# ---- design 1 ----
==> design_1/port_nets.png <==
Drawn at 1.5 px/um.
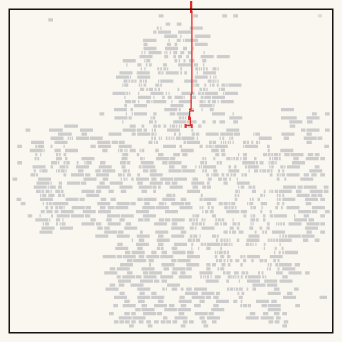

===== config.mk =====
export PLATFORM = sky130hd
export DESIGN_NAME = program_loader
export DESIGN_NICKNAME = d
export VERILOG_FILES = /design/src/rtl/program_loader_pkg.sv /design/src/rtl/program_uart_rx.sv /design/src/rtl/program_loader.sv
export SDC_FILE = /design/constraint.sdc
export NUM_CORES = 1
export LEC_CHECK = 0
export CAP_MARGIN = 20
export CORE_MARGIN = 1
export CORE_UTILIZATION = 25
export CTS_CLUSTER_SIZE = 12
export DETAILED_ROUTE_END_ITERATION = 10
export HOLD_SLACK_MARGIN = 0.03
export PLACE_DENSITY_LB_ADDON = 0.25
export REMOVE_ABC_BUFFERS = 1
export SLEW_MARGIN = 20
export SYNTH_ARGS = -nofsm -noshare
export SYNTH_HDL_FRONTEND = slang
export SYNTH_SLANG_ARGS = --single-unit

===== constraint.sdc =====
create_clock -name clk_i -period 7.6 [get_ports clk_i]
set_input_delay 1.9 -clock clk_i [delete_from_list [all_inputs] [get_ports clk_i]]
set_output_delay 1.9 -clock clk_i [all_outputs]
set_load 0.03 [all_outputs]

===== src/rtl/program_loader_pkg.sv =====
// rtl/program_loader_pkg.sv - loader FSM states and PROG header constants
package program_loader_pkg;

    typedef logic [2:0] state_t;

    localparam state_t ST_HUNT  = 3'd0;
    localparam state_t ST_LEN   = 3'd1;
    localparam state_t ST_DATA  = 3'd2;
    localparam state_t ST_WRITE = 3'd3;
    localparam state_t ST_DONE  = 3'd4;

    localparam int HDR_LEN = 4;

    localparam logic [7:0] MAGIC_P = 8'h50;
    localparam logic [7:0] MAGIC_R = 8'h52;
    localparam logic [7:0] MAGIC_O = 8'h4F;
    localparam logic [7:0] MAGIC_G = 8'h47;

    function automatic logic [7:0] magic_byte(input logic [1:0] idx);
        case (idx)
            2'd0:    return MAGIC_P;
            2'd1:    return MAGIC_R;
            2'd2:    return MAGIC_O;
            default: return MAGIC_G;
        endcase
    endfunction

endpackage


===== src/rtl/program_uart_rx.sv =====
// rtl/program_uart_rx.sv - 8N1 receiver with synchroniser, start-bit recheck and framing-error pulse
module program_uart_rx #(
    parameter int BAUD_DIV = 16
) (
    input  logic       clk_i,
    input  logic       rst_ni,
    input  logic       rx_i,
    output logic       byte_vld_o,
    output logic [7:0] byte_dat_o,
    output logic       frame_err_o
);
    localparam int CNT_W = $clog2(BAUD_DIV);
    localparam logic [CNT_W-1:0] HALF_M1 = CNT_W'(BAUD_DIV / 2 - 1);
    localparam logic [CNT_W-1:0] FULL_M1 = CNT_W'(BAUD_DIV - 1);

    localparam logic [1:0] RX_IDLE  = 2'd0;
    localparam logic [1:0] RX_START = 2'd1;
    localparam logic [1:0] RX_DATA  = 2'd2;
    localparam logic [1:0] RX_STOP  = 2'd3;

    // [0] metastable stage, [1] synchronised line, [2] previous synchronised value
    logic [2:0]       sync_q, sync_d;
    logic [1:0]       st_q, st_d;
    logic [CNT_W-1:0] cnt_q, cnt_d;
    logic [2:0]       bit_q, bit_d;
    logic [7:0]       shift_q, shift_d;
    logic             vld_q, vld_d;
    logic             ferr_q, ferr_d;
    logic             rx;

    assign rx = sync_q[1];

    always_comb begin
        sync_d  = {sync_q[1:0], rx_i};
        st_d    = st_q;
        cnt_d   = cnt_q + CNT_W'(1);
        bit_d   = bit_q;
        shift_d = shift_q;
        vld_d   = 1'b0;
        ferr_d  = 1'b0;
        case (st_q)
            RX_IDLE: begin
                cnt_d = '0;
                if (sync_q[2] && !rx) st_d = RX_START;
            end
            RX_START: begin
                if (cnt_q == HALF_M1) begin
                    cnt_d = '0;
                    bit_d = '0;
                    st_d  = rx ? RX_IDLE : RX_DATA;
                end
            end
            RX_DATA: begin
                if (cnt_q == FULL_M1) begin
                    cnt_d   = '0;
                    shift_d = {rx, shift_q[7:1]};
                    bit_d   = bit_q + 3'd1;
                    if (bit_q == 3'd7) st_d = RX_STOP;
                end
            end
            default: begin
                if (cnt_q == FULL_M1) begin
                    st_d   = RX_IDLE;
                    vld_d  = rx;
                    ferr_d = ~rx;
                end
            end
        endcase
    end

    always_ff @(posedge clk_i or negedge rst_ni) begin
        if (!rst_ni) begin
            sync_q  <= 3'b111;
            st_q    <= RX_IDLE;
            cnt_q   <= '0;
            bit_q   <= '0;
            shift_q <= '0;
            vld_q   <= 1'b0;
            ferr_q  <= 1'b0;
        end else begin
            sync_q  <= sync_d;
            st_q    <= st_d;
            cnt_q   <= cnt_d;
            bit_q   <= bit_d;
            shift_q <= shift_d;
            vld_q   <= vld_d;
            ferr_q  <= ferr_d;
        end
    end

    assign byte_vld_o  = vld_q;
    assign byte_dat_o  = shift_q;
    assign frame_err_o = ferr_q;

endmodule


===== src/rtl/program_loader.sv =====
// rtl/program_loader.sv - UART boot loader: PROG header hunt, length-prefixed image to memory write port
module program_loader #(
    parameter int                CLK_HZ      = 50_000_000,
    parameter int                BAUD        = 115_200,
    parameter int                ADDR_W      = 32,
    parameter logic [ADDR_W-1:0] BASE_ADDR   = 32'h4000_0000,
    parameter int                TIMEOUT_CYC = 16 * (CLK_HZ / BAUD) * 10
) (
    input  logic              clk_i,
    input  logic              rst_ni,
    input  logic              program_rx_i,
    output logic              prog_mode_o,
    output logic              core_rst_no,
    output logic              mem_valid_o,
    input  logic              mem_ready_i,
    output logic [ADDR_W-1:0] mem_addr_o,
    output logic [31:0]       mem_wdata_o,
    output logic              err_o
);
    import program_loader_pkg::*;

    localparam int BAUD_DIV = CLK_HZ / BAUD;
    localparam logic [31:0] TMO_M1 = 32'(TIMEOUT_CYC - 1);

    logic       byte_vld, frame_err;
    logic [7:0] byte_dat;

    program_uart_rx #(.BAUD_DIV(BAUD_DIV)) u_rx (
        .clk_i       (clk_i),
        .rst_ni      (rst_ni),
        .rx_i        (program_rx_i),
        .byte_vld_o  (byte_vld),
        .byte_dat_o  (byte_dat),
        .frame_err_o (frame_err)
    );

    state_t            state_q, state_d;
    logic [1:0]        match_q, match_d;
    logic [1:0]        byte_cnt_q, byte_cnt_d;
    logic [31:0]       shift_q, shift_d;
    logic [31:0]       len_q, len_d;
    logic [31:0]       word_idx_q, word_idx_d;
    logic [31:0]       tmo_q, tmo_d;
    logic [7:0]        hold_q, hold_d;
    logic              hold_vld_q, hold_vld_d;
    logic              err_q, err_d;
    logic              prog_mode_q, prog_mode_d;
    logic              core_rst_n_q, core_rst_n_d;
    logic              mem_valid_q, mem_valid_d;
    logic [ADDR_W-1:0] mem_addr_q, mem_addr_d;
    logic [31:0]       mem_wdata_q, mem_wdata_d;
    logic              consume;
    logic [31:0]       asm_word;

    // The holding register is only drained in byte-consuming states; in WRITE it waits.
    assign consume  = hold_vld_q && (state_q == ST_HUNT || state_q == ST_LEN || state_q == ST_DATA);
    assign asm_word = {hold_q, shift_q[31:8]};

    always_comb begin
        state_d      = state_q;
        match_d      = match_q;
        byte_cnt_d   = byte_cnt_q;
        shift_d      = shift_q;
        len_d        = len_q;
        word_idx_d   = word_idx_q;
        tmo_d        = '0;
        hold_d       = hold_q;
        hold_vld_d   = hold_vld_q && !consume;
        err_d        = err_q || frame_err;
        prog_mode_d  = prog_mode_q;
        core_rst_n_d = core_rst_n_q;
        mem_valid_d  = mem_valid_q;
        mem_addr_d   = mem_addr_q;
        mem_wdata_d  = mem_wdata_q;

        if (byte_vld) begin
            hold_d     = byte_dat;
            hold_vld_d = 1'b1;
            if (hold_vld_q && !consume) err_d = 1'b1;
        end

        case (state_q)
            ST_HUNT: begin
                if (consume) begin
                    if (hold_q == magic_byte(match_q)) begin
                        if (match_q == 2'(HDR_LEN - 1)) begin
                            state_d      = ST_LEN;
                            match_d      = 2'd0;
                            byte_cnt_d   = 2'd0;
                            prog_mode_d  = 1'b1;
                            core_rst_n_d = 1'b0;
                        end else begin
                            match_d = match_q + 2'd1;
                        end
                    end else begin
                        match_d = (hold_q == MAGIC_P) ? 2'd1 : 2'd0;
                    end
                end
            end
            ST_LEN, ST_DATA: begin
                if (!byte_vld) tmo_d = tmo_q + 32'd1;
                if (consume) begin
                    shift_d    = asm_word;
                    byte_cnt_d = byte_cnt_q + 2'd1;
                    if (byte_cnt_q == 2'd3) begin
                        if (state_q == ST_LEN) begin
                            len_d      = asm_word;
                            word_idx_d = '0;
                            state_d    = (asm_word == 32'd0) ? ST_DONE : ST_DATA;
                        end else begin
                            mem_valid_d = 1'b1;
                            mem_addr_d  = BASE_ADDR + ADDR_W'({word_idx_q[29:0], 2'b00});
                            mem_wdata_d = asm_word;
                            state_d     = ST_WRITE;
                        end
                    end
                end
                if (!byte_vld && tmo_q == TMO_M1) begin
                    err_d        = 1'b1;
                    state_d      = ST_HUNT;
                    prog_mode_d  = 1'b0;
                    core_rst_n_d = 1'b1;
                end
            end
            ST_WRITE: begin
                if (mem_ready_i) begin
                    mem_valid_d = 1'b0;
                    word_idx_d  = word_idx_q + 32'd1;
                    state_d     = (word_idx_q + 32'd1 == len_q) ? ST_DONE : ST_DATA;
                end
            end
            default: begin
                prog_mode_d  = 1'b0;
                core_rst_n_d = 1'b1;
                state_d      = ST_HUNT;
            end
        endcase
    end

    always_ff @(posedge clk_i or negedge rst_ni) begin
        if (!rst_ni) begin
            state_q      <= ST_HUNT;
            match_q      <= '0;
            byte_cnt_q   <= '0;
            shift_q      <= '0;
            len_q        <= '0;
            word_idx_q   <= '0;
            tmo_q        <= '0;
            hold_q       <= '0;
            hold_vld_q   <= 1'b0;
            err_q        <= 1'b0;
            prog_mode_q  <= 1'b0;
            core_rst_n_q <= 1'b1;
            mem_valid_q  <= 1'b0;
            mem_addr_q   <= '0;
            mem_wdata_q  <= '0;
        end else begin
            state_q      <= state_d;
            match_q      <= match_d;
            byte_cnt_q   <= byte_cnt_d;
            shift_q      <= shift_d;
            len_q        <= len_d;
            word_idx_q   <= word_idx_d;
            tmo_q        <= tmo_d;
            hold_q       <= hold_d;
            hold_vld_q   <= hold_vld_d;
            err_q        <= err_d;
            prog_mode_q  <= prog_mode_d;
            core_rst_n_q <= core_rst_n_d;
            mem_valid_q  <= mem_valid_d;
            mem_addr_q   <= mem_addr_d;
            mem_wdata_q  <= mem_wdata_d;
        end
    end

    assign prog_mode_o = prog_mode_q;
    assign core_rst_no = core_rst_n_q;
    assign mem_valid_o = mem_valid_q;
    assign mem_addr_o  = mem_addr_q;
    assign mem_wdata_o = mem_wdata_q;
    assign err_o       = err_q;

endmodule


# ---- design 2 ----
[src/rtl/lcd_bus_arbiter.sv]
// Shares the LCD byte writer between two frame sources: whole frames are granted
// round-robin, one byte in flight via dataReady/dataDone, and a watchdog abandons a stuck writer.
module lcd_bus_arbiter #(
    parameter int TIMEOUT = 4096,
    parameter int CW      = $clog2(TIMEOUT) + 1
) (
    input  logic       int_osc,
    input  logic       reset,
    input  logic       en,
    input  logic       req0_valid,
    input  logic [7:0] req0_data,
    input  logic       req0_rs,
    input  logic       req0_last,
    output logic       req0_ready,
    input  logic       req1_valid,
    input  logic [7:0] req1_data,
    input  logic       req1_rs,
    input  logic       req1_last,
    output logic       req1_ready,
    output logic [7:0] dataIn,
    output logic       RSin,
    output logic       RWin,
    output logic       dataReady,
    input  logic       dataDone,
    output logic [1:0] grant,
    output logic       busy,
    output logic       timeout_err
);
    typedef enum logic [1:0] {IDLE, BUSY, HOLD} state_t;

    typedef struct packed {
        logic       valid;
        logic [7:0] data;
        logic       rs;
        logic       last;
    } lcd_req_t;

    localparam logic [CW-1:0] WD_TERM = CW'(TIMEOUT - 1);

    lcd_req_t [1:0] req;
    lcd_req_t       sel_req;
    state_t         state, state_d;
    logic [7:0]     data_q, data_d;
    logic           rs_q, rs_d;
    logic           last_q, last_d;
    logic [1:0]     grant_q, grant_d;
    logic           rr_q, rr_d;     // 1: req1 wins the next tie
    logic [CW-1:0]  wdog_q, wdog_d;
    logic           terr_q, terr_d;
    logic           sel, xfer, wd_hit, abandon;
    logic [1:0]     ready;

    assign req[0] = {req0_valid, req0_data, req0_rs, req0_last};
    assign req[1] = {req1_valid, req1_data, req1_rs, req1_last};

    always_comb begin
        state_d = state;
        data_d  = data_q;
        rs_d    = rs_q;
        last_d  = last_q;
        grant_d = grant_q;
        rr_d    = rr_q;
        wdog_d  = wdog_q;
        terr_d  = terr_q;
        ready   = 2'b00;
        abandon = 1'b0;

        // HOLD keeps the frame owner; IDLE picks a lone requester, ties by rr_q
        sel = grant_q[1];
        if (state == IDLE)
            sel = req[1].valid && (!req[0].valid || rr_q);
        sel_req = req[sel];

        if (en && ((state == IDLE && sel_req.valid) || state == HOLD))
            ready[sel] = 1'b1;
        xfer   = ready[sel] && sel_req.valid;
        wd_hit = (wdog_q == WD_TERM);

        case (state)
            IDLE, HOLD: begin
                if (xfer) begin
                    state_d = BUSY;
                    data_d  = sel_req.data;
                    rs_d    = sel_req.rs;
                    last_d  = sel_req.last;
                    grant_d = sel ? 2'b10 : 2'b01;
                    wdog_d  = '0;
                end else if (state == HOLD) begin
                    if (wd_hit) abandon = 1'b1;
                    else        wdog_d  = wdog_q + CW'(1);
                end
            end
            BUSY: begin
                if (dataDone) begin
                    wdog_d = '0;
                    if (last_q) begin
                        state_d = IDLE;
                        grant_d = 2'b00;
                        rr_d    = ~grant_q[1];
                    end else begin
                        state_d = HOLD;
                    end
                end else if (wd_hit) begin
                    abandon = 1'b1;
                end else begin
                    wdog_d = wdog_q + CW'(1);
                end
            end
            default: state_d = IDLE;
        endcase

        if (abandon) begin
            state_d = IDLE;
            grant_d = 2'b00;
            rr_d    = ~grant_q[1];
            terr_d  = 1'b1;
            wdog_d  = '0;
        end
    end

    always_ff @(posedge int_osc) begin
        if (!reset) begin
            state   <= IDLE;
            data_q  <= 8'h00;
            rs_q    <= 1'b0;
            last_q  <= 1'b0;
            grant_q <= 2'b00;
            rr_q    <= 1'b0;
            wdog_q  <= '0;
            terr_q  <= 1'b0;
        end else if (en) begin
            state   <= state_d;
            data_q  <= data_d;
            rs_q    <= rs_d;
            last_q  <= last_d;
            grant_q <= grant_d;
            rr_q    <= rr_d;
            wdog_q  <= wdog_d;
            terr_q  <= terr_d;
        end
    end

    assign req0_ready  = ready[0];
    assign req1_ready  = ready[1];
    assign dataIn      = data_q;
    assign RSin        = rs_q;
    assign RWin        = 1'b0;
    assign dataReady   = (state == BUSY);
    assign grant       = grant_q;
    assign busy        = |grant_q;
    assign timeout_err = terr_q;
endmodule

[config.mk]
export PLATFORM = sky130hd
export DESIGN_NAME = lcd_bus_arbiter
export DESIGN_NICKNAME = d
export VERILOG_FILES = /design/src/rtl/lcd_bus_arbiter.sv
export SDC_FILE = /design/constraint.sdc
export NUM_CORES = 1
export LEC_CHECK = 0
export ABC_AREA = 1
export CAP_MARGIN = 20
export CORE_MARGIN = 2
export CORE_UTILIZATION = 40
export DETAILED_ROUTE_END_ITERATION = 6
export HOLD_SLACK_MARGIN = 0.08
export PLACE_DENSITY = 0.65
export SLEW_MARGIN = 25
export SYNTH_ARGS = -nofsm -noshare
export SYNTH_HDL_FRONTEND = slang
export SYNTH_SLANG_ARGS = --single-unit
[constraint.sdc]
create_clock -name int_osc -period 2.13 [get_ports int_osc]
set_input_delay 0.426 -clock int_osc [delete_from_list [all_inputs] [get_ports int_osc]]
set_output_delay 0.426 -clock int_osc [all_outputs]
set_load 0.01 [all_outputs]
# ---- design 3 ----
**config.mk**
```make
export PLATFORM = sky130hd
export DESIGN_NAME = sdram_cmd_bridge
export DESIGN_NICKNAME = d
export VERILOG_FILES = /design/src/rtl/sdram_cmd_pkg.sv /design/src/rtl/sdram_cmd_watchdog.sv /design/src/rtl/sdram_cmd_bridge.sv
export SDC_FILE = /design/constraint.sdc
export NUM_CORES = 1
export LEC_CHECK = 0
export ABC_AREA = 1
export CORE_UTILIZATION = 45
export CTS_CLUSTER_SIZE = 24
export DETAILED_ROUTE_END_ITERATION = 7
export PLACE_DENSITY = 0.77
export SYNTH_ARGS = -nofsm -noshare
export SYNTH_HDL_FRONTEND = slang
export SYNTH_SLANG_ARGS = --single-unit
export TNS_END_PERCENT = 100
```
**constraint.sdc**
```tcl
create_clock -name clk -period 3.43 [get_ports clk]
set_clock_uncertainty 0.2 [all_clocks]
set_input_delay 0.686 -clock clk [delete_from_list [all_inputs] [get_ports clk]]
set_output_delay 0.686 -clock clk [all_outputs]
set_load 0.01 [all_outputs]
```
**src/rtl/sdram_cmd_pkg.sv**
```systemverilog
// Shared opcodes, response codes and FSM states
// for the SDRAM command bridge.
package sdram_cmd_pkg;

  localparam logic [7:0] OP_WRITE = 8'h01;
  localparam logic [7:0] OP_READ  = 8'h02;
  localparam logic [7:0] RSP_ACK  = 8'hA5;
  localparam logic [7:0] RSP_ERR  = 8'hEE;

  typedef enum logic [3:0] {
    S_IDLE,
    S_ROW_HI,
    S_ROW_LO,
    S_COL,
    S_DHI,
    S_DLO,
    S_ISSUE,
    S_WAIT,
    S_RSP0,
    S_RSP1
  } bridge_state_t;

  function automatic logic is_op(input logic [7:0] b);
    return (b == OP_WRITE) || (b == OP_READ);
  endfunction

endpackage

```
**src/rtl/sdram_cmd_watchdog.sv**
```systemverilog
// Completion watchdog: cleared on load, counts while
// enabled, flags expiry after LIMIT counted cycles.
module sdram_cmd_watchdog #(
  parameter int LIMIT = 255
) (
  input  logic clk,
  input  logic rst_n,
  input  logic load,
  input  logic count,
  output logic expire
);

  localparam int W = $clog2(LIMIT + 1);

  logic [W-1:0] cnt;

  assign expire = count && (cnt == W'(LIMIT - 1));

  // cycle counter, restarted on every load
  always_ff @(posedge clk) begin
    if (!rst_n) begin
      cnt <= '0;
    end else if (load) begin
      cnt <= '0;
    end else if (count && !expire) begin
      cnt <= cnt + 1'b1;
    end
  end

endmodule

```
**src/rtl/sdram_cmd_bridge.sv**
```systemverilog
// Byte-serial command front end for sdram_controller.
// Optional WAIT timeout: SDRAM_CMD_BRIDGE_TIMEOUT_EN.
module sdram_cmd_bridge
  import sdram_cmd_pkg::*;
#(
  parameter int ROW_W          = 12,
  parameter int COL_W          = 8,
  parameter int DATA_W         = 16,
  parameter int TIMEOUT_CYCLES = 255
) (
  input  logic              clk,
  input  logic              rst_n,
  input  logic [7:0]        in_data,
  input  logic              in_valid,
  output logic              in_ready,
  output logic [7:0]        rsp_data,
  output logic              rsp_valid,
  input  logic              rsp_ready,
  input  logic              ctrl_ready,
  output logic [ROW_W-1:0]  ctrl_row,
  output logic [COL_W-1:0]  ctrl_col,
  output logic [DATA_W-1:0] ctrl_wdata,
  output logic              ctrl_wr_start,
  output logic              ctrl_rd_start,
  input  logic              ctrl_wr_done,
  input  logic              ctrl_rd_valid,
  input  logic [DATA_W-1:0] ctrl_rdata,
  output logic              busy
);

  bridge_state_t state, state_nx;

  logic       in_rdy_s;
  logic       wr_go;
  logic       rd_go;
  logic       accept;
  logic       done_hit;
  logic       wd_expire;
  logic       rsp_take;
  logic       is_wr;
  logic       rsp_two;
  logic [7:0] row_hi;
  logic [7:0] rsp_lo;
  logic [7:0] err_cnt;

  assign in_ready      = rst_n & in_rdy_s;
  assign accept        = in_valid & in_ready;
  assign busy          = (state != S_IDLE);
  assign done_hit      = is_wr ? ctrl_wr_done : ctrl_rd_valid;
  assign rsp_take      = rsp_valid & rsp_ready;
  assign ctrl_wr_start = rst_n & wr_go;
  assign ctrl_rd_start = rst_n & rd_go;

`ifdef SDRAM_CMD_BRIDGE_TIMEOUT_EN
  sdram_cmd_watchdog #(
    .LIMIT (TIMEOUT_CYCLES)
  ) u_wd (
    .clk    (clk),
    .rst_n  (rst_n),
    .load   (state == S_ISSUE),
    .count  (state == S_WAIT),
    .expire (wd_expire)
  );
`else
  logic unused_timeout;
  assign unused_timeout = ^TIMEOUT_CYCLES;
  assign wd_expire = 1'b0;
`endif

  // state register
  always_ff @(posedge clk) begin
    if (!rst_n) state <= S_IDLE;
    else        state <= state_nx;
  end

  // next state, byte acceptance and start pulses
  always_comb begin
    state_nx = state;
    in_rdy_s = 1'b0;
    wr_go    = 1'b0;
    rd_go    = 1'b0;
    unique case (state)
      S_IDLE: begin
        in_rdy_s = 1'b1;
        if (in_valid && is_op(in_data))
          state_nx = S_ROW_HI;
      end
      S_ROW_HI: begin
        in_rdy_s = 1'b1;
        if (in_valid) state_nx = S_ROW_LO;
      end
      S_ROW_LO: begin
        in_rdy_s = 1'b1;
        if (in_valid) state_nx = S_COL;
      end
      S_COL: begin
        in_rdy_s = 1'b1;
        if (in_valid)
          state_nx = is_wr ? S_DHI : S_ISSUE;
      end
      S_DHI: begin
        in_rdy_s = 1'b1;
        if (in_valid) state_nx = S_DLO;
      end
      S_DLO: begin
        in_rdy_s = 1'b1;
        if (in_valid) state_nx = S_ISSUE;
      end
      S_ISSUE: begin
        if (ctrl_ready) begin
          wr_go    = is_wr;
          rd_go    = !is_wr;
          state_nx = S_WAIT;
        end
      end
      S_WAIT: begin
        if (done_hit || wd_expire)
          state_nx = S_RSP0;
      end
      S_RSP0: begin
        if (rsp_take)
          state_nx = rsp_two ? S_RSP1 : S_IDLE;
      end
      S_RSP1: begin
        if (rsp_take) state_nx = S_IDLE;
      end
      default: state_nx = S_IDLE;
    endcase
  end

  // frame assembly, response registers, error count
  always_ff @(posedge clk) begin
    if (!rst_n) begin
      is_wr      <= 1'b0;
      row_hi     <= '0;
      ctrl_row   <= '0;
      ctrl_col   <= '0;
      ctrl_wdata <= '0;
      rsp_data   <= '0;
      rsp_valid  <= 1'b0;
      rsp_lo     <= '0;
      rsp_two    <= 1'b0;
      err_cnt    <= '0;
    end else begin
      unique case (state)
        S_IDLE: begin
          if (accept) begin
            if (is_op(in_data))
              is_wr <= (in_data == OP_WRITE);
            else if (err_cnt != 8'hFF)
              err_cnt <= err_cnt + 8'd1;
          end
        end
        S_ROW_HI: if (accept) row_hi <= in_data;
        S_ROW_LO: begin
          if (accept)
            ctrl_row <= ROW_W'({row_hi, in_data});
        end
        S_COL: if (accept) ctrl_col <= COL_W'(in_data);
        S_DHI: if (accept) ctrl_wdata[15:8] <= in_data;
        S_DLO: if (accept) ctrl_wdata[7:0] <= in_data;
        S_WAIT: begin
          if (done_hit) begin
            rsp_valid <= 1'b1;
            rsp_data  <= is_wr ? RSP_ACK : ctrl_rdata[15:8];
            rsp_lo    <= ctrl_rdata[7:0];
            rsp_two   <= !is_wr;
          end else if (wd_expire) begin
            rsp_valid <= 1'b1;
            rsp_data  <= RSP_ERR;
            rsp_two   <= 1'b0;
          end
        end
        S_RSP0: begin
          if (rsp_take) begin
            if (rsp_two) rsp_data  <= rsp_lo;
            else         rsp_valid <= 1'b0;
          end
        end
        S_RSP1: if (rsp_take) rsp_valid <= 1'b0;
        default: ;
      endcase
    end
  end

endmodule
```
# ---- design 4 ----
<file path="src/rtl/conv_engine_pkg.sv">
// conv_engine_pkg: shared frame geometry and output-control state for the convolution engine
package conv_engine_pkg;
    localparam int OUT_COLS     = 16;
    localparam int OUT_ROWS     = 16;
    localparam int FRAME_PIXELS = OUT_COLS * OUT_ROWS;
    typedef enum logic {IDLE, RUN} ctrl_state_e;
endpackage

</file>
<file path="src/rtl/output_skid_fifo.sv">
// output_skid_fifo: synchronous FIFO catching output pipeline tail results
module output_skid_fifo #(
    parameter int DataWidth = 32,
    parameter int Depth     = 8
) (
    input  logic                   clk,
    input  logic                   aclr,
    input  logic                   push,
    input  logic                   pop,
    input  logic [DataWidth-1:0]   din,
    output logic [DataWidth-1:0]   dout,
    output logic                   full,
    output logic                   empty,
    output logic [$clog2(Depth):0] count
);
    localparam int PtrW = $clog2(Depth);
    logic [DataWidth-1:0] mem_q [Depth];
    logic [DataWidth-1:0] mem_d [Depth];
    logic [PtrW-1:0]      wr_ptr_q, wr_ptr_d, rd_ptr_q, rd_ptr_d;
    logic [PtrW:0]        count_q, count_d;
    // Pointers wrap naturally because Depth is a power of two
    always_comb begin
        mem_d = mem_q;
        if (push) mem_d[wr_ptr_q] = din;
        wr_ptr_d = wr_ptr_q + PtrW'(push);
        rd_ptr_d = rd_ptr_q + PtrW'(pop);
        count_d  = count_q + (PtrW+1)'(push) - (PtrW+1)'(pop);
    end
    // Storage and pointer registers, all cleared by aclr
    always_ff @(posedge clk or posedge aclr) begin
        if (aclr) begin
            mem_q    <= '{default: '0};
            wr_ptr_q <= '0;
            rd_ptr_q <= '0;
            count_q  <= '0;
        end else begin
            mem_q    <= mem_d;
            wr_ptr_q <= wr_ptr_d;
            rd_ptr_q <= rd_ptr_d;
            count_q  <= count_d;
        end
    end
    assign dout  = mem_q[rd_ptr_q];
    assign full  = count_q == (PtrW+1)'(Depth);
    assign empty = count_q == '0;
    assign count = count_q;
endmodule

</file>
<file path="src/rtl/output_writeback_ctrl.sv">
// output_writeback_ctrl: credit-gated issue into the output pipeline and raster drain to the output buffer
module output_writeback_ctrl
    import conv_engine_pkg::*;
#(
    parameter int DataWidth = 32,
    parameter int Stages    = 5,
    parameter int FifoDepth = 8,
    parameter int OutCols   = OUT_COLS,
    parameter int OutRows   = OUT_ROWS,
    parameter int AddrWidth = 8
) (
    input  logic                         clk,
    input  logic                         aclr,
    input  logic                         start,
    input  logic                         issue_req,
    output logic                         issue_grant,
    input  logic [DataWidth-1:0]         pipe_data,
    output logic                         wr_valid,
    input  logic                         wr_ready,
    output logic [DataWidth-1:0]         wr_data,
    output logic [AddrWidth-1:0]         wr_addr,
    output logic [$clog2(FifoDepth):0]   credits,
    output logic                         busy,
    output logic                         frame_done
);
    localparam int frame_pix = OutCols * OutRows;
    localparam int credit_w  = $clog2(FifoDepth) + 1;
    localparam int issue_w   = $clog2(frame_pix + 1);
    ctrl_state_e          state_q, state_d;
    logic [Stages-1:0]    vld_q, vld_d;
    logic [issue_w-1:0]   issue_cnt_q, issue_cnt_d;
    logic [AddrWidth-1:0] wr_cnt_q, wr_cnt_d;
    logic                 frame_done_q, frame_done_d;
    logic [credit_w-1:0]  fifo_count, inflight;
    logic                 push, pop, last_pop, fifo_full, fifo_empty;
    output_skid_fifo #(.DataWidth(DataWidth), .Depth(FifoDepth)) u_fifo (
        .clk   (clk),
        .aclr  (aclr),
        .push  (push),
        .pop   (pop),
        .din   (pipe_data),
        .dout  (wr_data),
        .full  (fifo_full),
        .empty (fifo_empty),
        .count (fifo_count)
    );
    // Words still travelling through the pipeline each hold a reserved FIFO slot
    always_comb begin
        inflight = '0;
        for (int i = 0; i < Stages; i++) inflight = inflight + credit_w'(vld_q[i]);
    end
    assign push        = vld_q[Stages-1];
    assign wr_valid    = !fifo_empty;
    assign pop         = wr_valid & wr_ready;
    assign last_pop    = pop & (wr_cnt_q == AddrWidth'(frame_pix - 1));
    assign credits     = credit_w'(FifoDepth) - fifo_count - inflight;
    assign issue_grant = (state_q == RUN) & issue_req & (credits != '0) & (issue_cnt_q < issue_w'(frame_pix));
    assign wr_addr     = wr_cnt_q;
    assign busy        = state_q == RUN;
    assign frame_done  = frame_done_q;
    // Next-state: frame sequencing, valid chain shift and raster counters
    always_comb begin
        state_d      = (state_q == IDLE) ? (start ? RUN : IDLE) : (last_pop ? IDLE : RUN);
        vld_d        = Stages'({vld_q, issue_grant});
        issue_cnt_d  = last_pop ? '0 : issue_cnt_q + issue_w'(issue_grant);
        wr_cnt_d     = !pop ? wr_cnt_q : (last_pop ? '0 : wr_cnt_q + 1'b1);
        frame_done_d = last_pop & (state_q == RUN);
    end
    // Control registers, all cleared by aclr
    always_ff @(posedge clk or posedge aclr) begin
        if (aclr) begin
            state_q      <= IDLE;
            vld_q        <= '0;
            issue_cnt_q  <= '0;
            wr_cnt_q     <= '0;
            frame_done_q <= 1'b0;
        end else begin
            state_q      <= state_d;
            vld_q        <= vld_d;
            issue_cnt_q  <= issue_cnt_d;
            wr_cnt_q     <= wr_cnt_d;
            frame_done_q <= frame_done_d;
        end
    end
    // Credits reserve a slot per grant, so the FIFO can never be pushed while full
    assert property (@(posedge clk) disable iff (aclr) !(fifo_full && push));
endmodule

</file>
<file path="config.mk">
export PLATFORM = sky130hd
export DESIGN_NAME = output_writeback_ctrl
export DESIGN_NICKNAME = d
export VERILOG_FILES = /design/src/rtl/conv_engine_pkg.sv /design/src/rtl/output_skid_fifo.sv /design/src/rtl/output_writeback_ctrl.sv
export SDC_FILE = /design/constraint.sdc
export NUM_CORES = 1
export LEC_CHECK = 0
export CORE_ASPECT_RATIO = 1.25
export CORE_UTILIZATION = 30
export CTS_CLUSTER_DIAMETER = 40
export DETAILED_ROUTE_END_ITERATION = 16
export PLACE_DENSITY_LB_ADDON = 0.1
export SLEW_MARGIN = 20
export SYNTH_ARGS = -nofsm -noshare
export SYNTH_HDL_FRONTEND = slang
export SYNTH_SLANG_ARGS = --single-unit
</file>
<file path="constraint.sdc">
create_clock -name clk -period 12.15 [get_ports clk]
set_input_delay 2.43 -clock clk [delete_from_list [all_inputs] [get_ports clk]]
set_output_delay 2.43 -clock clk [all_outputs]
set_load 0.005 [all_outputs]
</file>
==> design_4/gate_families.png <==
Drawn at 2 px/um.
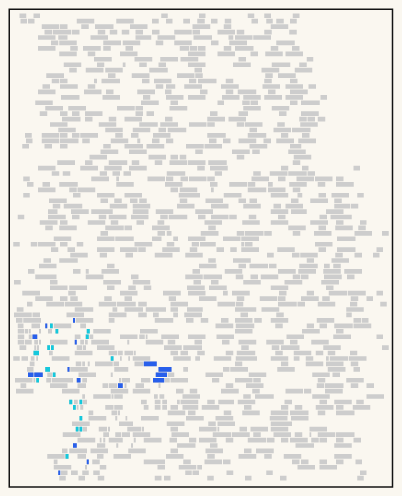
- blue: NOR gates (cells 16; where south-west)
- cyan: inverting AOI/OAI gates (cells 18; where south-west)
fraction of area in multi-input gates: 34.8%
Top cell excl fill/tap: dfrtp_1
post-route insts no fill: 1527

==> impl_metrics.toml, design 4 <==
# yosys + openroad results
[grt]
antenna_found_initial = 1

[finish]
seq_area_share_pct = 44.0
multiInputCombCellCount = 453
fin_nets = 974
largest_reg_flops = 256
regArea_um2 = 7260

[final_timing]
whs_ns = 0.369
rsz0062_at_grt = "false"

[floorplan]
nWellTaps = 572

[clock_tree]
cts_buffers = 47

[critical_path]
cp_slowest_stage_delay_ns = 0.54

[outcome]
outcome = "completed"

[yosys]
top_cells_by_area = "dfrtp_1 (54%), mux2_2 (24%), mux4_1 (11%)"
ys_top_cells_by_count = "dfrtp_1 (290), mux2_2 (285), mux4_1 (56)"

[pwr]
p_int_mw = 3.76
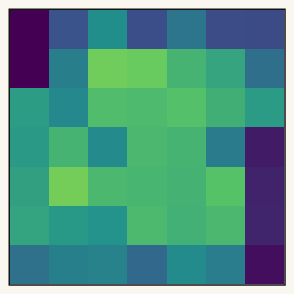
(design_2/density.png)
Drawn at 4 px/um. 7 x 7 tiles, from dark purple (low) to yellow (high), 0 to 100% covered.
- nearly empty tiles: 4.1%
- tiles over 75% full: 6.1%
- emptiest ninth of the die: north-west
- fullest tile: 79%
- densest ninth of the die: centre
floorplan core density: 41.7%
core area: 4000 um2
Layout Utilization: 58.1%

==> impl_metrics.toml, design 2 <==
# yosys + openroad results
[outcome]
outcome = "completed"

[finish]
clkCellAreaFrac_pct = 3.18
nFillCells = 397
diodes = 0
drive_above_1_share_pct = 16.1
lay_top_count = "nand2_1"
seq_area_share_pct = 25.0

[yosys]
numSynthFlops = 29
flop_cell = "dfxtp_1"
ys_area_um2 = 1670
synth_cells = 257
synth_nets = 284

[pwr]
power_leader = "registers"
p_leak_nw = 1.05
swShare_pct = 28.9

[placed_design]
place.gp.congestion = 0.835

[clock_tree]
clk_path_buf_depth = 2
cts.sinks = 29
post-cts-setup-buffer-count = 1
htreeDepth = 2

[route]
drc = 0
vias = 1701

[critical_path]
rr_endpoint = "wdog_q[7]$_SDFFE_PN0P_"
critPathBufInv = 3

[grt]
grt_pass1_wl_um = 6660

[job]
cap_violations = 0
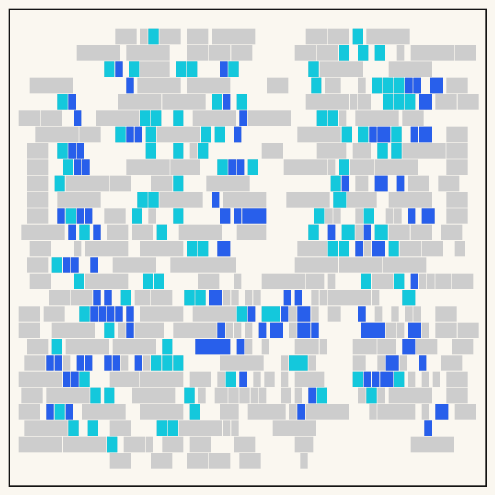
(design_3/gate_families.png)
Drawn at 6 px/um.
- blue: NOR gates (cells 93)
- cyan: inverting AOI/OAI gates (cells 100; where spread over the die)
fraction of area in multi-input gates: 32.1%
Top cell excl fill/tap: clkdlybuf4s50_1
post-route insts no fill: 509

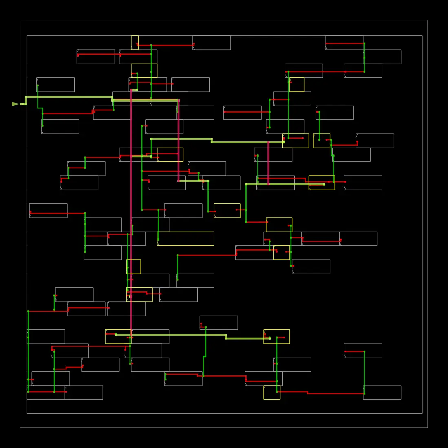
(design_3/final_clocks.png)
P_clk: 0.633 mW
total CTS buffers: 9
CTS Sinks: 63
Seq cells: 63
number of clock buffers in the layout: 10

==> impl_metrics.toml, design 3 <==
# yosys + openroad results
[outcome]
outcome = "completed"

[yosys]
numSynthFlops = 63
ys_area_um2 = 2680
yosysMostFrequentCell = "nor2_1"
flop_cell = "dfxtp_1"
synth-xor-area-share_pct = 0.326
fa_ha_area_share_pct = 0

[critical_path]
critPathKind = "input port to output port"
required_ns = 2.54
cp_num_cells = 4

[route]
ant_nets = 0
topRoutingLayerUsed = "met4"
post_drt_wl_per_cell_um = 12.7

[finish]
inv_count = 38
lay_top_cells = "clkdlybuf4s50_1 (78), nor2_1 (72), dfxtp_1 (63), o21ai_0 (62), inv_1 (33)"
clkCellAreaFrac_pct = 5.41
seq_area_share_pct = 34.3

[grt]
grt_pass1_wl_um = 10500
top_usage_layer = "met2"

[worst_hold_path]
hold_path.class = "flop to flop"

[pwr]
p_leak_nw = 1.52
combPwrFrac_pct = 25.5

[placed_design]
dp_hpwl_um = 4460
place.gp.congestion = 0.804
dp.cells = 493

[final_timing]
finalHoldViolCount = 0
slew_headroom_pct = 63.0

[clock_tree]
cts_tree = "yes"

[floorplan]
nWellTaps = 72
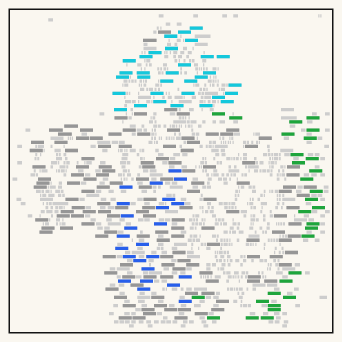
(design_1/registers.png)
Drawn at 1.5 px/um. Other sequential cells in the stronger grey, the rest of the logic in the fainter grey.
- cyan: tmo_q (placed flops 32; where north)
- green: mem_addr_o (placed flops 30)
- blue: shift_q (placed flops 24)
- not coloured: 143
Layout Utilization: 30.5%
Reg area: 5740 um2
total sequential power: 1.26 mW
fraction of area in registers: 42.4%

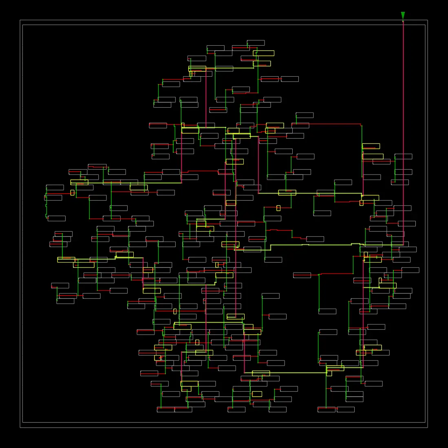
(design_1/final_clocks.png)
clk_skew: 0.00998 ns
Seq cells: 229
number of clock buffers in the layout: 41
total CTS buffers: 28

About design_1/port_nets.png:
- red: mem_ready_i (bits 1; direction input; edge north; end cells 3; buffers 1; wire 85.2 um)
# IOs: 72
IO buf count: 69

==> impl_metrics.toml, design 1 <==
# yosys + openroad results
[critical_path]
cp_num_cells = 9
crit_path_frequent_cell = "nand2_1"
r2r_setup_slack_ns = 4.28

[worst_hold_path]
worstHoldEndpoint = "u_rx.sync_q[1]$_DFF_PN1_"

[yosys]
muxShareOfSynthArea_pct = 13.5
synth-edff-count = 0
yosysCellCount = 1046
ys_warn_count = 0
synth_seq_share_pct = 50.7

[clock_tree]
clk_latency_ns = 0.55
cts.sinks = 229
clkSlewWorstSetupHoldPaths_ns = 0.06

[finish]
clkCellAreaFrac_pct = 7.22
buffers = 76
lay_top_count = "dfrtp_1"

[grt]
grt_use_met2_pct = 19.2
grt_util_met1_pct = 17.3

[route]
route.met2.wl_um = 12800

[pwr]
swShare_pct = 23.0
p_switching_mw = 0.636

[final_timing]
fin_crit_sh_pct = 49.3
whs_ns = 0.355

[floorplan]
fp-row-count = 77

[outcome]
outcome = "completed"

# ---- design 5 ----
==> design_5/port_nets.png <==
Drawn at 8 px/um.
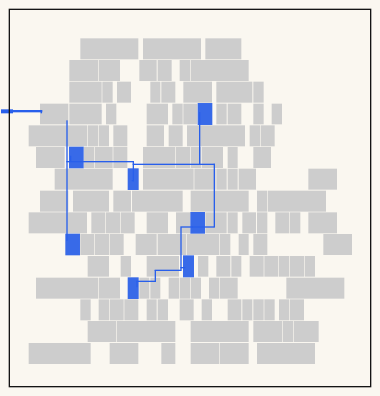

[config.mk]
export PLATFORM = sky130hd
export DESIGN_NAME = seq_detect_param
export DESIGN_NICKNAME = d
export VERILOG_FILES = /design/src/rtl/seq_detect_param.sv
export SDC_FILE = /design/constraint.sdc
export NUM_CORES = 1
export LEC_CHECK = 0
export ABC_AREA = 1
export CAP_MARGIN = 0
export CORE_AREA = 2 2 43 45
export CTS_CLUSTER_DIAMETER = 30
export DETAILED_ROUTE_END_ITERATION = 8
export DIE_AREA = 0 0 45 47
export PLACE_DENSITY = 0.79
export SLEW_MARGIN = 20
export SYNTH_ARGS = -nofsm -noshare
export SYNTH_HDL_FRONTEND = slang
export SYNTH_SLANG_ARGS = --single-unit
[constraint.sdc]
create_clock -name clk -period 2.2 [get_ports clk]
set_clock_uncertainty 0.05 [all_clocks]
set_input_delay 0.66 -clock clk [delete_from_list [all_inputs] [get_ports clk]]
set_output_delay 0.66 -clock clk [all_outputs]
set_load 0.01 [all_outputs]
[src/rtl/seq_detect_param.sv]
// seq_detect_param
//   Serial pattern detector. Accepted bits shift into a PAT_W-bit history.
//   A match fires once at least PAT_W bits have been accepted since reset or
//   since the last non-overlapping restart, and the history equals PATTERN.
//   Each match gives a one-cycle registered pulse on z and bumps a
//   saturating match counter.
//
// Ports
//   clk          in   clock; all state updates on the rising edge
//   reset        in   synchronous active-high reset
//   x            in   serial data bit
//   x_valid      in   x is accepted on an edge only when high
//   overlap_mode in   1 = overlapping detection, 0 = non-overlapping
//   clear_cnt    in   synchronous clear of match_count
//   z            out  registered match pulse, one cycle per match
//   match_count  out  saturating number of matches since reset or clear
//   cnt_full     out  high while match_count is at its maximum value
module seq_detect_param #(
  parameter int                PAT_W   = 4,
  parameter logic [PAT_W-1:0]  PATTERN = 4'b1011,
  parameter int                CNT_W   = 8
) (
  input  logic             clk,
  input  logic             reset,
  input  logic             x,
  input  logic             x_valid,
  input  logic             overlap_mode,
  input  logic             clear_cnt,
  output logic             z,
  output logic [CNT_W-1:0] match_count,
  output logic             cnt_full
);

  // fill counts 0..PAT_W, so it needs enough bits to hold PAT_W itself.
  localparam int                FILL_W   = $clog2(PAT_W + 1);
  localparam logic [FILL_W-1:0] FILL_MAX = FILL_W'(PAT_W);
  localparam logic [CNT_W-1:0]  CNT_MAX  = {CNT_W{1'b1}};

  logic [PAT_W-1:0]  hist;
  logic [FILL_W-1:0] fill;

  logic [PAT_W-1:0]  hist_n;
  logic [FILL_W-1:0] fill_n;
  logic              match;

  function automatic logic [CNT_W-1:0] sat_inc(input logic [CNT_W-1:0] v);
    return (v == CNT_MAX) ? v : v + CNT_W'(1);
  endfunction

  // Candidate next state for an accepted bit. The fill gate keeps the
  // all-zero reset history from matching an all-zero PATTERN.
  always_comb begin
    hist_n = (hist << 1) | PAT_W'(x);
    fill_n = (fill == FILL_MAX) ? FILL_MAX : fill + FILL_W'(1);
    match  = x_valid && (fill_n == FILL_MAX) && (hist_n == PATTERN);
  end

  always_ff @(posedge clk) begin
    if (reset) begin
      hist        <= '0;
      fill        <= '0;
      z           <= 1'b0;
      match_count <= '0;
    end else begin
      z <= match;
      if (x_valid) begin
        hist <= hist_n;
        // A non-overlapping match restarts the fill so the next match needs
        // PAT_W fresh bits; the stale history is then gated by fill.
        if (match && !overlap_mode)
          fill <= '0;
        else
          fill <= fill_n;
      end
      if (match)
        match_count <= clear_cnt ? CNT_W'(1) : sat_inc(match_count);
      else if (clear_cnt)
        match_count <= '0;
    end
  end

  assign cnt_full = (match_count == CNT_MAX);

endmodule

# ---- design 6 ----
## config.mk

```make
export PLATFORM = sky130hd
export DESIGN_NAME = hs_rx_sync
export DESIGN_NICKNAME = d
export VERILOG_FILES = /design/src/rtl/hs_pkg.sv /design/src/rtl/bit_sync.sv /design/src/rtl/hs_rx_sync.sv
export SDC_FILE = /design/constraint.sdc
export NUM_CORES = 1
export LEC_CHECK = 0
export CAP_MARGIN = 20
export CORE_MARGIN = 2
export CORE_UTILIZATION = 25
export DETAILED_ROUTE_END_ITERATION = 10
export HOLD_SLACK_MARGIN = 0.1
export PLACE_DENSITY_LB_ADDON = 0.08
export SLEW_MARGIN = 20
export SYNTH_ARGS = -nofsm -noshare
export SYNTH_HDL_FRONTEND = slang
export SYNTH_SLANG_ARGS = --single-unit
```

## constraint.sdc

```tcl
create_clock -name CK -period 1.6 [get_ports CK]
set_input_delay 0.16 -clock CK [delete_from_list [all_inputs] [get_ports CK]]
set_output_delay 0.16 -clock CK [all_outputs]
set_load 0.01 [all_outputs]
```

## src/rtl/hs_pkg.sv

```systemverilog
// Shared types and limits for the req/ack bundled-data CDC receiver.
package hs_pkg;

    // Receiver handshake state: IDLE waits for req, WAIT_LOW holds ack until req drops.
    typedef enum logic [0:0] {
        IDLE     = 1'b0,
        WAIT_LOW = 1'b1
    } hs_state_e;

    // Legal depth range for the req synchronizer chain.
    localparam int SYNC_MIN = 2;
    localparam int SYNC_MAX = 4;

    // True when a requested synchronizer depth is within the supported range.
    function automatic logic sync_depth_ok(input int depth);
        return (depth >= SYNC_MIN) && (depth <= SYNC_MAX);
    endfunction

endpackage

```

## src/rtl/bit_sync.sv

```systemverilog
// N-flop single-bit synchronizer for an asynchronous level input.
// Each stage is a plain DFF with asynchronous active-low clear; the chain
// carries the ASYNC_REG attribute so CDC tools recognise it as a synchronizer.
module bit_sync #(
    parameter int STAGES = 2
) (
    input  logic ck_i,
    input  logic rs_ni,
    input  logic d_i,
    output logic q_o
);

    (* ASYNC_REG = "TRUE" *) logic [STAGES-1:0] sync_q;

    // Shift the asynchronous input through the metastability-settling chain.
    always_ff @(posedge ck_i or negedge rs_ni) begin
        if (!rs_ni) begin
            sync_q <= {STAGES{1'b0}};
        end else begin
            sync_q <= {sync_q[STAGES-2:0], d_i};
        end
    end

    assign q_o = sync_q[STAGES-1];

endmodule

```

## src/rtl/hs_rx_sync.sv

```systemverilog
// Responder end of a 4-phase req/ack bundled-data link.
// req is synchronized into CK, the bundled word is captured into a one-entry
// buffer offered to a local consumer with valid/ready, and ack is returned.
// All outputs come straight from flops.
module hs_rx_sync
    import hs_pkg::*;
#(
    parameter int DATA_W      = 8,
    parameter int SYNC_STAGES = 2,
    parameter int CNT_W       = 4
) (
    input  logic              CK,
    input  logic              RS,
    input  logic              req,
    input  logic [DATA_W-1:0] din,
    output logic              ack,
    output logic [DATA_W-1:0] dout,
    output logic              dout_valid,
    input  logic              dout_ready,
    output logic [CNT_W-1:0]  xfer_count
);

    // Reject an unsupported synchronizer depth at elaboration time.
    if (!sync_depth_ok(SYNC_STAGES)) begin : g_bad_sync_depth
        $error("hs_rx_sync: SYNC_STAGES must lie in SYNC_MIN..SYNC_MAX");
    end

    hs_state_e         state_q, state_d;
    logic              ack_q, ack_d;
    logic [DATA_W-1:0] dout_q, dout_d;
    logic              dout_valid_q, dout_valid_d;
    logic [CNT_W-1:0]  cnt_q, cnt_d;

    logic req_s_s;
    logic pop_s;
    logic load_s;

    bit_sync #(
        .STAGES (SYNC_STAGES)
    ) u_req_sync (
        .ck_i  (CK),
        .rs_ni (RS),
        .d_i   (req),
        .q_o   (req_s_s)
    );

    // Next-state logic: handshake FSM, buffer load/pop and transfer counting.
    always_comb begin
        state_d      = state_q;
        ack_d        = ack_q;
        dout_d       = dout_q;
        dout_valid_d = dout_valid_q;
        cnt_d        = cnt_q;
        load_s       = 1'b0;
        pop_s        = dout_valid_q & dout_ready;

        case (state_q)
            IDLE: begin
                // A pop in this cycle frees the buffer, so load and pop may coincide.
                if (req_s_s && (!dout_valid_q || pop_s)) begin
                    load_s  = 1'b1;
                    ack_d   = 1'b1;
                    state_d = WAIT_LOW;
                end else begin
                    ack_d   = 1'b0;
                    state_d = IDLE;
                end
            end
            WAIT_LOW: begin
                // din is not looked at here; the word was taken on entry.
                if (!req_s_s) begin
                    ack_d   = 1'b0;
                    cnt_d   = cnt_q + CNT_W'(1);
                    state_d = IDLE;
                end else begin
                    ack_d   = 1'b1;
                    state_d = WAIT_LOW;
                end
            end
            default: begin
                ack_d   = 1'b0;
                state_d = IDLE;
            end
        endcase

        // A load wins over a pop: the new word replaces the consumed one.
        if (load_s) begin
            dout_d       = din;
            dout_valid_d = 1'b1;
        end else if (pop_s) begin
            dout_valid_d = 1'b0;
        end else begin
            dout_valid_d = dout_valid_q;
        end
    end

    // State, buffer, acknowledge and counter registers; reset discards any held word.
    always_ff @(posedge CK or negedge RS) begin
        if (!RS) begin
            state_q      <= IDLE;
            ack_q        <= 1'b0;
            dout_q       <= {DATA_W{1'b0}};
            dout_valid_q <= 1'b0;
            cnt_q        <= {CNT_W{1'b0}};
        end else begin
            state_q      <= state_d;
            ack_q        <= ack_d;
            dout_q       <= dout_d;
            dout_valid_q <= dout_valid_d;
            cnt_q        <= cnt_d;
        end
    end

    assign ack        = ack_q;
    assign dout       = dout_q;
    assign dout_valid = dout_valid_q;
    assign xfer_count = cnt_q;

endmodule
```

# ---- design 7 ----
[config.mk]
export PLATFORM = sky130hd
export DESIGN_NAME = bus_if
export DESIGN_NICKNAME = d
export VERILOG_FILES = /design/src/rtl/bus_if.sv
export SDC_FILE = /design/constraint.sdc
export NUM_CORES = 1
export LEC_CHECK = 0
export CAP_MARGIN = 20
export CORE_AREA = 2 2 114 116
export CTS_CLUSTER_DIAMETER = 80
export DETAILED_ROUTE_END_ITERATION = 7
export DIE_AREA = 0 0 116 118
export PLACE_DENSITY = 0.9
export SYNTH_ARGS = -nofsm -noshare
export SYNTH_HDL_FRONTEND = slang
export SYNTH_SLANG_ARGS = --single-unit
[constraint.sdc]
create_clock -name clk -period 4.6 [get_ports clk]
set_input_delay 0.69 -clock clk [delete_from_list [all_inputs] [get_ports clk]]
set_output_delay 0.69 -clock clk [all_outputs]
set_load 0.01 [all_outputs]
[src/rtl/bus_if.sv]
// bus_if: memory-access front end for one pipeline stage.
// Accesses that hit the scratchpad (addr[29:27] == SPM_INDEX) complete in the
// same cycle with no wait. Other accesses go to the external bus through a
// request/grant/strobe/ready handshake.
// Ports:
//   clk, reset         - clock, asynchronous active-high reset
//   stall, flush       - pipeline control for the owning stage
//   addr, as_, rw,     - stage access request (as_ active-low, rw 1 = read)
//   wr_data
//   busy, rd_data      - hold request and load data back to the stage
//   spm_*              - scratchpad port (strobe active-low)
//   bus_*              - external bus master port (req_, as_, rdy_, grnt_ active-low)
module bus_if #(
   parameter int unsigned SPM_INDEX = 3
) (
   input  logic        clk,
   input  logic        reset,
   input  logic        stall,
   input  logic        flush,
   output logic        busy,
   input  logic [29:0] addr,
   input  logic        as_,
   input  logic        rw,
   input  logic [31:0] wr_data,
   output logic [31:0] rd_data,
   input  logic [31:0] spm_rd_data,
   output logic [11:0] spm_addr,
   output logic        spm_as_,
   output logic        spm_rw,
   output logic [31:0] spm_wr_data,
   input  logic [31:0] bus_rd_data,
   input  logic        bus_rdy_,
   input  logic        bus_grnt_,
   output logic        bus_req_,
   output logic [29:0] bus_addr,
   output logic        bus_as_,
   output logic        bus_rw,
   output logic [31:0] bus_wr_data
);

   localparam int unsigned ADDR_W = 30;
   localparam int unsigned DATA_W = 32;
   localparam int unsigned SEL_W  = 3;

   typedef enum logic [1:0] {
      ST_IDLE   = 2'd0,
      ST_REQ    = 2'd1,
      ST_ACCESS = 2'd2,
      ST_STALL  = 2'd3
   } state_t;

   // Registered external bus master signals.
   typedef struct packed {
      logic              req_n;
      logic              as_n;
      logic [ADDR_W-1:0] addr;
      logic              rw;
      logic [DATA_W-1:0] wr_data;
   } bus_regs_t;

   localparam bus_regs_t BUS_IDLE = '{
      req_n:   1'b1,
      as_n:    1'b1,
      addr:    '0,
      rw:      1'b1,
      wr_data: '0
   };

   state_t            state_q, state_d;
   bus_regs_t         bus_q, bus_d;
   logic [DATA_W-1:0] rd_buf_q, rd_buf_d;
   logic              spm_hit;

   assign spm_hit = (addr[29:27] == SEL_W'(SPM_INDEX));

   // Scratchpad address/direction/data follow the stage directly.
   assign spm_addr    = addr[11:0];
   assign spm_rw      = rw;
   assign spm_wr_data = wr_data;

   assign bus_req_    = bus_q.req_n;
   assign bus_as_     = bus_q.as_n;
   assign bus_addr    = bus_q.addr;
   assign bus_rw      = bus_q.rw;
   assign bus_wr_data = bus_q.wr_data;

   // State and bus register update; reset drops any transaction in flight.
   always_ff @(posedge clk or posedge reset) begin
      if (reset) begin
         state_q  <= ST_IDLE;
         bus_q    <= BUS_IDLE;
         rd_buf_q <= '0;
      end else begin
         state_q  <= state_d;
         bus_q    <= bus_d;
         rd_buf_q <= rd_buf_d;
      end
   end

   // Next state, bus register updates and stage-facing outputs.
   always_comb begin
      state_d  = state_q;
      bus_d    = bus_q;
      rd_buf_d = rd_buf_q;
      busy     = 1'b0;
      rd_data  = '0;
      spm_as_  = 1'b1;

      case (state_q)
         ST_IDLE: begin
            if (!flush && !as_) begin
               if (spm_hit) begin
                  spm_as_ = 1'b0;
                  rd_data = spm_rd_data;
               end else begin
                  busy          = 1'b1;
                  state_d       = ST_REQ;
                  bus_d.req_n   = 1'b0;
                  bus_d.addr    = addr;
                  bus_d.rw      = rw;
                  bus_d.wr_data = wr_data;
               end
            end
         end

         // Ready is not looked at until the grant has been taken.
         ST_REQ: begin
            busy = 1'b1;
            if (!bus_grnt_) begin
               state_d    = ST_ACCESS;
               bus_d.as_n = 1'b0;
            end
         end

         // Strobe is dropped after the first access cycle; flush is ignored.
         ST_ACCESS: begin
            bus_d.as_n = 1'b1;
            if (!bus_rdy_) begin
               if (bus_q.rw) begin
                  rd_data  = bus_rd_data;
                  rd_buf_d = bus_rd_data;
               end
               bus_d   = BUS_IDLE;
               state_d = stall ? ST_STALL : ST_IDLE;
            end else begin
               busy = 1'b1;
            end
         end

         // Stage is stalled: keep presenting the last load result.
         ST_STALL: begin
            rd_data = rd_buf_q;
            if (!stall) begin
               state_d = ST_IDLE;
            end
         end

         default: begin
            state_d = ST_IDLE;
         end
      endcase
   end

endmodule

==> design_7/gate_families.png <==
Drawn at 4 px/um.
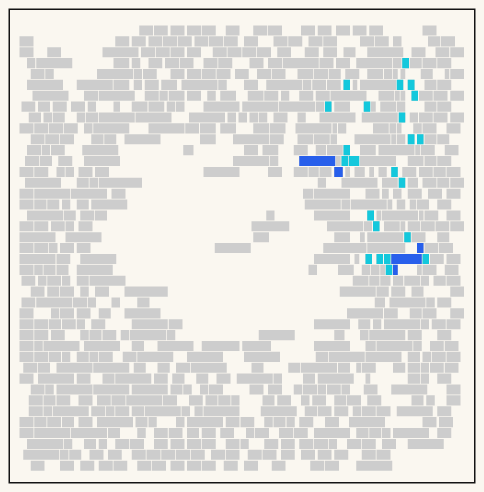
- cyan: inverting AOI/OAI gates (cells 23)
- blue: NOR gates (cells 5; where east)
fraction of area in multi-input gates: 26.4%
post-route insts no fill: 857
Top cell excl fill/tap: clkdlybuf4s50_1

==> impl_metrics.toml, design 7 <==
# yosys + openroad results
[outcome]
outcome = "completed"

[route]
post_drt_wl_per_cell_um = 17.7
dr.pass1.iters = 4

[yosys]
muxShareOfSynthArea_pct = 7.07
synth_seq_share_pct = 47.4
syn_area_per_cell_um2 = 11.0

[clock_tree]
cts_buffers = 9

[critical_path]
required_ns = 3.91

[floorplan]
nWellTaps = 172

[placed_design]
numPortBuffers = 277

[grt]
grtUsageMet3_pct = 5.61
grt_pass1_vias = 4777
antenna_found_initial = 0

[finish]
final_cell_area_um2 = 8030
area_delta_synth_final_pct = 53.4

[pwr]
power-per-cell-area_nw_per_um2 = 541
power_leader = "combinational logic"
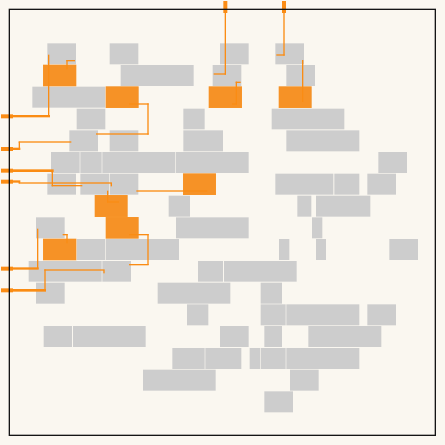
(design_6/port_nets.png)
Drawn at 8 px/um.
- orange: din (bits 8; direction input; edge 6 west, 2 north; end cells 8; buffers 8; wire 125 um)
# IOs: 26
IO buf count: 25

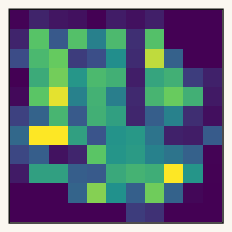
(design_6/density.png)
Drawn at 4 px/um. 11 x 11 tiles, from dark purple (low) to yellow (high), 0 to 100% covered.
- densest ninth of the die: west
- fullest tile: 100%
- emptiest ninth of the die: south-west
- nearly empty tiles: 22%
- mean over tiles: 33%
Layout Utilization: 42.2%
core area: 2250 um2
floorplan core density: 26.7%

==> impl_metrics.toml, design 6 <==
# yosys + openroad results
[outcome]
outcome = "completed"

[route]
route.met2.wl_um = 455
ant_nets = 0
wl_met1_um = 571
route.met3.wl_um = 97

[finish]
clkbuf_count = 4
flops = 16
inv_count = 1

[yosys]
yosysCellCount = 38
synth_top_cell_by_area = "dfrtp_1"
synth_area_um2 = 602
numSynthFlops = 16

[grt]
grt_pass1_vias = 402
grt_util_met1_pct = 13.9
grt_use_met2_pct = 11.7
grt_usage_pct = 9.09

[job]
tool_warnings = 26

[clock_tree]
cts_tree = "yes"

[floorplan]
nWellTaps = 28

[final_timing]
finalSetupTns_ns = 0

[critical_path]
reg2reg_from = "dout_valid$_DFFE_PN0P_"
critPathMaxFanout = 5
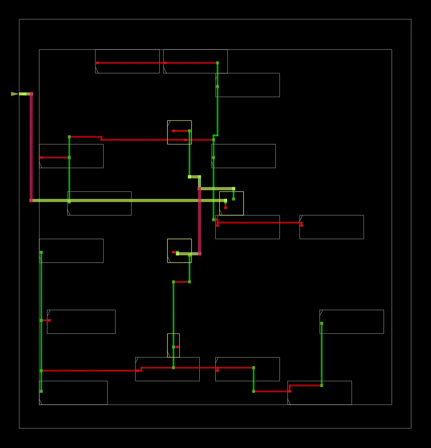
(design_5/final_clocks.png)
total CTS buffers: 3
number of clock buffers in the layout: 4
CTS Sinks: 15
P_clk: 0.158 mW
Seq cells: 15

About design_5/port_nets.png:
- blue: reset (bits 1; direction input; edge west; end cells 7; buffers 1; wire 72.0 um)
IO buf count: 15
# IOs: 16

==> impl_metrics.toml, design 5 <==
# yosys + openroad results
[finish]
sh_comb_area_pct = 42.6
dominant_cells = "logic gates"
regMostFlops = "match_count"
multiInputCombCellCount = 78
nFillCells = 146
final_util_pct = 64.2

[yosys]
simple_gate_share_pct = 33.7
synth_top_cell_by_area = "dfxtp_1"
yosysCellCount = 114
logic_family = "simple AND/OR/NAND/NOR gates"

[final_timing]
slew_headroom_pct = 80.0

[critical_path]
critPathMaxFanout = 5
critPathKind = "flop to output port"

[outcome]
outcome = "completed"

[pwr]
p_total_mw = 0.499

[floorplan]
fp_util_pct = 50.8

[grt]
grt-ovfl-total = 0
grt_use_met2_pct = 27.4
grt_pass1_wl_um = 2770

[job]
tool_warnings = 27

[worst_hold_path]
worstHoldEndpoint = "hist[0]$_SDFFE_PP0P_"

[route]
route.met3.wl_um = 75

# ---- design 8 ----
==> design_8/registers.png <==
Drawn at 2 px/um. Other sequential cells in the stronger grey, the rest of the logic in the fainter grey.
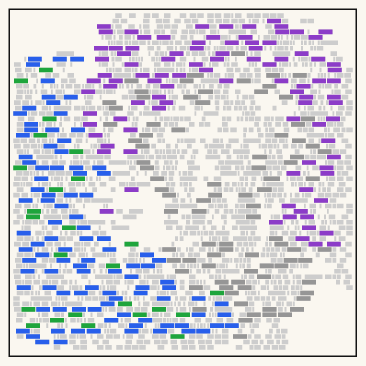

--- src/rtl/flash_read_arbiter.sv ---
// flash_read_arbiter: shares one flash read-command/byte-return channel among
// N_REQ loaders. Commands are latched per requester, granted round-robin one at
// a time, and the returned byte stream is routed only to the current owner.
module flash_read_arbiter #(
    parameter int N_REQ       = 4,
    parameter int TIMEOUT_CYC = 65535
) (
    input  logic                sys_clk,
    input  logic                glbl_rst,
    input  logic [N_REQ-1:0]    req_rden,
    input  logic [N_REQ*25-1:0] req_addr,
    input  logic [N_REQ*24-1:0] req_length,
    output logic [N_REQ-1:0]    req_pending,
    output logic [N_REQ-1:0]    req_grant,
    output logic [N_REQ-1:0]    req_valid,
    output logic [N_REQ-1:0]    req_last,
    output logic [7:0]          req_data,
    output logic [N_REQ-1:0]    req_done,
    output logic [N_REQ-1:0]    req_error,
    output logic                flash_rden,
    output logic [24:0]         flash_addr,
    output logic [23:0]         flash_length,
    input  logic                flash_valid,
    input  logic                flash_last,
    input  logic [7:0]          flash_data
);
    localparam int PW = $clog2(N_REQ);
    localparam int TW = $clog2(TIMEOUT_CYC + 1);
    localparam logic [PW-1:0] LAST_IDX = PW'(N_REQ - 1);
    localparam logic [TW-1:0] TO_LAST  = TW'(TIMEOUT_CYC - 1);

    typedef enum logic [1:0] {S_IDLE, S_WAIT, S_RELEASE} state_t;
    state_t state, state_nxt;

    logic [PW-1:0]          ptr, gidx, win_idx;
    logic                   any_pend;
    logic [N_REQ-1:0]       win_oh, rej, acc;
    logic [N_REQ-1:0][24:0] lat_addr;
    logic [N_REQ-1:0][23:0] lat_len;
    logic [23:0]            byte_cnt;
    logic [TW-1:0]          to_cnt;
    logic                   start, xfer_ok, xfer_err;

    // Classify incoming command pulses: a busy index or zero length is rejected.
    always_comb begin
        rej = '0;
        acc = '0;
        for (int i = 0; i < N_REQ; i++) begin
            rej[i] = req_rden[i] & (req_pending[i] | req_grant[i] |
                                    (req_length[24*i +: 24] == 24'd0));
            acc[i] = req_rden[i] & ~rej[i];
        end
    end

    // Round-robin pick: first pending index at or after the pointer, wrapping.
    always_comb begin
        int s;
        s        = 0;
        win_idx  = '0;
        any_pend = 1'b0;
        for (int k = N_REQ - 1; k >= 0; k--) begin
            s = int'(ptr) + k;
            if (s >= N_REQ) s = s - N_REQ;
            if (req_pending[PW'(s)]) begin
                win_idx  = PW'(s);
                any_pend = 1'b1;
            end
        end
        win_oh = N_REQ'(1) << win_idx;
    end

    // State register.
    always_ff @(posedge sys_clk) begin
        if (glbl_rst) state <= S_IDLE;
        else          state <= state_nxt;
    end

    // Next state, transfer exit decisions and zero-latency byte routing.
    always_comb begin
        state_nxt = state;
        start     = 1'b0;
        xfer_ok   = 1'b0;
        xfer_err  = 1'b0;
        req_valid = '0;
        req_last  = '0;
        req_data  = '0;
        case (state)
            S_IDLE: begin
                if (any_pend) begin
                    start     = 1'b1;
                    state_nxt = S_WAIT;
                end
            end
            S_WAIT: begin
                if (flash_valid) begin
                    req_valid = req_grant;
                    req_last  = flash_last ? req_grant : '0;
                    req_data  = flash_data;
                    if (flash_last) begin
                        if (byte_cnt + 24'd1 == flash_length) xfer_ok  = 1'b1;
                        else                                  xfer_err = 1'b1;
                    end else if (byte_cnt + 24'd1 == flash_length) begin
                        // Full length delivered but no last marker: overrun.
                        xfer_err = 1'b1;
                    end
                end else if (to_cnt == TO_LAST) begin
                    xfer_err = 1'b1;
                end
                if (xfer_ok | xfer_err) state_nxt = S_RELEASE;
            end
            S_RELEASE: state_nxt = S_IDLE;
            default:   state_nxt = S_IDLE;
        endcase
    end

    // Per-requester command latches and pending flags.
    always_ff @(posedge sys_clk) begin
        if (glbl_rst) begin
            req_pending <= '0;
            lat_addr    <= '0;
            lat_len     <= '0;
        end else begin
            req_pending <= (req_pending & ~(start ? win_oh : '0)) | acc;
            for (int i = 0; i < N_REQ; i++) begin
                if (acc[i]) begin
                    lat_addr[i] <= req_addr[25*i +: 25];
                    lat_len[i]  <= req_length[24*i +: 24];
                end
            end
        end
    end

    // Channel ownership, flash command issue and transfer counters.
    always_ff @(posedge sys_clk) begin
        if (glbl_rst) begin
            req_grant    <= '0;
            gidx         <= '0;
            ptr          <= '0;
            flash_rden   <= 1'b0;
            flash_addr   <= '0;
            flash_length <= '0;
            byte_cnt     <= '0;
            to_cnt       <= '0;
        end else begin
            flash_rden <= start;
            if (start) begin
                req_grant    <= win_oh;
                gidx         <= win_idx;
                flash_addr   <= lat_addr[win_idx];
                flash_length <= lat_len[win_idx];
                byte_cnt     <= '0;
                to_cnt       <= '0;
            end else if (state == S_WAIT) begin
                if (flash_valid) begin
                    byte_cnt <= byte_cnt + 24'd1;
                    to_cnt   <= '0;
                end else begin
                    to_cnt <= to_cnt + TW'(1);
                end
                // Grant drops on exit so the owner may re-request during release.
                if (xfer_ok | xfer_err) begin
                    req_grant <= '0;
                    ptr       <= (gidx == LAST_IDX) ? '0 : gidx + PW'(1);
                end
            end
        end
    end

    // Status pulses; a rejection on the owning index suppresses its done.
    always_ff @(posedge sys_clk) begin
        if (glbl_rst) begin
            req_done  <= '0;
            req_error <= '0;
        end else begin
            req_done  <= xfer_ok ? (req_grant & ~rej) : '0;
            req_error <= rej | (xfer_err ? req_grant : '0);
        end
    end
endmodule
--- config.mk ---
export PLATFORM = sky130hd
export DESIGN_NAME = flash_read_arbiter
export DESIGN_NICKNAME = d
export VERILOG_FILES = /design/src/rtl/flash_read_arbiter.sv
export SDC_FILE = /design/constraint.sdc
export NUM_CORES = 1
export LEC_CHECK = 0
export CORE_MARGIN = 1
export CORE_UTILIZATION = 46
export DETAILED_ROUTE_END_ITERATION = 6
export PLACE_DENSITY = 0.77
export SLEW_MARGIN = 30
export SYNTH_ARGS = -nofsm -noshare
export SYNTH_HDL_FRONTEND = slang
export SYNTH_SLANG_ARGS = --single-unit
--- constraint.sdc ---
create_clock -name sys_clk -period 3.1 [get_ports sys_clk]
set_input_delay 0.62 -clock sys_clk [delete_from_list [all_inputs] [get_ports sys_clk]]
set_output_delay 0.62 -clock sys_clk [all_outputs]
set_load 0.02 [all_outputs]
# ---- design 9 ----
==> src/rtl/Config.sv <==
// Shared data-bus definitions used by the core, the GEMM accelerator and the
// bus arbiter that lets them share the data-memory port.
package Config;

    typedef struct packed {
        logic        en;
        logic        rdwr;     // 1 = write, 0 = read
        logic [3:0]  mask;
        logic [31:0] wr_data;
        logic [31:0] addr;
        logic [31:0] rd_data;
    } dbus_interface;

    typedef enum logic [1:0] {GNT_NONE, GNT_CPU, GNT_ACC} dbus_gnt_t;

    parameter int DBUS_MAX_LOCK = 16;

endpackage

==> src/rtl/dbus_arbiter_rr_pick.sv <==
// Combinational two-way picker: req[0] is the CPU, req[1] the accelerator.
// last = 1 means the accelerator held the most recent grant.
module dbus_rr_pick
    import Config::*;
(
    input  logic [1:0] req,
    input  logic       last,
    input  logic       force_acc,
    output dbus_gnt_t  gnt
);

    always_comb begin
        gnt = GNT_NONE;
        unique case (req)
            2'b01:   gnt = GNT_CPU;
            2'b10:   gnt = GNT_ACC;
            2'b11:   gnt = (force_acc || !last) ? GNT_ACC : GNT_CPU;
            default: gnt = GNT_NONE;
        endcase
    end

endmodule

==> src/rtl/dbus_arbiter.sv <==
// Shares the single data-memory port between the CPU load/store unit and the
// GEMM accelerator: round-robin with a bounded accelerator burst lock.
module dbus_arbiter
    import Config::*;
#(
    parameter int MAX_LOCK = DBUS_MAX_LOCK
) (
    input  logic          clk,
    input  logic          rst,
    input  dbus_interface cpu_req,
    output logic          cpu_stall,
    output logic          cpu_rd_valid,
    output logic [31:0]   cpu_rd_data,
    input  dbus_interface acc_req,
    input  logic          acc_lock,
    output logic          acc_stall,
    output logic          acc_rd_valid,
    output logic [31:0]   acc_rd_data,
    output dbus_interface mem_req,
    input  logic [31:0]   mem_rd_data
);

    localparam int CNT_W = $clog2(MAX_LOCK + 1);
    localparam logic [CNT_W-1:0] LOCK_LIMIT = CNT_W'(MAX_LOCK);

    logic             last_acc;
    logic             lock_active;
    logic [CNT_W-1:0] lock_cnt;
    dbus_gnt_t        rsp_id;
    dbus_gnt_t        gnt;
    logic             cpu_gnt;
    logic             acc_gnt;
    logic             force_acc;
    logic             unused_rd_fields;

    // Requesters never drive meaningful rd_data on their request bundles.
    assign unused_rd_fields = ^{cpu_req.rd_data, acc_req.rd_data};

    assign force_acc = lock_active && (lock_cnt < LOCK_LIMIT);

    dbus_rr_pick u_pick (
        .req       ({acc_req.en, cpu_req.en}),
        .last      (last_acc),
        .force_acc (force_acc),
        .gnt       (gnt)
    );

    assign cpu_gnt   = (gnt == GNT_CPU);
    assign acc_gnt   = (gnt == GNT_ACC);
    assign cpu_stall = cpu_req.en && !cpu_gnt;
    assign acc_stall = acc_req.en && !acc_gnt;

    always_comb begin
        mem_req = '0;
        if (cpu_gnt) begin
            mem_req = cpu_req;
        end else if (acc_gnt) begin
            mem_req = acc_req;
        end
        mem_req.rd_data = '0;
    end

    always_ff @(posedge clk or posedge rst) begin
        if (rst) begin
            last_acc    <= 1'b1;
            lock_active <= 1'b0;
            lock_cnt    <= '0;
            rsp_id      <= GNT_NONE;
        end else begin
            if (gnt != GNT_NONE) begin
                last_acc <= acc_gnt;
            end

            // A lock survives only while the accelerator keeps winning with acc_lock high.
            lock_active <= acc_gnt && acc_lock;
            if (cpu_gnt || !(acc_gnt && acc_lock)) begin
                lock_cnt <= '0;
            end else if (cpu_req.en && (lock_cnt != LOCK_LIMIT)) begin
                lock_cnt <= lock_cnt + 1'b1;
            end

            if (cpu_gnt && !cpu_req.rdwr) begin
                rsp_id <= GNT_CPU;
            end else if (acc_gnt && !acc_req.rdwr) begin
                rsp_id <= GNT_ACC;
            end else begin
                rsp_id <= GNT_NONE;
            end
        end
    end

    assign cpu_rd_valid = (rsp_id == GNT_CPU);
    assign acc_rd_valid = (rsp_id == GNT_ACC);
    assign cpu_rd_data  = cpu_rd_valid ? mem_rd_data : '0;
    assign acc_rd_data  = acc_rd_valid ? mem_rd_data : '0;

endmodule

==> config.mk <==
export PLATFORM = sky130hd
export DESIGN_NAME = dbus_arbiter
export DESIGN_NICKNAME = d
export VERILOG_FILES = /design/src/rtl/Config.sv /design/src/rtl/dbus_arbiter_rr_pick.sv /design/src/rtl/dbus_arbiter.sv
export SDC_FILE = /design/constraint.sdc
export NUM_CORES = 1
export LEC_CHECK = 0
export CAP_MARGIN = 20
export CORE_AREA = 4 4 156 158
export CTS_BUF_LIST = sky130_fd_sc_hd__clkbuf_4 sky130_fd_sc_hd__clkbuf_8
export CTS_CLUSTER_SIZE = 28
export DETAILED_ROUTE_END_ITERATION = 6
export DIE_AREA = 0 0 160 162
export SETUP_SLACK_MARGIN = 0.1
export SYNTH_ARGS = -nofsm -noshare
export SYNTH_HDL_FRONTEND = slang
export SYNTH_SLANG_ARGS = --single-unit
==> constraint.sdc <==
create_clock -name clk -period 2.42 [get_ports clk]
set_input_delay 0.363 -clock clk [delete_from_list [all_inputs] [get_ports clk]]
set_output_delay 0.363 -clock clk [all_outputs]
set_load 0.005 [all_outputs]
# ---- design 10 ----
==> src/rtl/input_devices.sv <==
// Purpose : read-only I/O port block exposing two 32-bit device words, a device count and
//           optional sticky per-bit change flags (macro INPUT_DEVICES_CHANGE_DETECT_EN).
// Latency : read data is combinational (0 cycles); change flags update on the rising clk edge.
// Backpressure: none; reads are always served, ack clears the addressed flag word in one edge.
module input_devices (
    input  logic        clk,
    input  logic        reset,
    input  logic [15:0] address,
    input  logic        ack,
    input  logic [31:0] device0_values,
    input  logic [31:0] device1_values,
    output logic [31:0] value
);

    localparam logic [15:0] ADDR_DEV0  = 16'h0000;
    localparam logic [15:0] ADDR_DEV1  = 16'h0001;
    localparam logic [15:0] ADDR_CHG0  = 16'h0002;
    localparam logic [15:0] ADDR_CHG1  = 16'h0003;
    localparam logic [15:0] ADDR_COUNT = 16'h0004;
    localparam logic [31:0] DEV_COUNT  = 32'h0000_0002;

    logic [31:0] chg0_view;
    logic [31:0] chg1_view;

`ifdef INPUT_DEVICES_CHANGE_DETECT_EN
    logic [31:0] prev0;
    logic [31:0] prev1;
    logic [31:0] chg0;
    logic [31:0] chg1;
    logic [31:0] clr0;
    logic [31:0] clr1;

    // Clear masks: ack only acts on the flag word currently addressed.
    always_comb begin
        clr0 = (ack && (address == ADDR_CHG0)) ? 32'hFFFF_FFFF : 32'h0000_0000;
        clr1 = (ack && (address == ADDR_CHG1)) ? 32'hFFFF_FFFF : 32'h0000_0000;
    end

    // Sample inputs each edge; new toggles are ORed in after the clear so they win.
    always_ff @(posedge clk) begin
        if (reset) begin
            chg0  <= 32'h0000_0000;
            chg1  <= 32'h0000_0000;
            prev0 <= device0_values;
            prev1 <= device1_values;
        end else begin
            chg0  <= (chg0 & ~clr0) | (device0_values ^ prev0);
            chg1  <= (chg1 & ~clr1) | (device1_values ^ prev1);
            prev0 <= device0_values;
            prev1 <= device1_values;
        end
    end

    assign chg0_view = chg0;
    assign chg1_view = chg1;
`else
    // Without change detection the clock, reset and ack have nothing to drive.
    logic unused_inputs;
    assign unused_inputs = &{1'b0, clk, reset, ack};

    assign chg0_view = 32'h0000_0000;
    assign chg1_view = 32'h0000_0000;
`endif

    // Fully decoded read mux; unmapped addresses return zero.
    always_comb begin
        value = 32'h0000_0000;
        case (address)
            ADDR_DEV0:  value = device0_values;
            ADDR_DEV1:  value = device1_values;
            ADDR_CHG0:  value = chg0_view;
            ADDR_CHG1:  value = chg1_view;
            ADDR_COUNT: value = DEV_COUNT;
            default:    value = 32'h0000_0000;
        endcase
    end

endmodule

==> config.mk <==
export PLATFORM = sky130hd
export DESIGN_NAME = input_devices
export DESIGN_NICKNAME = d
export VERILOG_FILES = /design/src/rtl/input_devices.sv
export SDC_FILE = /design/constraint.sdc
export NUM_CORES = 1
export LEC_CHECK = 0
export CORE_AREA = 2 2 85 46
export DETAILED_ROUTE_END_ITERATION = 8
export DIE_AREA = 0 0 87 48
export GPL_TIMING_DRIVEN = 0
export PLACE_DENSITY = 0.76
export SETUP_SLACK_MARGIN = 0.5
export SLEW_MARGIN = 40
export SYNTH_ARGS = -nofsm -noshare
export SYNTH_HDL_FRONTEND = slang
export SYNTH_SLANG_ARGS = --single-unit
==> constraint.sdc <==
create_clock -name vclk -period 1.1
set_input_delay 0.22 -clock vclk [all_inputs]
set_output_delay 0.22 -clock vclk [all_outputs]
set_load 0.02 [all_outputs]
# ---- design 11 ----
## config.mk

```make
export PLATFORM = sky130hd
export DESIGN_NAME = demodulator
export DESIGN_NICKNAME = d
export VERILOG_FILES = /design/src/rtl/demod_pkg.sv /design/src/rtl/tick_divider.sv /design/src/rtl/demodulator.sv
export SDC_FILE = /design/constraint.sdc
export NUM_CORES = 1
export LEC_CHECK = 0
export ABC_AREA = 1
export CORE_ASPECT_RATIO = 1.25
export CORE_MARGIN = 1.5
export CORE_UTILIZATION = 50
export CTS_CLUSTER_SIZE = 16
export DETAILED_ROUTE_END_ITERATION = 10
export GPL_TIMING_DRIVEN = 0
export PLACE_DENSITY = 0.69
export SKIP_CTS_REPAIR_TIMING = 1
export SLEW_MARGIN = 20
export SYNTH_ARGS = -nofsm -noshare
export SYNTH_HDL_FRONTEND = slang
export SYNTH_SLANG_ARGS = --single-unit
```

## constraint.sdc

```tcl
create_clock -name clock -period 3 [get_ports clock]
set_input_delay 0.75 -clock clock [delete_from_list [all_inputs] [get_ports clock]]
set_output_delay 0.75 -clock clock [all_outputs]
set_load 0.01 [all_outputs]
```

## src/rtl/demod_pkg.sv

```systemverilog
// Shared types, default parameter values and helpers for the OOK frame demodulator.
package demod_pkg;

  typedef enum logic [1:0] {
    IDLE      = 2'd0,
    ARM       = 2'd1,
    HIGH_MEAS = 2'd2,
    WAIT_LOW  = 2'd3
  } state_e;

  localparam int DIV_DEF       = 50;
  localparam int GUARD_MIN_DEF = 400;
  localparam int HIGH_MIN_DEF  = 5200;
  localparam int HIGH_MAX_DEF  = 5900;

  function automatic logic [15:0] sat_inc16(input logic [15:0] v);
    return (v == 16'hFFFF) ? v : v + 16'd1;
  endfunction

endpackage

```

## src/rtl/tick_divider.sv

```systemverilog
// Sample-tick prescaler: counts 0..DIV-1 while enabled, pulses tick on the wrap.
module tick_divider #(
  parameter int DIV = 50
) (
  input  logic clock,
  input  logic reset,
  input  logic enable,
  output logic tick
);

  localparam int CW = (DIV > 1) ? $clog2(DIV) : 1;
  localparam logic [CW-1:0] LAST = CW'(DIV - 1);

  logic [CW-1:0] cnt_q, cnt_d;

  always_comb begin
    cnt_d = cnt_q;
    if (!enable || cnt_q == LAST) cnt_d = '0;
    else                          cnt_d = cnt_q + CW'(1);
  end

  always_ff @(posedge clock) begin
    if (reset) cnt_q <= '0;
    else       cnt_q <= cnt_d;
  end

  assign tick = enable && (cnt_q == LAST);

endmodule

```

## src/rtl/demodulator.sv

```systemverilog
// OOK frame demodulator: measures high bursts that follow a long-enough low guard
// interval and flags them as valid frames or errors according to their length.
module demodulator
  import demod_pkg::*;
#(
  parameter int DIV       = DIV_DEF,
  parameter int GUARD_MIN = GUARD_MIN_DEF,
  parameter int HIGH_MIN  = HIGH_MIN_DEF,
  parameter int HIGH_MAX  = HIGH_MAX_DEF
) (
  input  logic        clock,
  input  logic        reset,
  input  logic        enable,
  input  logic        rx_signal,
  output logic        frame_valid,
  output logic        frame_error,
  output logic [15:0] high_ticks,
  output logic        busy
);

  localparam logic [15:0] GUARD_L   = 16'(GUARD_MIN);
  localparam logic [15:0] HMIN_L    = 16'(HIGH_MIN);
  localparam logic [15:0] HMAX_L    = 16'(HIGH_MAX);
  localparam logic [15:0] HOVER_L   = 16'(HIGH_MAX + 1);

  logic        tick;
  logic        sync1_q, sync2_q;
  state_e      state_q, state_d;
  logic [15:0] low_q, low_d;
  logic [15:0] hi_q, hi_d;
  logic        fv_q, fv_d;
  logic        fe_q, fe_d;
  logic [15:0] ht_q, ht_d;

  tick_divider #(.DIV(DIV)) u_tick (
    .clock  (clock),
    .reset  (reset),
    .enable (enable),
    .tick   (tick)
  );

  always_comb begin
    state_d = state_q;
    low_d   = low_q;
    hi_d    = hi_q;
    fv_d    = 1'b0;
    fe_d    = 1'b0;
    ht_d    = ht_q;
    if (!enable) begin
      state_d = IDLE;
      low_d   = '0;
      hi_d    = '0;
    end else if (tick) begin
      unique case (state_q)
        IDLE: begin
          state_d = ARM;
          low_d   = '0;
        end
        ARM: begin
          if (!sync2_q) begin
            low_d = sat_inc16(low_q);
          end else if (low_q >= GUARD_L) begin
            state_d = HIGH_MEAS;
            hi_d    = 16'd1;
          end else begin
            state_d = WAIT_LOW;
          end
        end
        HIGH_MEAS: begin
          if (sync2_q) begin
            // Overlong burst is cut off as soon as the count would pass HIGH_MAX.
            if (hi_q >= HMAX_L) begin
              fe_d    = 1'b1;
              ht_d    = HOVER_L;
              hi_d    = '0;
              state_d = WAIT_LOW;
            end else begin
              hi_d = sat_inc16(hi_q);
            end
          end else begin
            ht_d    = hi_q;
            fv_d    = (hi_q >= HMIN_L);
            fe_d    = (hi_q <  HMIN_L);
            state_d = ARM;
            low_d   = 16'd1;
          end
        end
        WAIT_LOW: begin
          if (!sync2_q) begin
            state_d = ARM;
            low_d   = 16'd1;
          end
        end
        default: state_d = IDLE;
      endcase
    end
  end

  always_ff @(posedge clock) begin
    if (reset) begin
      sync1_q <= 1'b0;
      sync2_q <= 1'b0;
      state_q <= IDLE;
      low_q   <= '0;
      hi_q    <= '0;
      fv_q    <= 1'b0;
      fe_q    <= 1'b0;
      ht_q    <= '0;
    end else begin
      sync1_q <= rx_signal;
      sync2_q <= sync1_q;
      state_q <= state_d;
      low_q   <= low_d;
      hi_q    <= hi_d;
      fv_q    <= fv_d;
      fe_q    <= fe_d;
      ht_q    <= ht_d;
    end
  end

  assign frame_valid = fv_q;
  assign frame_error = fe_q;
  assign high_ticks  = ht_q;
  assign busy        = (state_q == HIGH_MEAS);

endmodule

```

==> design_8/port_nets.png <==
Drawn at 2 px/um.
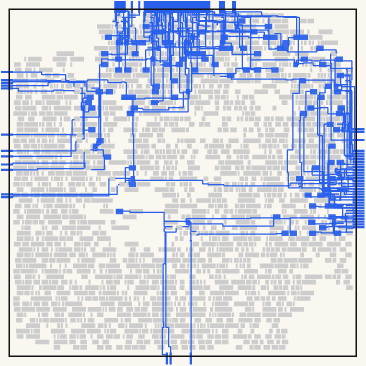
- blue: req_length (bits 96; direction input; edge 49 north, 32 east, 12 west, 3 south; end cells 120; buffers 97; wire 5070 um)
IO buf count: 293
# IOs: 294

Notes on design_8/registers.png above:
- blue: lat_addr (placed flops 100)
- purple: lat_len (placed flops 96)
- green: flash_addr (placed flops 25)
- not coloured: 87
Layout Utilization: 65.1%
fraction of area in registers: 33.1%
Reg area: 6190 um2

==> impl_metrics.toml, design 8 <==
# yosys + openroad results
[final_timing]
slew_headroom_pct = 43.6
setup_violations = 3
worst_slack_ns = -0.118
whs_ns = 0.359
slew_viol_final = 0

[finish]
biggestRegsByFlops = "lat_addr (100), lat_len (96), flash_addr (25)"
final_cell_area_um2 = 18700
inv_count = 12
dominant_cells = "logic gates"
combGateArea_um2 = 7010

[critical_path]
crit_path_frequent_cell = "or4_4"
reg2reg_from = "byte_cnt[13]$_SDFFE_PP0P_"
r2r_setup_slack_ns = -0.12

[clock_tree]
cts_tree = "yes"

[yosys]
syn_area_per_cell_um2 = 8.68
synth_cells = 1545

[outcome]
failed_checks = "negative setup slack"
outcome = "finished, violations left"

[grt]
grt_pass1_vias = 12300
top_usage_layer = "met2"

[placed_design]
placed_area_um2 = 17400

[worst_hold_path]
worstHoldEndpoint = "flash_rden$_SDFF_PP0_"

[floorplan]
chipWidth_um = 173

[pwr]
p_comb_mw = 2.48
p_switching_mw = 3.17
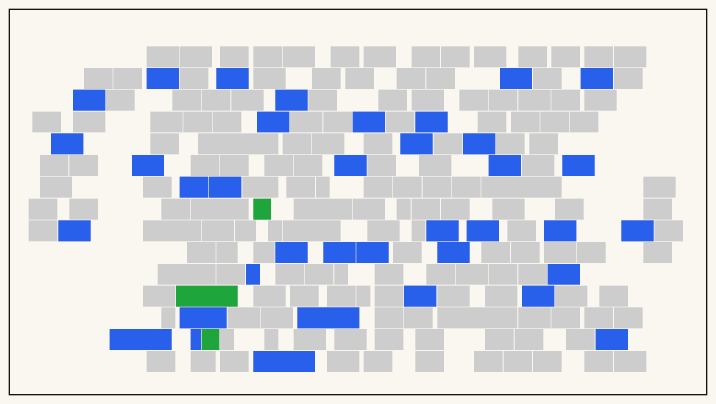
(design_10/gate_families.png)
Drawn at 8 px/um.
- green: NAND gates (cells 3)
- blue: NOR gates (cells 37; where spread over the die)
fraction of area in multi-input gates: 36.2%
Top cell excl fill/tap: clkdlybuf4s50_1

==> impl_metrics.toml, design 10 <==
# yosys + openroad results
[placed_design]
pre_cts_ws_ns = -1.30

[finish]
fin_cells = 239
dominant_cells = "buffers"
diodes = 0
regArea_um2 = 0

[grt]
grt_pass1_wl_um = 5010

[clock_tree]
cts_resized = 256

[outcome]
outcome = "finished, violations left"
failed_checks = "negative setup slack"

[yosys]
synth_cells = 79
synth_top_cell_by_area = "mux2i_1"
top_cells_by_area = "mux2i_1 (52%), nor2_1 (19%), nor4_4 (11%)"

[route]
dr.pass1.iters = 4
topRoutingLayerUsed = "met3"
viasPerCell = 4.26

[final_timing]
finalSetupTns_ns = -15.66
worst_pin_slew_ns = 0.288
setup_violations = 32
slew_headroom_pct = 80.2
worst_slack_ns = -0.515

[pwr]
pg_clk_mw = 0
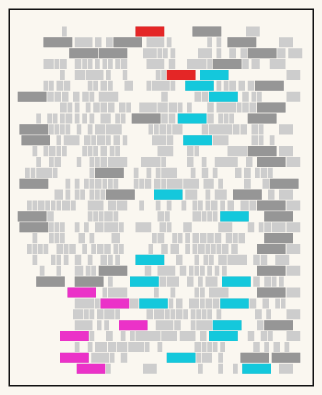
(design_11/registers.png)
Drawn at 4 px/um. Other sequential cells in the stronger grey, the rest of the logic in the fainter grey.
- red: state_q (placed flops 2)
- magenta: u_tick.cnt_q (placed flops 6; where south-west)
- cyan: hi_q (placed flops 16)
- not coloured: 36
Layout Utilization: 60.3%
total sequential power: 0.800 mW
Reg area: 1200 um2
fraction of area in registers: 31.7%

==> impl_metrics.toml, design 11 <==
# yosys + openroad results
[outcome]
outcome = "completed"

[route]
ant_nets = 0
wl_met1_um = 3190

[critical_path]
reg2reg_from = "state_q[1]$_SDFFE_PP0P_"
cp_top_family = "buffers and inverters"

[floorplan]
chipWidth_um = 75.6

[finish]
buffers = 33
multiInputCombCellCount = 342
fin_nets = 526

[final_timing]
finalSetupTns_ns = 0
fin_crit_sh_pct = 75.7

[worst_hold_path]
min_from = "sync1_q$_SDFF_PP0_"

[yosys]
yosysTopAreaCellShare_pct = 36.5

[job]
tool_warnings = 34

[pwr]
combPwrFrac_pct = 2.8
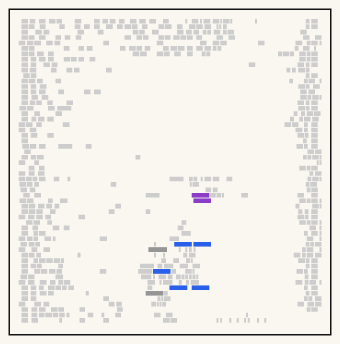
(design_9/registers.png)
Drawn at 2 px/um. Other sequential cells in the stronger grey, the rest of the logic in the fainter grey.
- purple: rsp_id (placed flops 2)
- blue: lock_cnt (placed flops 5; where south)
- not coloured: 2
total sequential power: 0.164 mW
Reg area: 226 um2
Layout Utilization: 23.4%
fraction of area in registers: 4.18%

==> impl_metrics.toml, design 9 <==
# yosys + openroad results
[floorplan]
chipWidth_um = 160
fp_util_pct = 8.02

[grt]
grt_util_met1_pct = 9.49
grt_usage_pct = 8.78
top_usage_layer = "met2"
antenna_found_initial = 1

[finish]
clkbuf_count = 4
combGateArea_um2 = 1410
buffers = 346
fin_nets = 812
sh_comb_area_pct = 26.0
fin_cells = 860

[critical_path]
critical_path.slowest_cell = "dfstp_2"

[yosys]
synth_cells = 242
yosysMostFrequentCell = "a22o_1"

[clock_tree]
clk_path_buf_depth = 2
root_buffer = "clkbuf_8"
cts_tree = "yes"

[final_timing]
finalSetupTns_ns = 0
whs_ns = 0.426

[pwr]
power_leader = "combinational logic"

[outcome]
outcome = "completed"

[route]
route.met2.wl_um = 6520

[worst_hold_path]
hold_path.class = "input port to asynchronous set/reset pin"

# ---- design 12 ----
[config.mk]
export PLATFORM = sky130hd
export DESIGN_NAME = ps2_keyboard_flat
export DESIGN_NICKNAME = d
export VERILOG_FILES = /design/src/rtl/ps2_keyboard_if.sv /design/src/rtl/ps2_keyboard.sv /design/src/flat_wrapper.sv
export SDC_FILE = /design/constraint.sdc
export NUM_CORES = 1
export LEC_CHECK = 0
export CAP_MARGIN = 25
export CELL_PAD_IN_SITES_DETAIL_PLACEMENT = 0
export CELL_PAD_IN_SITES_GLOBAL_PLACEMENT = 2
export CORE_ASPECT_RATIO = 0.8
export CORE_MARGIN = 2
export CORE_UTILIZATION = 25
export DETAILED_ROUTE_END_ITERATION = 10
export PLACE_DENSITY = 0.61
export SETUP_SLACK_MARGIN = 0.1
export SLEW_MARGIN = 40
export SYNTH_ARGS = -nofsm -noshare
export SYNTH_HDL_FRONTEND = slang
export SYNTH_SLANG_ARGS = --single-unit
[constraint.sdc]
create_clock -name clk -period 2.59 [get_ports clk]
set_input_delay 0.3885 -clock clk [delete_from_list [all_inputs] [get_ports clk]]
set_output_delay 0.3885 -clock clk [all_outputs]
set_load 0.01 [all_outputs]
[src/rtl/ps2_keyboard_if.sv]
// PS/2 keyboard signal bundle: board pins in, keyboard_symbol/frame_error pulses out.
// master = receiver/decoder side, slave = pin driver plus symbol consumer side.
interface ps2_keyboard_if #(
  parameter int SYMBOL_WIDTH = 7
);
  logic                    ps2_clk;
  logic                    ps2_data;
  logic [SYMBOL_WIDTH-1:0] keyboard_symbol;
  logic                    frame_error;

  modport master (
    input  ps2_clk,
    input  ps2_data,
    output keyboard_symbol,
    output frame_error
  );

  modport slave (
    output ps2_clk,
    output ps2_data,
    input  keyboard_symbol,
    input  frame_error
  );
endinterface

[src/rtl/ps2_keyboard.sv]
// PS/2 set-2 receiver and scancode decoder emitting one-cycle keyboard_symbol pulses.
// Optional macro PS2_KEYBOARD_KEYPAD_EN maps the numeric keypad keys.
module ps2_keyboard #(
  parameter int SYMBOL_WIDTH   = 7,
  parameter int TIMEOUT_CYCLES = 25175
) (
  input  logic           clk,
  input  logic           rst_n,
  ps2_keyboard_if.master kbd
);

  typedef enum logic [1:0] {S_IDLE, S_DATA, S_PARITY, S_STOP} state_t;

  localparam int TW = $clog2(TIMEOUT_CYCLES);

  logic [1:0]              clk_sync, data_sync;
  logic                    clk_prev;
  logic                    fall, bit_in, timeout;
  state_t                  state, state_d;
  logic [2:0]              bit_cnt, bit_cnt_d;
  logic [7:0]              shreg, shreg_d;
  logic                    par, par_d;
  logic                    byte_valid, byte_valid_d;
  logic                    frame_err, frame_err_d;
  logic [TW-1:0]           to_cnt;
  logic                    ext, brk, shift;
  logic [SYMBOL_WIDTH-1:0] symbol;

  // Synchronizers reset to 1 (idle bus level) so reset release never looks like an edge.
  // NOTE: sequential state uses non-blocking (<=) so every flop samples pre-edge values.
  always_ff @(posedge clk or negedge rst_n) begin
    if (!rst_n) begin
      clk_sync  <= 2'b11;
      data_sync <= 2'b11;
      clk_prev  <= 1'b1;
    end else begin
      clk_sync  <= {clk_sync[0], kbd.ps2_clk};
      data_sync <= {data_sync[0], kbd.ps2_data};
      clk_prev  <= clk_sync[1];
    end
  end

  assign fall    = clk_prev & ~clk_sync[1];
  assign bit_in  = data_sync[1];
  assign timeout = (state != S_IDLE) && !fall && (to_cnt == TW'(TIMEOUT_CYCLES - 1));

  always_ff @(posedge clk or negedge rst_n) begin
    if (!rst_n)                      to_cnt <= '0;
    else if (fall || state == S_IDLE) to_cnt <= '0;
    else                             to_cnt <= to_cnt + TW'(1);
  end

  always_ff @(posedge clk or negedge rst_n) begin
    if (!rst_n) begin
      state      <= S_IDLE;
      bit_cnt    <= '0;
      shreg      <= '0;
      par        <= 1'b0;
      byte_valid <= 1'b0;
      frame_err  <= 1'b0;
    end else begin
      state      <= state_d;
      bit_cnt    <= bit_cnt_d;
      shreg      <= shreg_d;
      par        <= par_d;
      byte_valid <= byte_valid_d;
      frame_err  <= frame_err_d;
    end
  end

  // NOTE: every output of this block gets a default first, so no path can infer a latch.
  always_comb begin
    state_d      = state;
    bit_cnt_d    = bit_cnt;
    shreg_d      = shreg;
    par_d        = par;
    byte_valid_d = 1'b0;
    frame_err_d  = 1'b0;
    if (timeout) begin
      state_d     = S_IDLE;
      frame_err_d = 1'b1;
    end else if (fall) begin
      case (state)
        S_IDLE: begin
          if (!bit_in) begin
            state_d   = S_DATA;
            bit_cnt_d = '0;
          end
        end
        S_DATA: begin
          shreg_d   = {bit_in, shreg[7:1]};
          bit_cnt_d = bit_cnt + 3'd1;
          if (bit_cnt == 3'd7) state_d = S_PARITY;
        end
        S_PARITY: begin
          par_d   = bit_in;
          state_d = S_STOP;
        end
        S_STOP: begin
          // Odd parity over data plus parity bit, and a high stop bit.
          if (bit_in && (^{shreg, par})) byte_valid_d = 1'b1;
          else                           frame_err_d  = 1'b1;
          state_d = S_IDLE;
        end
        default: state_d = S_IDLE;
      endcase
    end
  end

  function automatic logic [6:0] lookup(input logic [7:0] code, input logic is_ext,
                                        input logic is_shift);
    lookup = 7'h00;
    if (is_ext) begin
      case (code)
        8'h6B: lookup = 7'd1;
        8'h74: lookup = 7'd2;
`ifdef PS2_KEYBOARD_KEYPAD_EN
        8'h4A: lookup = 7'h2F;
`endif
        default: lookup = 7'h00;
      endcase
    end else begin
      case (code)
        8'h1C: lookup = 7'h61;  8'h32: lookup = 7'h62;  8'h21: lookup = 7'h63;
        8'h23: lookup = 7'h64;  8'h24: lookup = 7'h65;  8'h2B: lookup = 7'h66;
        8'h34: lookup = 7'h67;  8'h33: lookup = 7'h68;  8'h43: lookup = 7'h69;
        8'h3B: lookup = 7'h6A;  8'h42: lookup = 7'h6B;  8'h4B: lookup = 7'h6C;
        8'h3A: lookup = 7'h6D;  8'h31: lookup = 7'h6E;  8'h44: lookup = 7'h6F;
        8'h4D: lookup = 7'h70;  8'h15: lookup = 7'h71;  8'h2D: lookup = 7'h72;
        8'h1B: lookup = 7'h73;  8'h2C: lookup = 7'h74;  8'h3C: lookup = 7'h75;
        8'h2A: lookup = 7'h76;  8'h1D: lookup = 7'h77;  8'h22: lookup = 7'h78;
        8'h35: lookup = 7'h79;  8'h1A: lookup = 7'h7A;
        8'h66: lookup = 7'd3;
`ifdef PS2_KEYBOARD_KEYPAD_EN
        8'h70: lookup = 7'h30;  8'h69: lookup = 7'h31;  8'h72: lookup = 7'h32;
        8'h7A: lookup = 7'h33;  8'h6B: lookup = 7'h34;  8'h73: lookup = 7'h35;
        8'h74: lookup = 7'h36;  8'h6C: lookup = 7'h37;  8'h75: lookup = 7'h38;
        8'h7D: lookup = 7'h39;  8'h71: lookup = 7'h2E;  8'h79: lookup = 7'h2B;
        8'h7B: lookup = 7'h2D;  8'h7C: lookup = 7'h2A;
`endif
        default: begin
          if (is_shift) begin
            case (code)
              8'h36: lookup = 7'h5E;  8'h3E: lookup = 7'h2A;  8'h46: lookup = 7'h28;
              8'h45: lookup = 7'h29;  8'h55: lookup = 7'h2B;
              default: lookup = 7'h00;
            endcase
          end else begin
            case (code)
              8'h45: lookup = 7'h30;  8'h16: lookup = 7'h31;  8'h1E: lookup = 7'h32;
              8'h26: lookup = 7'h33;  8'h25: lookup = 7'h34;  8'h2E: lookup = 7'h35;
              8'h36: lookup = 7'h36;  8'h3D: lookup = 7'h37;  8'h3E: lookup = 7'h38;
              8'h46: lookup = 7'h39;  8'h4E: lookup = 7'h2D;  8'h55: lookup = 7'h3D;
              8'h49: lookup = 7'h2E;  8'h4A: lookup = 7'h2F;  8'h29: lookup = 7'h20;
              default: lookup = 7'h00;
            endcase
          end
        end
      endcase
    end
  endfunction

  // Prefix bytes only set flags; the final byte of a sequence consumes and clears them.
  always_ff @(posedge clk or negedge rst_n) begin
    if (!rst_n) begin
      ext    <= 1'b0;
      brk    <= 1'b0;
      shift  <= 1'b0;
      symbol <= '0;
    end else begin
      symbol <= '0;
      if (frame_err) begin
        ext   <= 1'b0;
        brk   <= 1'b0;
        shift <= 1'b0;
      end else if (byte_valid) begin
        if (shreg == 8'hE0) begin
          ext <= 1'b1;
        end else if (shreg == 8'hF0) begin
          brk <= 1'b1;
        end else begin
          if (shreg == 8'h12 || shreg == 8'h59) shift  <= !brk;
          else if (!brk)                        symbol <= SYMBOL_WIDTH'(lookup(shreg, ext, shift));
          ext <= 1'b0;
          brk <= 1'b0;
        end
      end
    end
  end

  assign kbd.keyboard_symbol = symbol;
  assign kbd.frame_error     = frame_err;

endmodule

[src/flat_wrapper.sv]
// flat-port wrapper written by rule: the top's interface ports become plain ports
module ps2_keyboard_flat 
#(
  parameter int SYMBOL_WIDTH   = 7,
  parameter int TIMEOUT_CYCLES = 25175
)
  (clk, rst_n, kbd_ps2_clk, kbd_ps2_data, kbd_keyboard_symbol, kbd_frame_error);
  ps2_keyboard_if #(.SYMBOL_WIDTH(SYMBOL_WIDTH)) kbd_i ();
  input  logic clk;
  input  logic rst_n;
  input wire logic [$bits(kbd_i.ps2_clk)-1:0] kbd_ps2_clk;
  input wire logic [$bits(kbd_i.ps2_data)-1:0] kbd_ps2_data;
  output wire logic [$bits(kbd_i.keyboard_symbol)-1:0] kbd_keyboard_symbol;
  output wire logic [$bits(kbd_i.frame_error)-1:0] kbd_frame_error;
  assign kbd_i.ps2_clk = kbd_ps2_clk;
  assign kbd_i.ps2_data = kbd_ps2_data;
  assign kbd_keyboard_symbol = kbd_i.keyboard_symbol;
  assign kbd_frame_error = kbd_i.frame_error;
  ps2_keyboard #(.SYMBOL_WIDTH(SYMBOL_WIDTH), .TIMEOUT_CYCLES(TIMEOUT_CYCLES)) u_core (.clk(clk), .rst_n(rst_n), .kbd(kbd_i));
endmodule
# ---- design 13 ----
$ cat config.mk
export PLATFORM = sky130hd
export DESIGN_NAME = scroll_stripe_plotter
export DESIGN_NICKNAME = d
export VERILOG_FILES = /design/src/rtl/scroll_pkg.sv /design/src/rtl/scroll_tick_gen.sv /design/src/rtl/scroll_stripe_plotter.sv
export SDC_FILE = /design/constraint.sdc
export NUM_CORES = 1
export LEC_CHECK = 0
export CAP_MARGIN = 30
export CORE_ASPECT_RATIO = 0.8
export CORE_MARGIN = 2
export CORE_UTILIZATION = 50
export CTS_CLUSTER_DIAMETER = 120
export DETAILED_ROUTE_END_ITERATION = 6
export PLACE_DENSITY = 0.74
export SLEW_MARGIN = 10
export SYNTH_ARGS = -nofsm -noshare
export SYNTH_HDL_FRONTEND = slang
export SYNTH_SLANG_ARGS = --single-unit
$ cat constraint.sdc
create_clock -name CLOCK_50 -period 2.44 [get_ports CLOCK_50]
set_clock_uncertainty 0.15 [all_clocks]
set_input_delay 0.366 -clock CLOCK_50 [delete_from_list [all_inputs] [get_ports CLOCK_50]]
set_output_delay 0.366 -clock CLOCK_50 [all_outputs]
set_load 0.05 [all_outputs]
$ cat src/rtl/scroll_pkg.sv
// Shared types and constants for the scrolling-floor / energy-bar plotter.
package scroll_pkg;

    typedef enum logic [1:0] {
        ST_IDLE  = 2'd0,
        ST_DRAW  = 2'd1,
        ST_WAIT  = 2'd2,
        ST_ERASE = 2'd3
    } scroll_state_t;

    localparam logic [2:0] COLOR_BLACK  = 3'b000;
    localparam logic [2:0] COLOR_YELLOW = 3'b110;

    localparam int unsigned TICK_DIV_50MHZ_16HZ = 3_125_000;

endpackage

$ cat src/rtl/scroll_tick_gen.sv
// Free-running divider: one-cycle tick every TICK_DIV clocks, first tick TICK_DIV clocks after reset.
module scroll_tick_gen
    import scroll_pkg::*;
#(
    parameter int unsigned TICK_DIV = TICK_DIV_50MHZ_16HZ
) (
    input  logic CLOCK_50,
    input  logic resetn,
    output logic tick
);

    localparam int unsigned CNT_W = (TICK_DIV > 1) ? $clog2(TICK_DIV) : 1;

    logic [CNT_W-1:0] cnt;

    always_ff @(posedge CLOCK_50) begin
        if (!resetn) begin
            cnt  <= '0;
            tick <= 1'b0;
        end else if (cnt == CNT_W'(TICK_DIV - 1)) begin
            cnt  <= '0;
            tick <= 1'b1;
        end else begin
            cnt  <= cnt + CNT_W'(1);
            tick <= 1'b0;
        end
    end

endmodule

$ cat src/rtl/scroll_stripe_plotter.sv
// Dashed scrolling rows plus an energy bar that loses one column every BAR_STEP_TICKS ticks.
// Sole pixel-write source for the 160x120 VGA adapter while enabled.
module scroll_stripe_plotter
    import scroll_pkg::*;
#(
    parameter int unsigned SCREEN_W       = 160,
    parameter int unsigned X_W            = 8,
    parameter int unsigned Y_W            = 7,
    parameter int unsigned NUM_ROWS       = 1,
    parameter int unsigned ROW_Y0         = 79,
    parameter int unsigned ROW_STEP       = 1,
    parameter int unsigned ROW_SKEW       = 0,
    parameter int unsigned PERIOD         = 16,
    parameter int unsigned ON_LEN         = 8,
    parameter logic [2:0]  COLOR_ON       = COLOR_YELLOW,
    parameter logic [2:0]  COLOR_OFF      = COLOR_BLACK,
    parameter int unsigned TICK_DIV       = TICK_DIV_50MHZ_16HZ,
    parameter int unsigned BAR_W          = 160,
    parameter int unsigned BAR_H          = 5,
    parameter int unsigned BAR_Y          = 0,
    parameter int unsigned BAR_STEP_TICKS = 16
) (
    input  logic           CLOCK_50,
    input  logic           resetn,
    input  logic           enable,
    input  logic           dir,
    input  logic           refill,
    output logic [X_W-1:0] x,
    output logic [Y_W-1:0] y,
    output logic [2:0]     colour,
    output logic           plot,
    output logic [X_W-1:0] bar_level,
    output logic           bar_empty,
    output logic           busy
);

    localparam int unsigned P_W = (PERIOD > 1) ? $clog2(PERIOD) : 1;
    localparam int unsigned R_W = (NUM_ROWS > 1) ? $clog2(NUM_ROWS) : 1;
    localparam int unsigned E_W = (BAR_H > 1) ? $clog2(BAR_H) : 1;
    localparam int unsigned T_W = $clog2(BAR_STEP_TICKS + 1);

    scroll_state_t  state, state_n;
    logic [R_W-1:0] row, row_n;
    logic [E_W-1:0] ecnt, ecnt_n;
    logic [P_W-1:0] phase, phase_n;
    logic [T_W-1:0] tick_cnt, tick_cnt_n;
    logic           pending, pending_n;
    logic [X_W-1:0] x_n, bar_level_n;
    logic [Y_W-1:0] y_n;
    logic [2:0]     colour_n;
    logic           plot_n, bar_empty_n, busy_n;
    logic           start_draw;
    logic           tick;

    scroll_tick_gen #(.TICK_DIV(TICK_DIV)) u_tick (
        .CLOCK_50(CLOCK_50),
        .resetn  (resetn),
        .tick    (tick)
    );

    function automatic logic [Y_W-1:0] row_y(input logic [R_W-1:0] r);
        return Y_W'(ROW_Y0 + 32'(r) * ROW_STEP);
    endfunction

    function automatic logic [2:0] pix_colour(input logic [X_W-1:0] px,
                                              input logic [R_W-1:0] pr,
                                              input logic [P_W-1:0] ph);
        int unsigned p;
        p = (32'(px) + 32'(ph) + 32'(pr) * ROW_SKEW) % PERIOD;
        return (p < ON_LEN) ? COLOR_ON : COLOR_OFF;
    endfunction

    // Next-state and next-output logic; every transition into DRAW presents pixel (0, row 0).
    always_comb begin
        state_n     = state;
        row_n       = row;
        ecnt_n      = ecnt;
        phase_n     = phase;
        tick_cnt_n  = tick_cnt;
        pending_n   = pending | tick;
        x_n         = x;
        y_n         = y;
        colour_n    = colour;
        plot_n      = 1'b0;
        bar_level_n = bar_level;
        start_draw  = 1'b0;

        case (state)
            ST_IDLE: begin
                phase_n    = '0;
                tick_cnt_n = '0;
                start_draw = enable;
            end
            ST_DRAW: begin
                if (x == X_W'(SCREEN_W - 1)) begin
                    if (row == R_W'(NUM_ROWS - 1)) begin
                        state_n = ST_WAIT;
                    end else begin
                        row_n  = row + R_W'(1);
                        x_n    = '0;
                        plot_n = 1'b1;
                    end
                end else begin
                    x_n    = x + X_W'(1);
                    plot_n = 1'b1;
                end
                if (plot_n) begin
                    y_n      = row_y(row_n);
                    colour_n = pix_colour(x_n, row_n, phase);
                end
            end
            ST_WAIT: begin
                if (!enable) begin
                    state_n = ST_IDLE;
                end else if (pending) begin
                    // A tick landing on the service cycle is dropped, not queued.
                    pending_n  = 1'b0;
                    phase_n    = dir ? P_W'((32'(phase) + PERIOD - 1) % PERIOD)
                                     : P_W'((32'(phase) + 1) % PERIOD);
                    tick_cnt_n = tick_cnt + T_W'(1);
                    if (tick_cnt_n == T_W'(BAR_STEP_TICKS) && !bar_empty) begin
                        tick_cnt_n = '0;
                        state_n    = ST_ERASE;
                        ecnt_n     = '0;
                        x_n        = bar_level;
                        y_n        = Y_W'(BAR_Y);
                        colour_n   = COLOR_OFF;
                        plot_n     = 1'b1;
                    end else begin
                        if (tick_cnt_n == T_W'(BAR_STEP_TICKS)) begin
                            tick_cnt_n = '0;
                        end
                        start_draw = 1'b1;
                    end
                end
            end
            ST_ERASE: begin
                if (ecnt == E_W'(BAR_H - 1)) begin
                    bar_level_n = bar_level + X_W'(1);
                    start_draw  = 1'b1;
                end else begin
                    ecnt_n   = ecnt + E_W'(1);
                    y_n      = y + Y_W'(1);
                    colour_n = COLOR_OFF;
                    plot_n   = 1'b1;
                end
            end
            default: state_n = ST_IDLE;
        endcase

        if (start_draw) begin
            state_n  = ST_DRAW;
            row_n    = '0;
            x_n      = '0;
            y_n      = row_y('0);
            colour_n = pix_colour('0, '0, phase_n);
            plot_n   = 1'b1;
        end

        if (refill) begin
            bar_level_n = '0;
        end

        bar_empty_n = (bar_level_n == X_W'(BAR_W));
        busy_n      = (state_n == ST_DRAW) || (state_n == ST_ERASE);
    end

    always_ff @(posedge CLOCK_50) begin
        if (!resetn) begin
            state     <= ST_IDLE;
            row       <= '0;
            ecnt      <= '0;
            phase     <= '0;
            tick_cnt  <= '0;
            pending   <= 1'b0;
            x         <= '0;
            y         <= '0;
            colour    <= '0;
            plot      <= 1'b0;
            bar_level <= '0;
            bar_empty <= 1'b0;
            busy      <= 1'b0;
        end else begin
            state     <= state_n;
            row       <= row_n;
            ecnt      <= ecnt_n;
            phase     <= phase_n;
            tick_cnt  <= tick_cnt_n;
            pending   <= pending_n;
            x         <= x_n;
            y         <= y_n;
            colour    <= colour_n;
            plot      <= plot_n;
            bar_level <= bar_level_n;
            bar_empty <= bar_empty_n;
            busy      <= busy_n;
        end
    end

endmodule

# ---- design 14 ----
## config.mk

```make
export PLATFORM = sky130hd
export DESIGN_NAME = mobo_xfer
export DESIGN_NICKNAME = d
export VERILOG_FILES = /design/src/rtl/mobo_xfer.sv
export SDC_FILE = /design/constraint.sdc
export NUM_CORES = 1
export LEC_CHECK = 0
export CAP_MARGIN = 20
export CORE_MARGIN = 3
export CORE_UTILIZATION = 42
export CTS_BUF_LIST = sky130_fd_sc_hd__clkbuf_8
export DETAILED_ROUTE_END_ITERATION = 10
export PLACE_DENSITY = 0.85
export RECOVER_POWER = 50
export SLEW_MARGIN = 30
export SYNTH_ARGS = -nofsm -noshare
export SYNTH_HDL_FRONTEND = slang
export SYNTH_SLANG_ARGS = --single-unit
```

## constraint.sdc

```tcl
create_clock -name i_clk -period 2.2 [get_ports i_clk]
set_input_delay 0.33 -clock i_clk [delete_from_list [all_inputs] [get_ports i_clk]]
set_output_delay 0.33 -clock i_clk [all_outputs]
set_load 0.05 [all_outputs]
```

## src/rtl/mobo_xfer.sv

```systemverilog
// Burst transfer engine: moves words between req/wr/rd handshakes and a command/status bus.
// Define MOBO_XFER_TIMEOUT_EN to bound each bus wait phase to TIMEOUT cycles (abort with err).
module mobo_xfer #(
    parameter int unsigned WORD_WIDTH = 32,
    parameter int unsigned LEN_W      = 4,
    parameter int unsigned TIMEOUT    = 255
) (
    input  logic                  i_clk,
    input  logic                  i_rst_n,
    input  logic                  i_req_valid,
    output logic                  o_req_ready,
    input  logic                  i_req_write,
    input  logic [WORD_WIDTH-1:0] i_req_addr,
    input  logic [LEN_W-1:0]      i_req_len,
    input  logic                  i_wr_valid,
    output logic                  o_wr_ready,
    input  logic [WORD_WIDTH-1:0] i_wr_data,
    output logic                  o_rd_valid,
    input  logic                  i_rd_ready,
    output logic [WORD_WIDTH-1:0] o_rd_data,
    output logic                  o_done,
    output logic                  o_err,
    output logic [WORD_WIDTH-1:0] o_mobo_ctrl,
    input  logic [WORD_WIDTH-1:0] i_mobo_stat,
    output logic [WORD_WIDTH-1:0] o_addr_out,
    output logic [WORD_WIDTH-1:0] o_mobodat_out,
    input  logic [WORD_WIDTH-1:0] i_mobodat_in
);
    localparam logic [WORD_WIDTH-1:0] CTRL_NONE  = WORD_WIDTH'(0);
    localparam logic [WORD_WIDTH-1:0] CTRL_WRITE = WORD_WIDTH'(1);
    localparam logic [WORD_WIDTH-1:0] CTRL_READ  = WORD_WIDTH'(2);
    localparam logic [WORD_WIDTH-1:0] STAT_IDLE  = WORD_WIDTH'(0);
    localparam logic [WORD_WIDTH-1:0] STAT_DONE  = WORD_WIDTH'(1);

    typedef enum logic [2:0] {
        IDLE,
        FETCH,
        WAIT_IDLE,
        WAIT_DONE,
        PUSH,
        FINISH
    } state_t;

    state_t                r_state, w_state_d;
    logic                  r_write, w_write_d;
    logic [WORD_WIDTH-1:0] r_addr, w_addr_d;
    logic [WORD_WIDTH-1:0] r_wdata, w_wdata_d;
    logic [WORD_WIDTH-1:0] r_rdata, w_rdata_d;
    logic [LEN_W-1:0]      r_remain, w_remain_d;
    logic [WORD_WIDTH-1:0] r_ctrl, w_ctrl_d;
    logic                  r_req_ready, r_wr_ready, r_rd_valid, r_done;
    logic                  w_advance;

`ifdef MOBO_XFER_TIMEOUT_EN
    localparam int unsigned TMO_W = $clog2(TIMEOUT + 1);
    logic [TMO_W-1:0] r_tmo;
    logic             r_err;
    logic             w_abort;
    logic             w_waiting;
`else
    logic w_unused_timeout;
    assign w_unused_timeout = ^TIMEOUT;
`endif

    always_comb begin
        w_state_d  = r_state;
        w_write_d  = r_write;
        w_addr_d   = r_addr;
        w_wdata_d  = r_wdata;
        w_rdata_d  = r_rdata;
        w_remain_d = r_remain;
        w_ctrl_d   = r_ctrl;
        w_advance  = 1'b0;
        case (r_state)
            IDLE: begin
                if (i_req_valid && r_req_ready) begin
                    w_write_d  = i_req_write;
                    w_addr_d   = i_req_addr;
                    w_remain_d = i_req_len;
                    if (i_req_len == '0) begin
                        w_state_d = FINISH;
                    end else if (i_req_write) begin
                        w_state_d = FETCH;
                    end else begin
                        w_state_d = WAIT_IDLE;
                    end
                end
            end
            FETCH: begin
                if (i_wr_valid) begin
                    w_wdata_d = i_wr_data;
                    w_state_d = WAIT_IDLE;
                end
            end
            WAIT_IDLE: begin
                if (i_mobo_stat == STAT_IDLE) begin
                    w_ctrl_d  = r_write ? CTRL_WRITE : CTRL_READ;
                    w_state_d = WAIT_DONE;
                end
            end
            WAIT_DONE: begin
                if (i_mobo_stat == STAT_DONE) begin
                    w_ctrl_d = CTRL_NONE;
                    if (r_write) begin
                        w_advance = 1'b1;
                    end else begin
                        w_rdata_d = i_mobodat_in;
                        w_state_d = PUSH;
                    end
                end
            end
            PUSH: begin
                if (i_rd_ready) begin
                    w_advance = 1'b1;
                end
            end
            FINISH: begin
                w_state_d = IDLE;
            end
            default: begin
                w_state_d = IDLE;
            end
        endcase

        // A completed word moves the address on and picks the next phase.
        if (w_advance) begin
            w_remain_d = r_remain - LEN_W'(1);
            w_addr_d   = r_addr + WORD_WIDTH'(1);
            if (r_remain == LEN_W'(1)) begin
                w_state_d = FINISH;
            end else if (r_write) begin
                w_state_d = FETCH;
            end else begin
                w_state_d = WAIT_IDLE;
            end
        end

`ifdef MOBO_XFER_TIMEOUT_EN
        w_waiting = (r_state == WAIT_IDLE) || (r_state == WAIT_DONE);
        w_abort   = w_waiting && (w_state_d == r_state) && (r_tmo == TMO_W'(TIMEOUT - 1));
        if (w_abort) begin
            w_ctrl_d  = CTRL_NONE;
            w_state_d = FINISH;
        end
`endif
    end

    always_ff @(posedge i_clk or negedge i_rst_n) begin
        if (!i_rst_n) begin
            r_state     <= IDLE;
            r_write     <= 1'b0;
            r_addr      <= '0;
            r_wdata     <= '0;
            r_rdata     <= '0;
            r_remain    <= '0;
            r_ctrl      <= CTRL_NONE;
            r_req_ready <= 1'b0;
            r_wr_ready  <= 1'b0;
            r_rd_valid  <= 1'b0;
            r_done      <= 1'b0;
        end else begin
            r_state     <= w_state_d;
            r_write     <= w_write_d;
            r_addr      <= w_addr_d;
            r_wdata     <= w_wdata_d;
            r_rdata     <= w_rdata_d;
            r_remain    <= w_remain_d;
            r_ctrl      <= w_ctrl_d;
            // Handshake flags are decoded from the next state so they stay glitch-free.
            r_req_ready <= (w_state_d == IDLE);
            r_wr_ready  <= (w_state_d == FETCH);
            r_rd_valid  <= (w_state_d == PUSH);
            r_done      <= (w_state_d == FINISH);
        end
    end

`ifdef MOBO_XFER_TIMEOUT_EN
    always_ff @(posedge i_clk or negedge i_rst_n) begin
        if (!i_rst_n) begin
            r_tmo <= '0;
            r_err <= 1'b0;
        end else begin
            r_err <= w_abort;
            if (w_state_d != r_state) begin
                r_tmo <= '0;
            end else if (w_waiting) begin
                r_tmo <= r_tmo + TMO_W'(1);
            end
        end
    end

    assign o_err = r_err;
`else
    assign o_err = 1'b0;
`endif

    assign o_req_ready   = r_req_ready;
    assign o_wr_ready    = r_wr_ready;
    assign o_rd_valid    = r_rd_valid;
    assign o_rd_data     = r_rdata;
    assign o_done        = r_done;
    assign o_mobo_ctrl   = r_ctrl;
    assign o_addr_out    = r_addr;
    assign o_mobodat_out = r_wdata;

endmodule

```

# ---- design 15 ----
<file path="config.mk">
export PLATFORM = sky130hd
export DESIGN_NAME = stream_frame_gate
export DESIGN_NICKNAME = d
export VERILOG_FILES = /design/src/rtl/stream_sync_pkg.sv /design/src/rtl/stream_frame_gate_stat.sv /design/src/rtl/stream_frame_gate.sv
export SDC_FILE = /design/constraint.sdc
export NUM_CORES = 1
export LEC_CHECK = 0
export CAP_MARGIN = 20
export CORE_MARGIN = 2
export CORE_UTILIZATION = 30
export CTS_CLUSTER_DIAMETER = 30
export CTS_CLUSTER_SIZE = 28
export DETAILED_ROUTE_END_ITERATION = 10
export MAX_ROUTING_LAYER = met4
export PLACE_DENSITY = 0.53
export SLEW_MARGIN = 0
export SYNTH_ARGS = -nofsm -noshare
export SYNTH_HDL_FRONTEND = slang
export SYNTH_SLANG_ARGS = --single-unit
</file>
<file path="constraint.sdc">
create_clock -name clk_pix -period 4.3 [get_ports clk_pix]
set_clock_uncertainty 0.05 [all_clocks]
set_input_delay 0.645 -clock clk_pix [delete_from_list [all_inputs] [get_ports clk_pix]]
set_output_delay 0.645 -clock clk_pix [all_outputs]
set_load 0.02 [all_outputs]
</file>
<file path="src/rtl/stream_sync_pkg.sv">
// Shared definitions for the stream_sync pipeline stages.
//   - default widths for the sensor stream and the statistics counters
//   - frame gate state encoding
package stream_sync_pkg;

  localparam int unsigned DefSensorDatWidth = 10;
  localparam int unsigned DefChannelNum     = 4;
  localparam int unsigned DefRegWd          = 32;
  localparam int unsigned DefLineCntWd      = 16;

  typedef enum logic [1:0] {
    StIdle = 2'd0,
    StWait = 2'd1,
    StPass = 2'd2,
    StSkip = 2'd3
  } gate_state_e;

endpackage

</file>
<file path="src/rtl/stream_frame_gate_stat.sv">
// Frame statistics for stream_frame_gate.
//   clk_i, rst_ni    : pixel clock, asynchronous active-low reset
//   pass_start_i     : strobe, a forwarded frame begins this cycle
//   pass_end_i       : strobe, a forwarded frame ends this cycle
//   skip_end_i       : strobe, a dropped frame ends this cycle
//   pass_next_i      : level, the gate forwards in the coming cycle
//   lval_i           : line valid already qualified by frame valid
//   frame_cnt_o      : forwarded frames (wraps)
//   drop_cnt_o       : dropped frames (wraps)
//   last_line_cnt_o  : line count of the last forwarded frame
module stream_frame_gate_stat #(
  parameter int unsigned RegWd     = 32,
  parameter int unsigned LineCntWd = 16
) (
  input  logic                 clk_i,
  input  logic                 rst_ni,
  input  logic                 pass_start_i,
  input  logic                 pass_end_i,
  input  logic                 skip_end_i,
  input  logic                 pass_next_i,
  input  logic                 lval_i,
  output logic [RegWd-1:0]     frame_cnt_o,
  output logic [RegWd-1:0]     drop_cnt_o,
  output logic [LineCntWd-1:0] last_line_cnt_o
);

  logic                 lval_q;
  logic                 lval_rise;
  logic [LineCntWd-1:0] line_cnt_q, line_cnt_d;
  logic [RegWd-1:0]     frame_cnt_q, drop_cnt_q;
  logic [LineCntWd-1:0] last_line_cnt_q;

  assign lval_rise = lval_i & ~lval_q;

  // Clear on frame entry first, so a line starting together with the frame still counts.
  always_comb begin
    line_cnt_d = line_cnt_q;
    if (pass_start_i) begin
      line_cnt_d = '0;
    end
    if (pass_next_i && lval_rise && (line_cnt_d != '1)) begin
      line_cnt_d = line_cnt_d + LineCntWd'(1);
    end
  end

  always_ff @(posedge clk_i or negedge rst_ni) begin
    if (!rst_ni) begin
      lval_q          <= 1'b0;
      line_cnt_q      <= '0;
      frame_cnt_q     <= '0;
      drop_cnt_q      <= '0;
      last_line_cnt_q <= '0;
    end else begin
      lval_q     <= lval_i;
      line_cnt_q <= line_cnt_d;
      if (pass_end_i) begin
        frame_cnt_q     <= frame_cnt_q + RegWd'(1);
        last_line_cnt_q <= line_cnt_q;
      end
      if (skip_end_i) begin
        drop_cnt_q <= drop_cnt_q + RegWd'(1);
      end
    end
  end

  assign frame_cnt_o     = frame_cnt_q;
  assign drop_cnt_o      = drop_cnt_q;
  assign last_line_cnt_o = last_line_cnt_q;

endmodule

</file>
<file path="src/rtl/stream_frame_gate.sv">
// Whole-frame gate for the sync_buffer pixel stream.
// Stream enable and acquisition start take effect only at a frame-valid rising edge, so
// downstream logic only ever sees complete frames. Output is the input delayed by one clock.
//   clk_pix, reset_pix_n      : pixel clock, asynchronous active-low reset
//   i_fval/i_lval/iv_pix_data : stream from sync_buffer
//   i_stream_enable           : stream enable (clk_pix domain)
//   i_acquisition_start       : acquisition start (clk_pix domain)
//   o_fval/o_lval/ov_pix_data : gated stream
//   o_frame_active            : a forwarded frame is in progress
//   ov_frame_cnt/ov_drop_cnt  : forwarded / dropped frame counters
//   ov_last_line_cnt          : line count of the last forwarded frame
module stream_frame_gate
  import stream_sync_pkg::*;
#(
  parameter int unsigned SENSOR_DAT_WIDTH = DefSensorDatWidth,
  parameter int unsigned CHANNEL_NUM      = DefChannelNum,
  parameter int unsigned REG_WD           = DefRegWd,
  parameter int unsigned LINE_CNT_WD      = DefLineCntWd
) (
  input  logic                                  clk_pix,
  input  logic                                  reset_pix_n,
  input  logic                                  i_fval,
  input  logic                                  i_lval,
  input  logic [SENSOR_DAT_WIDTH*CHANNEL_NUM-1:0] iv_pix_data,
  input  logic                                  i_stream_enable,
  input  logic                                  i_acquisition_start,
  output logic                                  o_fval,
  output logic                                  o_lval,
  output logic [SENSOR_DAT_WIDTH*CHANNEL_NUM-1:0] ov_pix_data,
  output logic                                  o_frame_active,
  output logic [REG_WD-1:0]                     ov_frame_cnt,
  output logic [REG_WD-1:0]                     ov_drop_cnt,
  output logic [LINE_CNT_WD-1:0]                ov_last_line_cnt
);

  gate_state_e state_q, state_d;
  logic        fval_q;
  logic        fval_rise;
  logic        en;
  logic        pass_next;
  logic        lval_in_frame;
  logic        lval_fwd;
  logic        pass_start;
  logic        pass_end;
  logic        skip_end;

  assign fval_rise     = i_fval & ~fval_q;
  assign en            = i_stream_enable & i_acquisition_start;
  assign lval_in_frame = i_lval & i_fval;

  // IDLE waits for a low frame valid so a frame already running at reset release is discarded.
  always_comb begin
    state_d = state_q;
    case (state_q)
      StIdle:  if (!i_fval) state_d = StWait;
      StWait:  if (fval_rise) state_d = en ? StPass : StSkip;
      StPass:  if (!i_fval) state_d = StWait;
      StSkip:  if (!i_fval) state_d = StWait;
      default: state_d = StIdle;
    endcase
  end

  assign pass_next  = (state_d == StPass);
  assign pass_start = (state_q != StPass) && pass_next;
  assign pass_end   = (state_q == StPass) && !i_fval;
  assign skip_end   = (state_q == StSkip) && !i_fval;
  assign lval_fwd   = lval_in_frame & pass_next;

  // fval_q resets high so a frame valid held across reset is not seen as a rising edge.
  always_ff @(posedge clk_pix or negedge reset_pix_n) begin
    if (!reset_pix_n) begin
      state_q        <= StIdle;
      fval_q         <= 1'b1;
      o_fval         <= 1'b0;
      o_lval         <= 1'b0;
      ov_pix_data    <= '0;
      o_frame_active <= 1'b0;
    end else begin
      state_q        <= state_d;
      fval_q         <= i_fval;
      o_fval         <= i_fval & pass_next;
      o_lval         <= lval_fwd;
      ov_pix_data    <= lval_fwd ? iv_pix_data : '0;
      o_frame_active <= pass_next;
    end
  end

  stream_frame_gate_stat #(
    .RegWd     (REG_WD),
    .LineCntWd (LINE_CNT_WD)
  ) u_stat (
    .clk_i           (clk_pix),
    .rst_ni          (reset_pix_n),
    .pass_start_i    (pass_start),
    .pass_end_i      (pass_end),
    .skip_end_i      (skip_end),
    .pass_next_i     (pass_next),
    .lval_i          (lval_in_frame),
    .frame_cnt_o     (ov_frame_cnt),
    .drop_cnt_o      (ov_drop_cnt),
    .last_line_cnt_o (ov_last_line_cnt)
  );

endmodule

</file>

## Gallery

Cell density map.
Plate I
Drawn at 3 px/um. 10 x 8 tiles, from dark purple (low) to yellow (high), 0 to 100% covered.
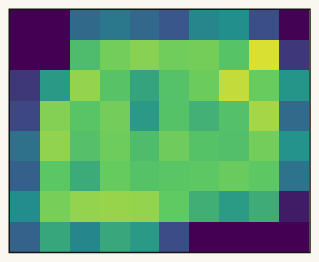
Plate II
Drawn at 2 px/um. 13 x 11 tiles, from dark purple (low) to yellow (high), 0 to 100% covered.
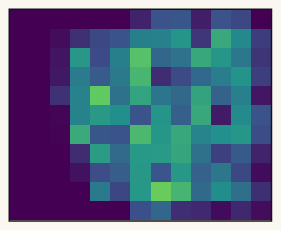
Plate III
Drawn at 2 px/um. 14 x 14 tiles, from dark purple (low) to yellow (high), 0 to 100% covered.
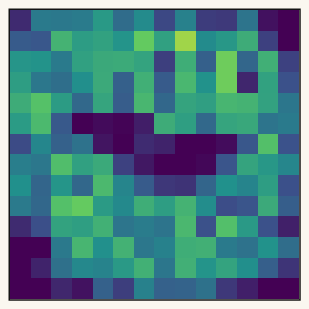
Plate IV
Drawn at 2 px/um. 12 x 12 tiles, from dark purple (low) to yellow (high), 0 to 100% covered.
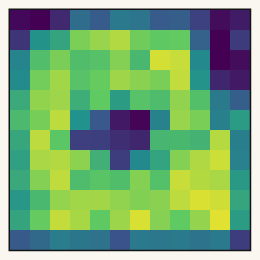
Plate III comes from design 15.
Plate IV comes from design 14.
Plate II comes from design 12.
Plate I comes from design 13.

==> design_12/registers.png <==
Drawn at 3 px/um. Other sequential cells in the stronger grey, the rest of the logic in the fainter grey.
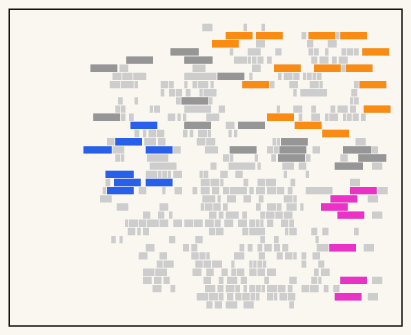
- blue: u_core.shreg (placed flops 8)
- magenta: u_core.kbd.keyboard_symbol (placed flops 7)
- orange: u_core.to_cnt (placed flops 15; where north-east)
- not coloured: 16
fraction of area in registers: 30.8%
Reg area: 1160 um2
total sequential power: 1.12 mW
Layout Utilization: 30.5%

==> impl_metrics.toml, design 12 <==
# yosys + openroad results
[critical_path]
worstSetupStartpointType = "flop"
critical_path.slowest_cell = "dfrtp_1"
critPathCapture = "u_core.kbd.keyboard_symbol[5]$_DFF_PN0_"
rr_endpoint = "u_core.kbd.keyboard_symbol[5]$_DFF_PN0_"
r2r_setup_slack_ns = 0.24

[grt]
grt-ovfl-total = 0
antenna_found_initial = 0

[yosys]
logic_family = "simple AND/OR/NAND/NOR gates"
flop_cell = "dfrtp_1"
synthDistinctLibCells = 63
synth_cells = 366
numSynthFlops = 46

[clock_tree]
cts_resized = 0
clkSlewWorstSetupHoldPaths_ns = 0.07

[route]
route.met3.wl_um = 576
drtIter0Drc = 224
viasPerCell = 5.10

[final_timing]
finalSetupTns_ns = 0

[pwr]
p_total_mw = 3.53

[outcome]
outcome = "completed"

[finish]
regMostFlops = "u_core.to_cnt"
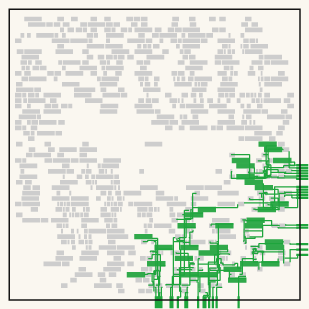
(design_15/port_nets.png)
Drawn at 2 px/um.
- green: ov_drop_cnt (bits 32; direction output; edge 16 south, 16 east; end cells 32; buffers 32; wire 1340 um)
IO buf count: 168
# IOs: 169

==> impl_metrics.toml, design 15 <==
# yosys + openroad results
[pwr]
p_int_mw = 2.47
combPwrFrac_pct = 8.9

[floorplan]
die_h_um = 145

[route]
wl_met1_um = 6190

[critical_path]
rr_worst_depth = 9
critPathBufInv = 1

[placed_design]
placed_area_um2 = 7930

[final_timing]
rsz0062_at_grt = "false"
finalSetupTns_ns = 0

[finish]
largest_reg_flops = 40
drive_above_1_share_pct = 10.9

[outcome]
outcome = "completed"

[yosys]
yosysTopAreaCellShare_pct = 59.9
flop_cell = "dfrtp_1"
synth_area_um2 = 5930

[clock_tree]
holdBufCountCts = 0
post-cts-setup-buffer-count = 0
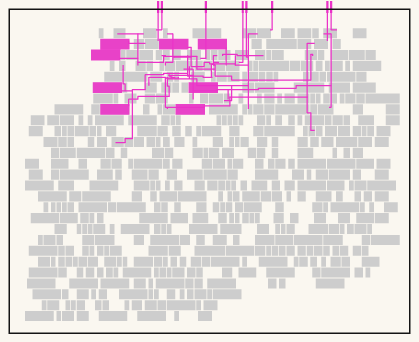
(design_13/port_nets.png)
Drawn at 4 px/um.
- magenta: bar_level (bits 8; direction output; edge north; end cells 8; buffers 8; wire 502 um)
IO buf count: 32
# IOs: 34

==> impl_metrics.toml, design 13 <==
# yosys + openroad results
[finish]
final-nonclk-buf-share_pct = 12.5
final_util_pct = 64.2
inv_count = 16

[yosys]
synth_area_um2 = 3670
synthDistinctLibCells = 59
synth-edff-count = 0
fa_ha_area_share_pct = 5.39
aoi_share_pct = 16.9

[placed_design]
dp.cells = 584
dp_hpwl_um = 6420

[critical_path]
reg2reg_from = "tick_cnt[0]$_SDFFE_PN0P_"
critPathCaptureType = "flop"
r2r_setup_slack_ns = 0.13
critical_path.slowest_cell = "dfxtp_1"

[final_timing]
finalHoldViolCount = 0
fmax_mhz = 434

[clock_tree]
cts_resized = 1
clk_path_buf_depth = 2
clk_latency_ns = 0.35
root_buffer = "clkbuf_8"

[route]
dr.pass1.iters = 5
viasPerCell = 5.74

[pwr]
p_leak_nw = 1.71
clkPwrFrac_pct = 40.6

[floorplan]
core_area_um2 = 6990
dieArea_um2 = 8040

[outcome]
outcome = "completed"

[job]
cap_violations = 0

[grt]
grt_util_met1_pct = 32.9
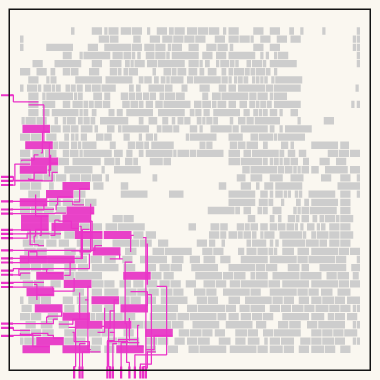
(design_14/port_nets.png)
Drawn at 3 px/um.
- magenta: o_mobodat_out (bits 32; direction output; edge 20 west, 12 south; end cells 32; buffers 32; wire 1050 um)
IO buf count: 239
# IOs: 271

==> impl_metrics.toml, design 14 <==
# yosys + openroad results
[yosys]
numSynthFlops = 110
syn_area_per_cell_um2 = 10.7
simple_gate_share_pct = 16.3
synth_top_cell_by_area = "dfrtp_1"

[pwr]
power_leader = "registers"
power-per-cell-area_nw_per_um2 = 536

[final_timing]
worst_slack_ns = 0.0157
setup_violations = 0
slew_headroom_pct = 49.0

[outcome]
outcome = "completed"

[floorplan]
nWellTaps = 168

[finish]
fin_cells = 964
drive_above_1_share_pct = 21.4

[clock_tree]
clk_path_buf_depth = 2
cts_tree = "yes"

[critical_path]
crit_path_frequent_cell = "buf_6"
worstSetupStartpoint = "i_mobo_stat[25]"

[route]
drc = 0
route.met3.wl_um = 1660

[grt]
top_usage_layer = "met2"
grt_usage_pct = 24.4


==> notes/layouts.md <==
Pictures saved along the way, in no particular order.

Where the registers sit.
picture 1
Drawn at 8 px/um. Other sequential cells in the stronger grey, the rest of the logic in the fainter grey.
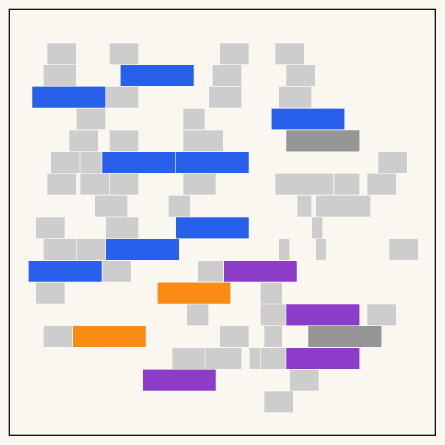
picture 2
Drawn at 1.5 px/um. Other sequential cells in the stronger grey, the rest of the logic in the fainter grey.
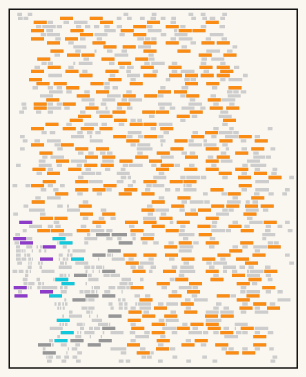
picture 3
Drawn at 6 px/um. Other sequential cells in the stronger grey, the rest of the logic in the fainter grey.
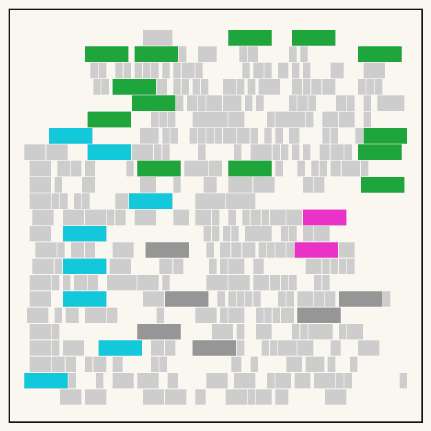
picture 4
Drawn at 8 px/um. Other sequential cells in the stronger grey, the rest of the logic in the fainter grey.
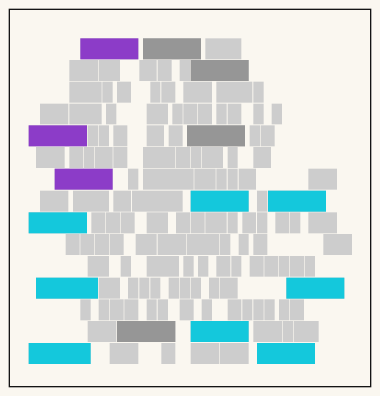
picture 5
Drawn at 3 px/um. Other sequential cells in the stronger grey, the rest of the logic in the fainter grey.
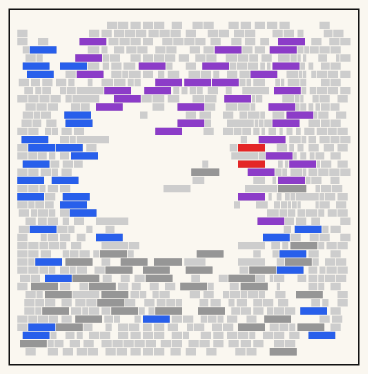
picture 6
Drawn at 4 px/um. Other sequential cells in the stronger grey, the rest of the logic in the fainter grey.
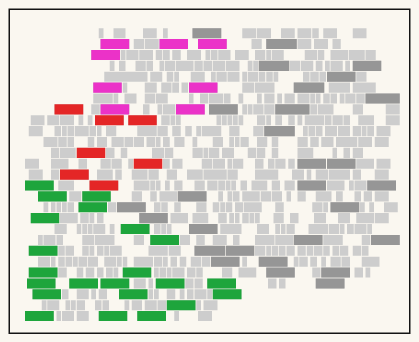
- design 4 = picture 2
- design 6 = picture 1
- design 5 = picture 4
- design 2 = picture 3
- design 13 = picture 6
- design 7 = picture 5


## Gallery

Where the registers sit.
(a)
Drawn at 4 px/um. Other sequential cells in the stronger grey, the rest of the logic in the fainter grey.
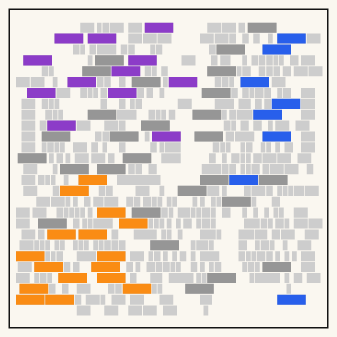
(b)
Drawn at 2 px/um. Other sequential cells in the stronger grey, the rest of the logic in the fainter grey.
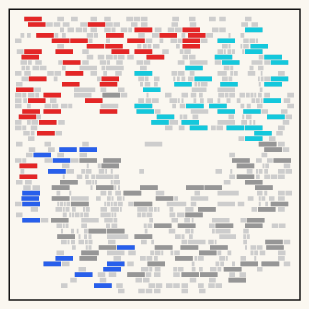
(c)
Drawn at 3 px/um. Other sequential cells in the stronger grey, the rest of the logic in the fainter grey.
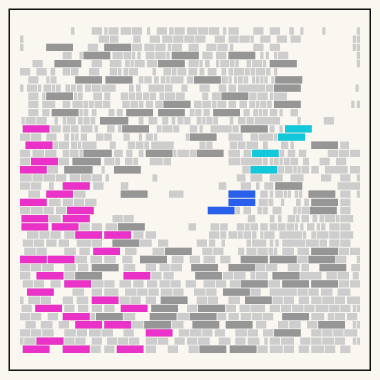
For design 3, see (a).
For design 15, see (b).
For design 14, see (c).
Of these, largest die: (b)
Of these, most sequential cells: (b)

Key to (a):
- orange: ctrl_wdata (placed flops 16; where south-west)
- blue: rsp_data (placed flops 8)
- purple: ctrl_row (placed flops 12)
- not coloured: 27

No activity file was given, so power comes from the tool's default toggle rates.
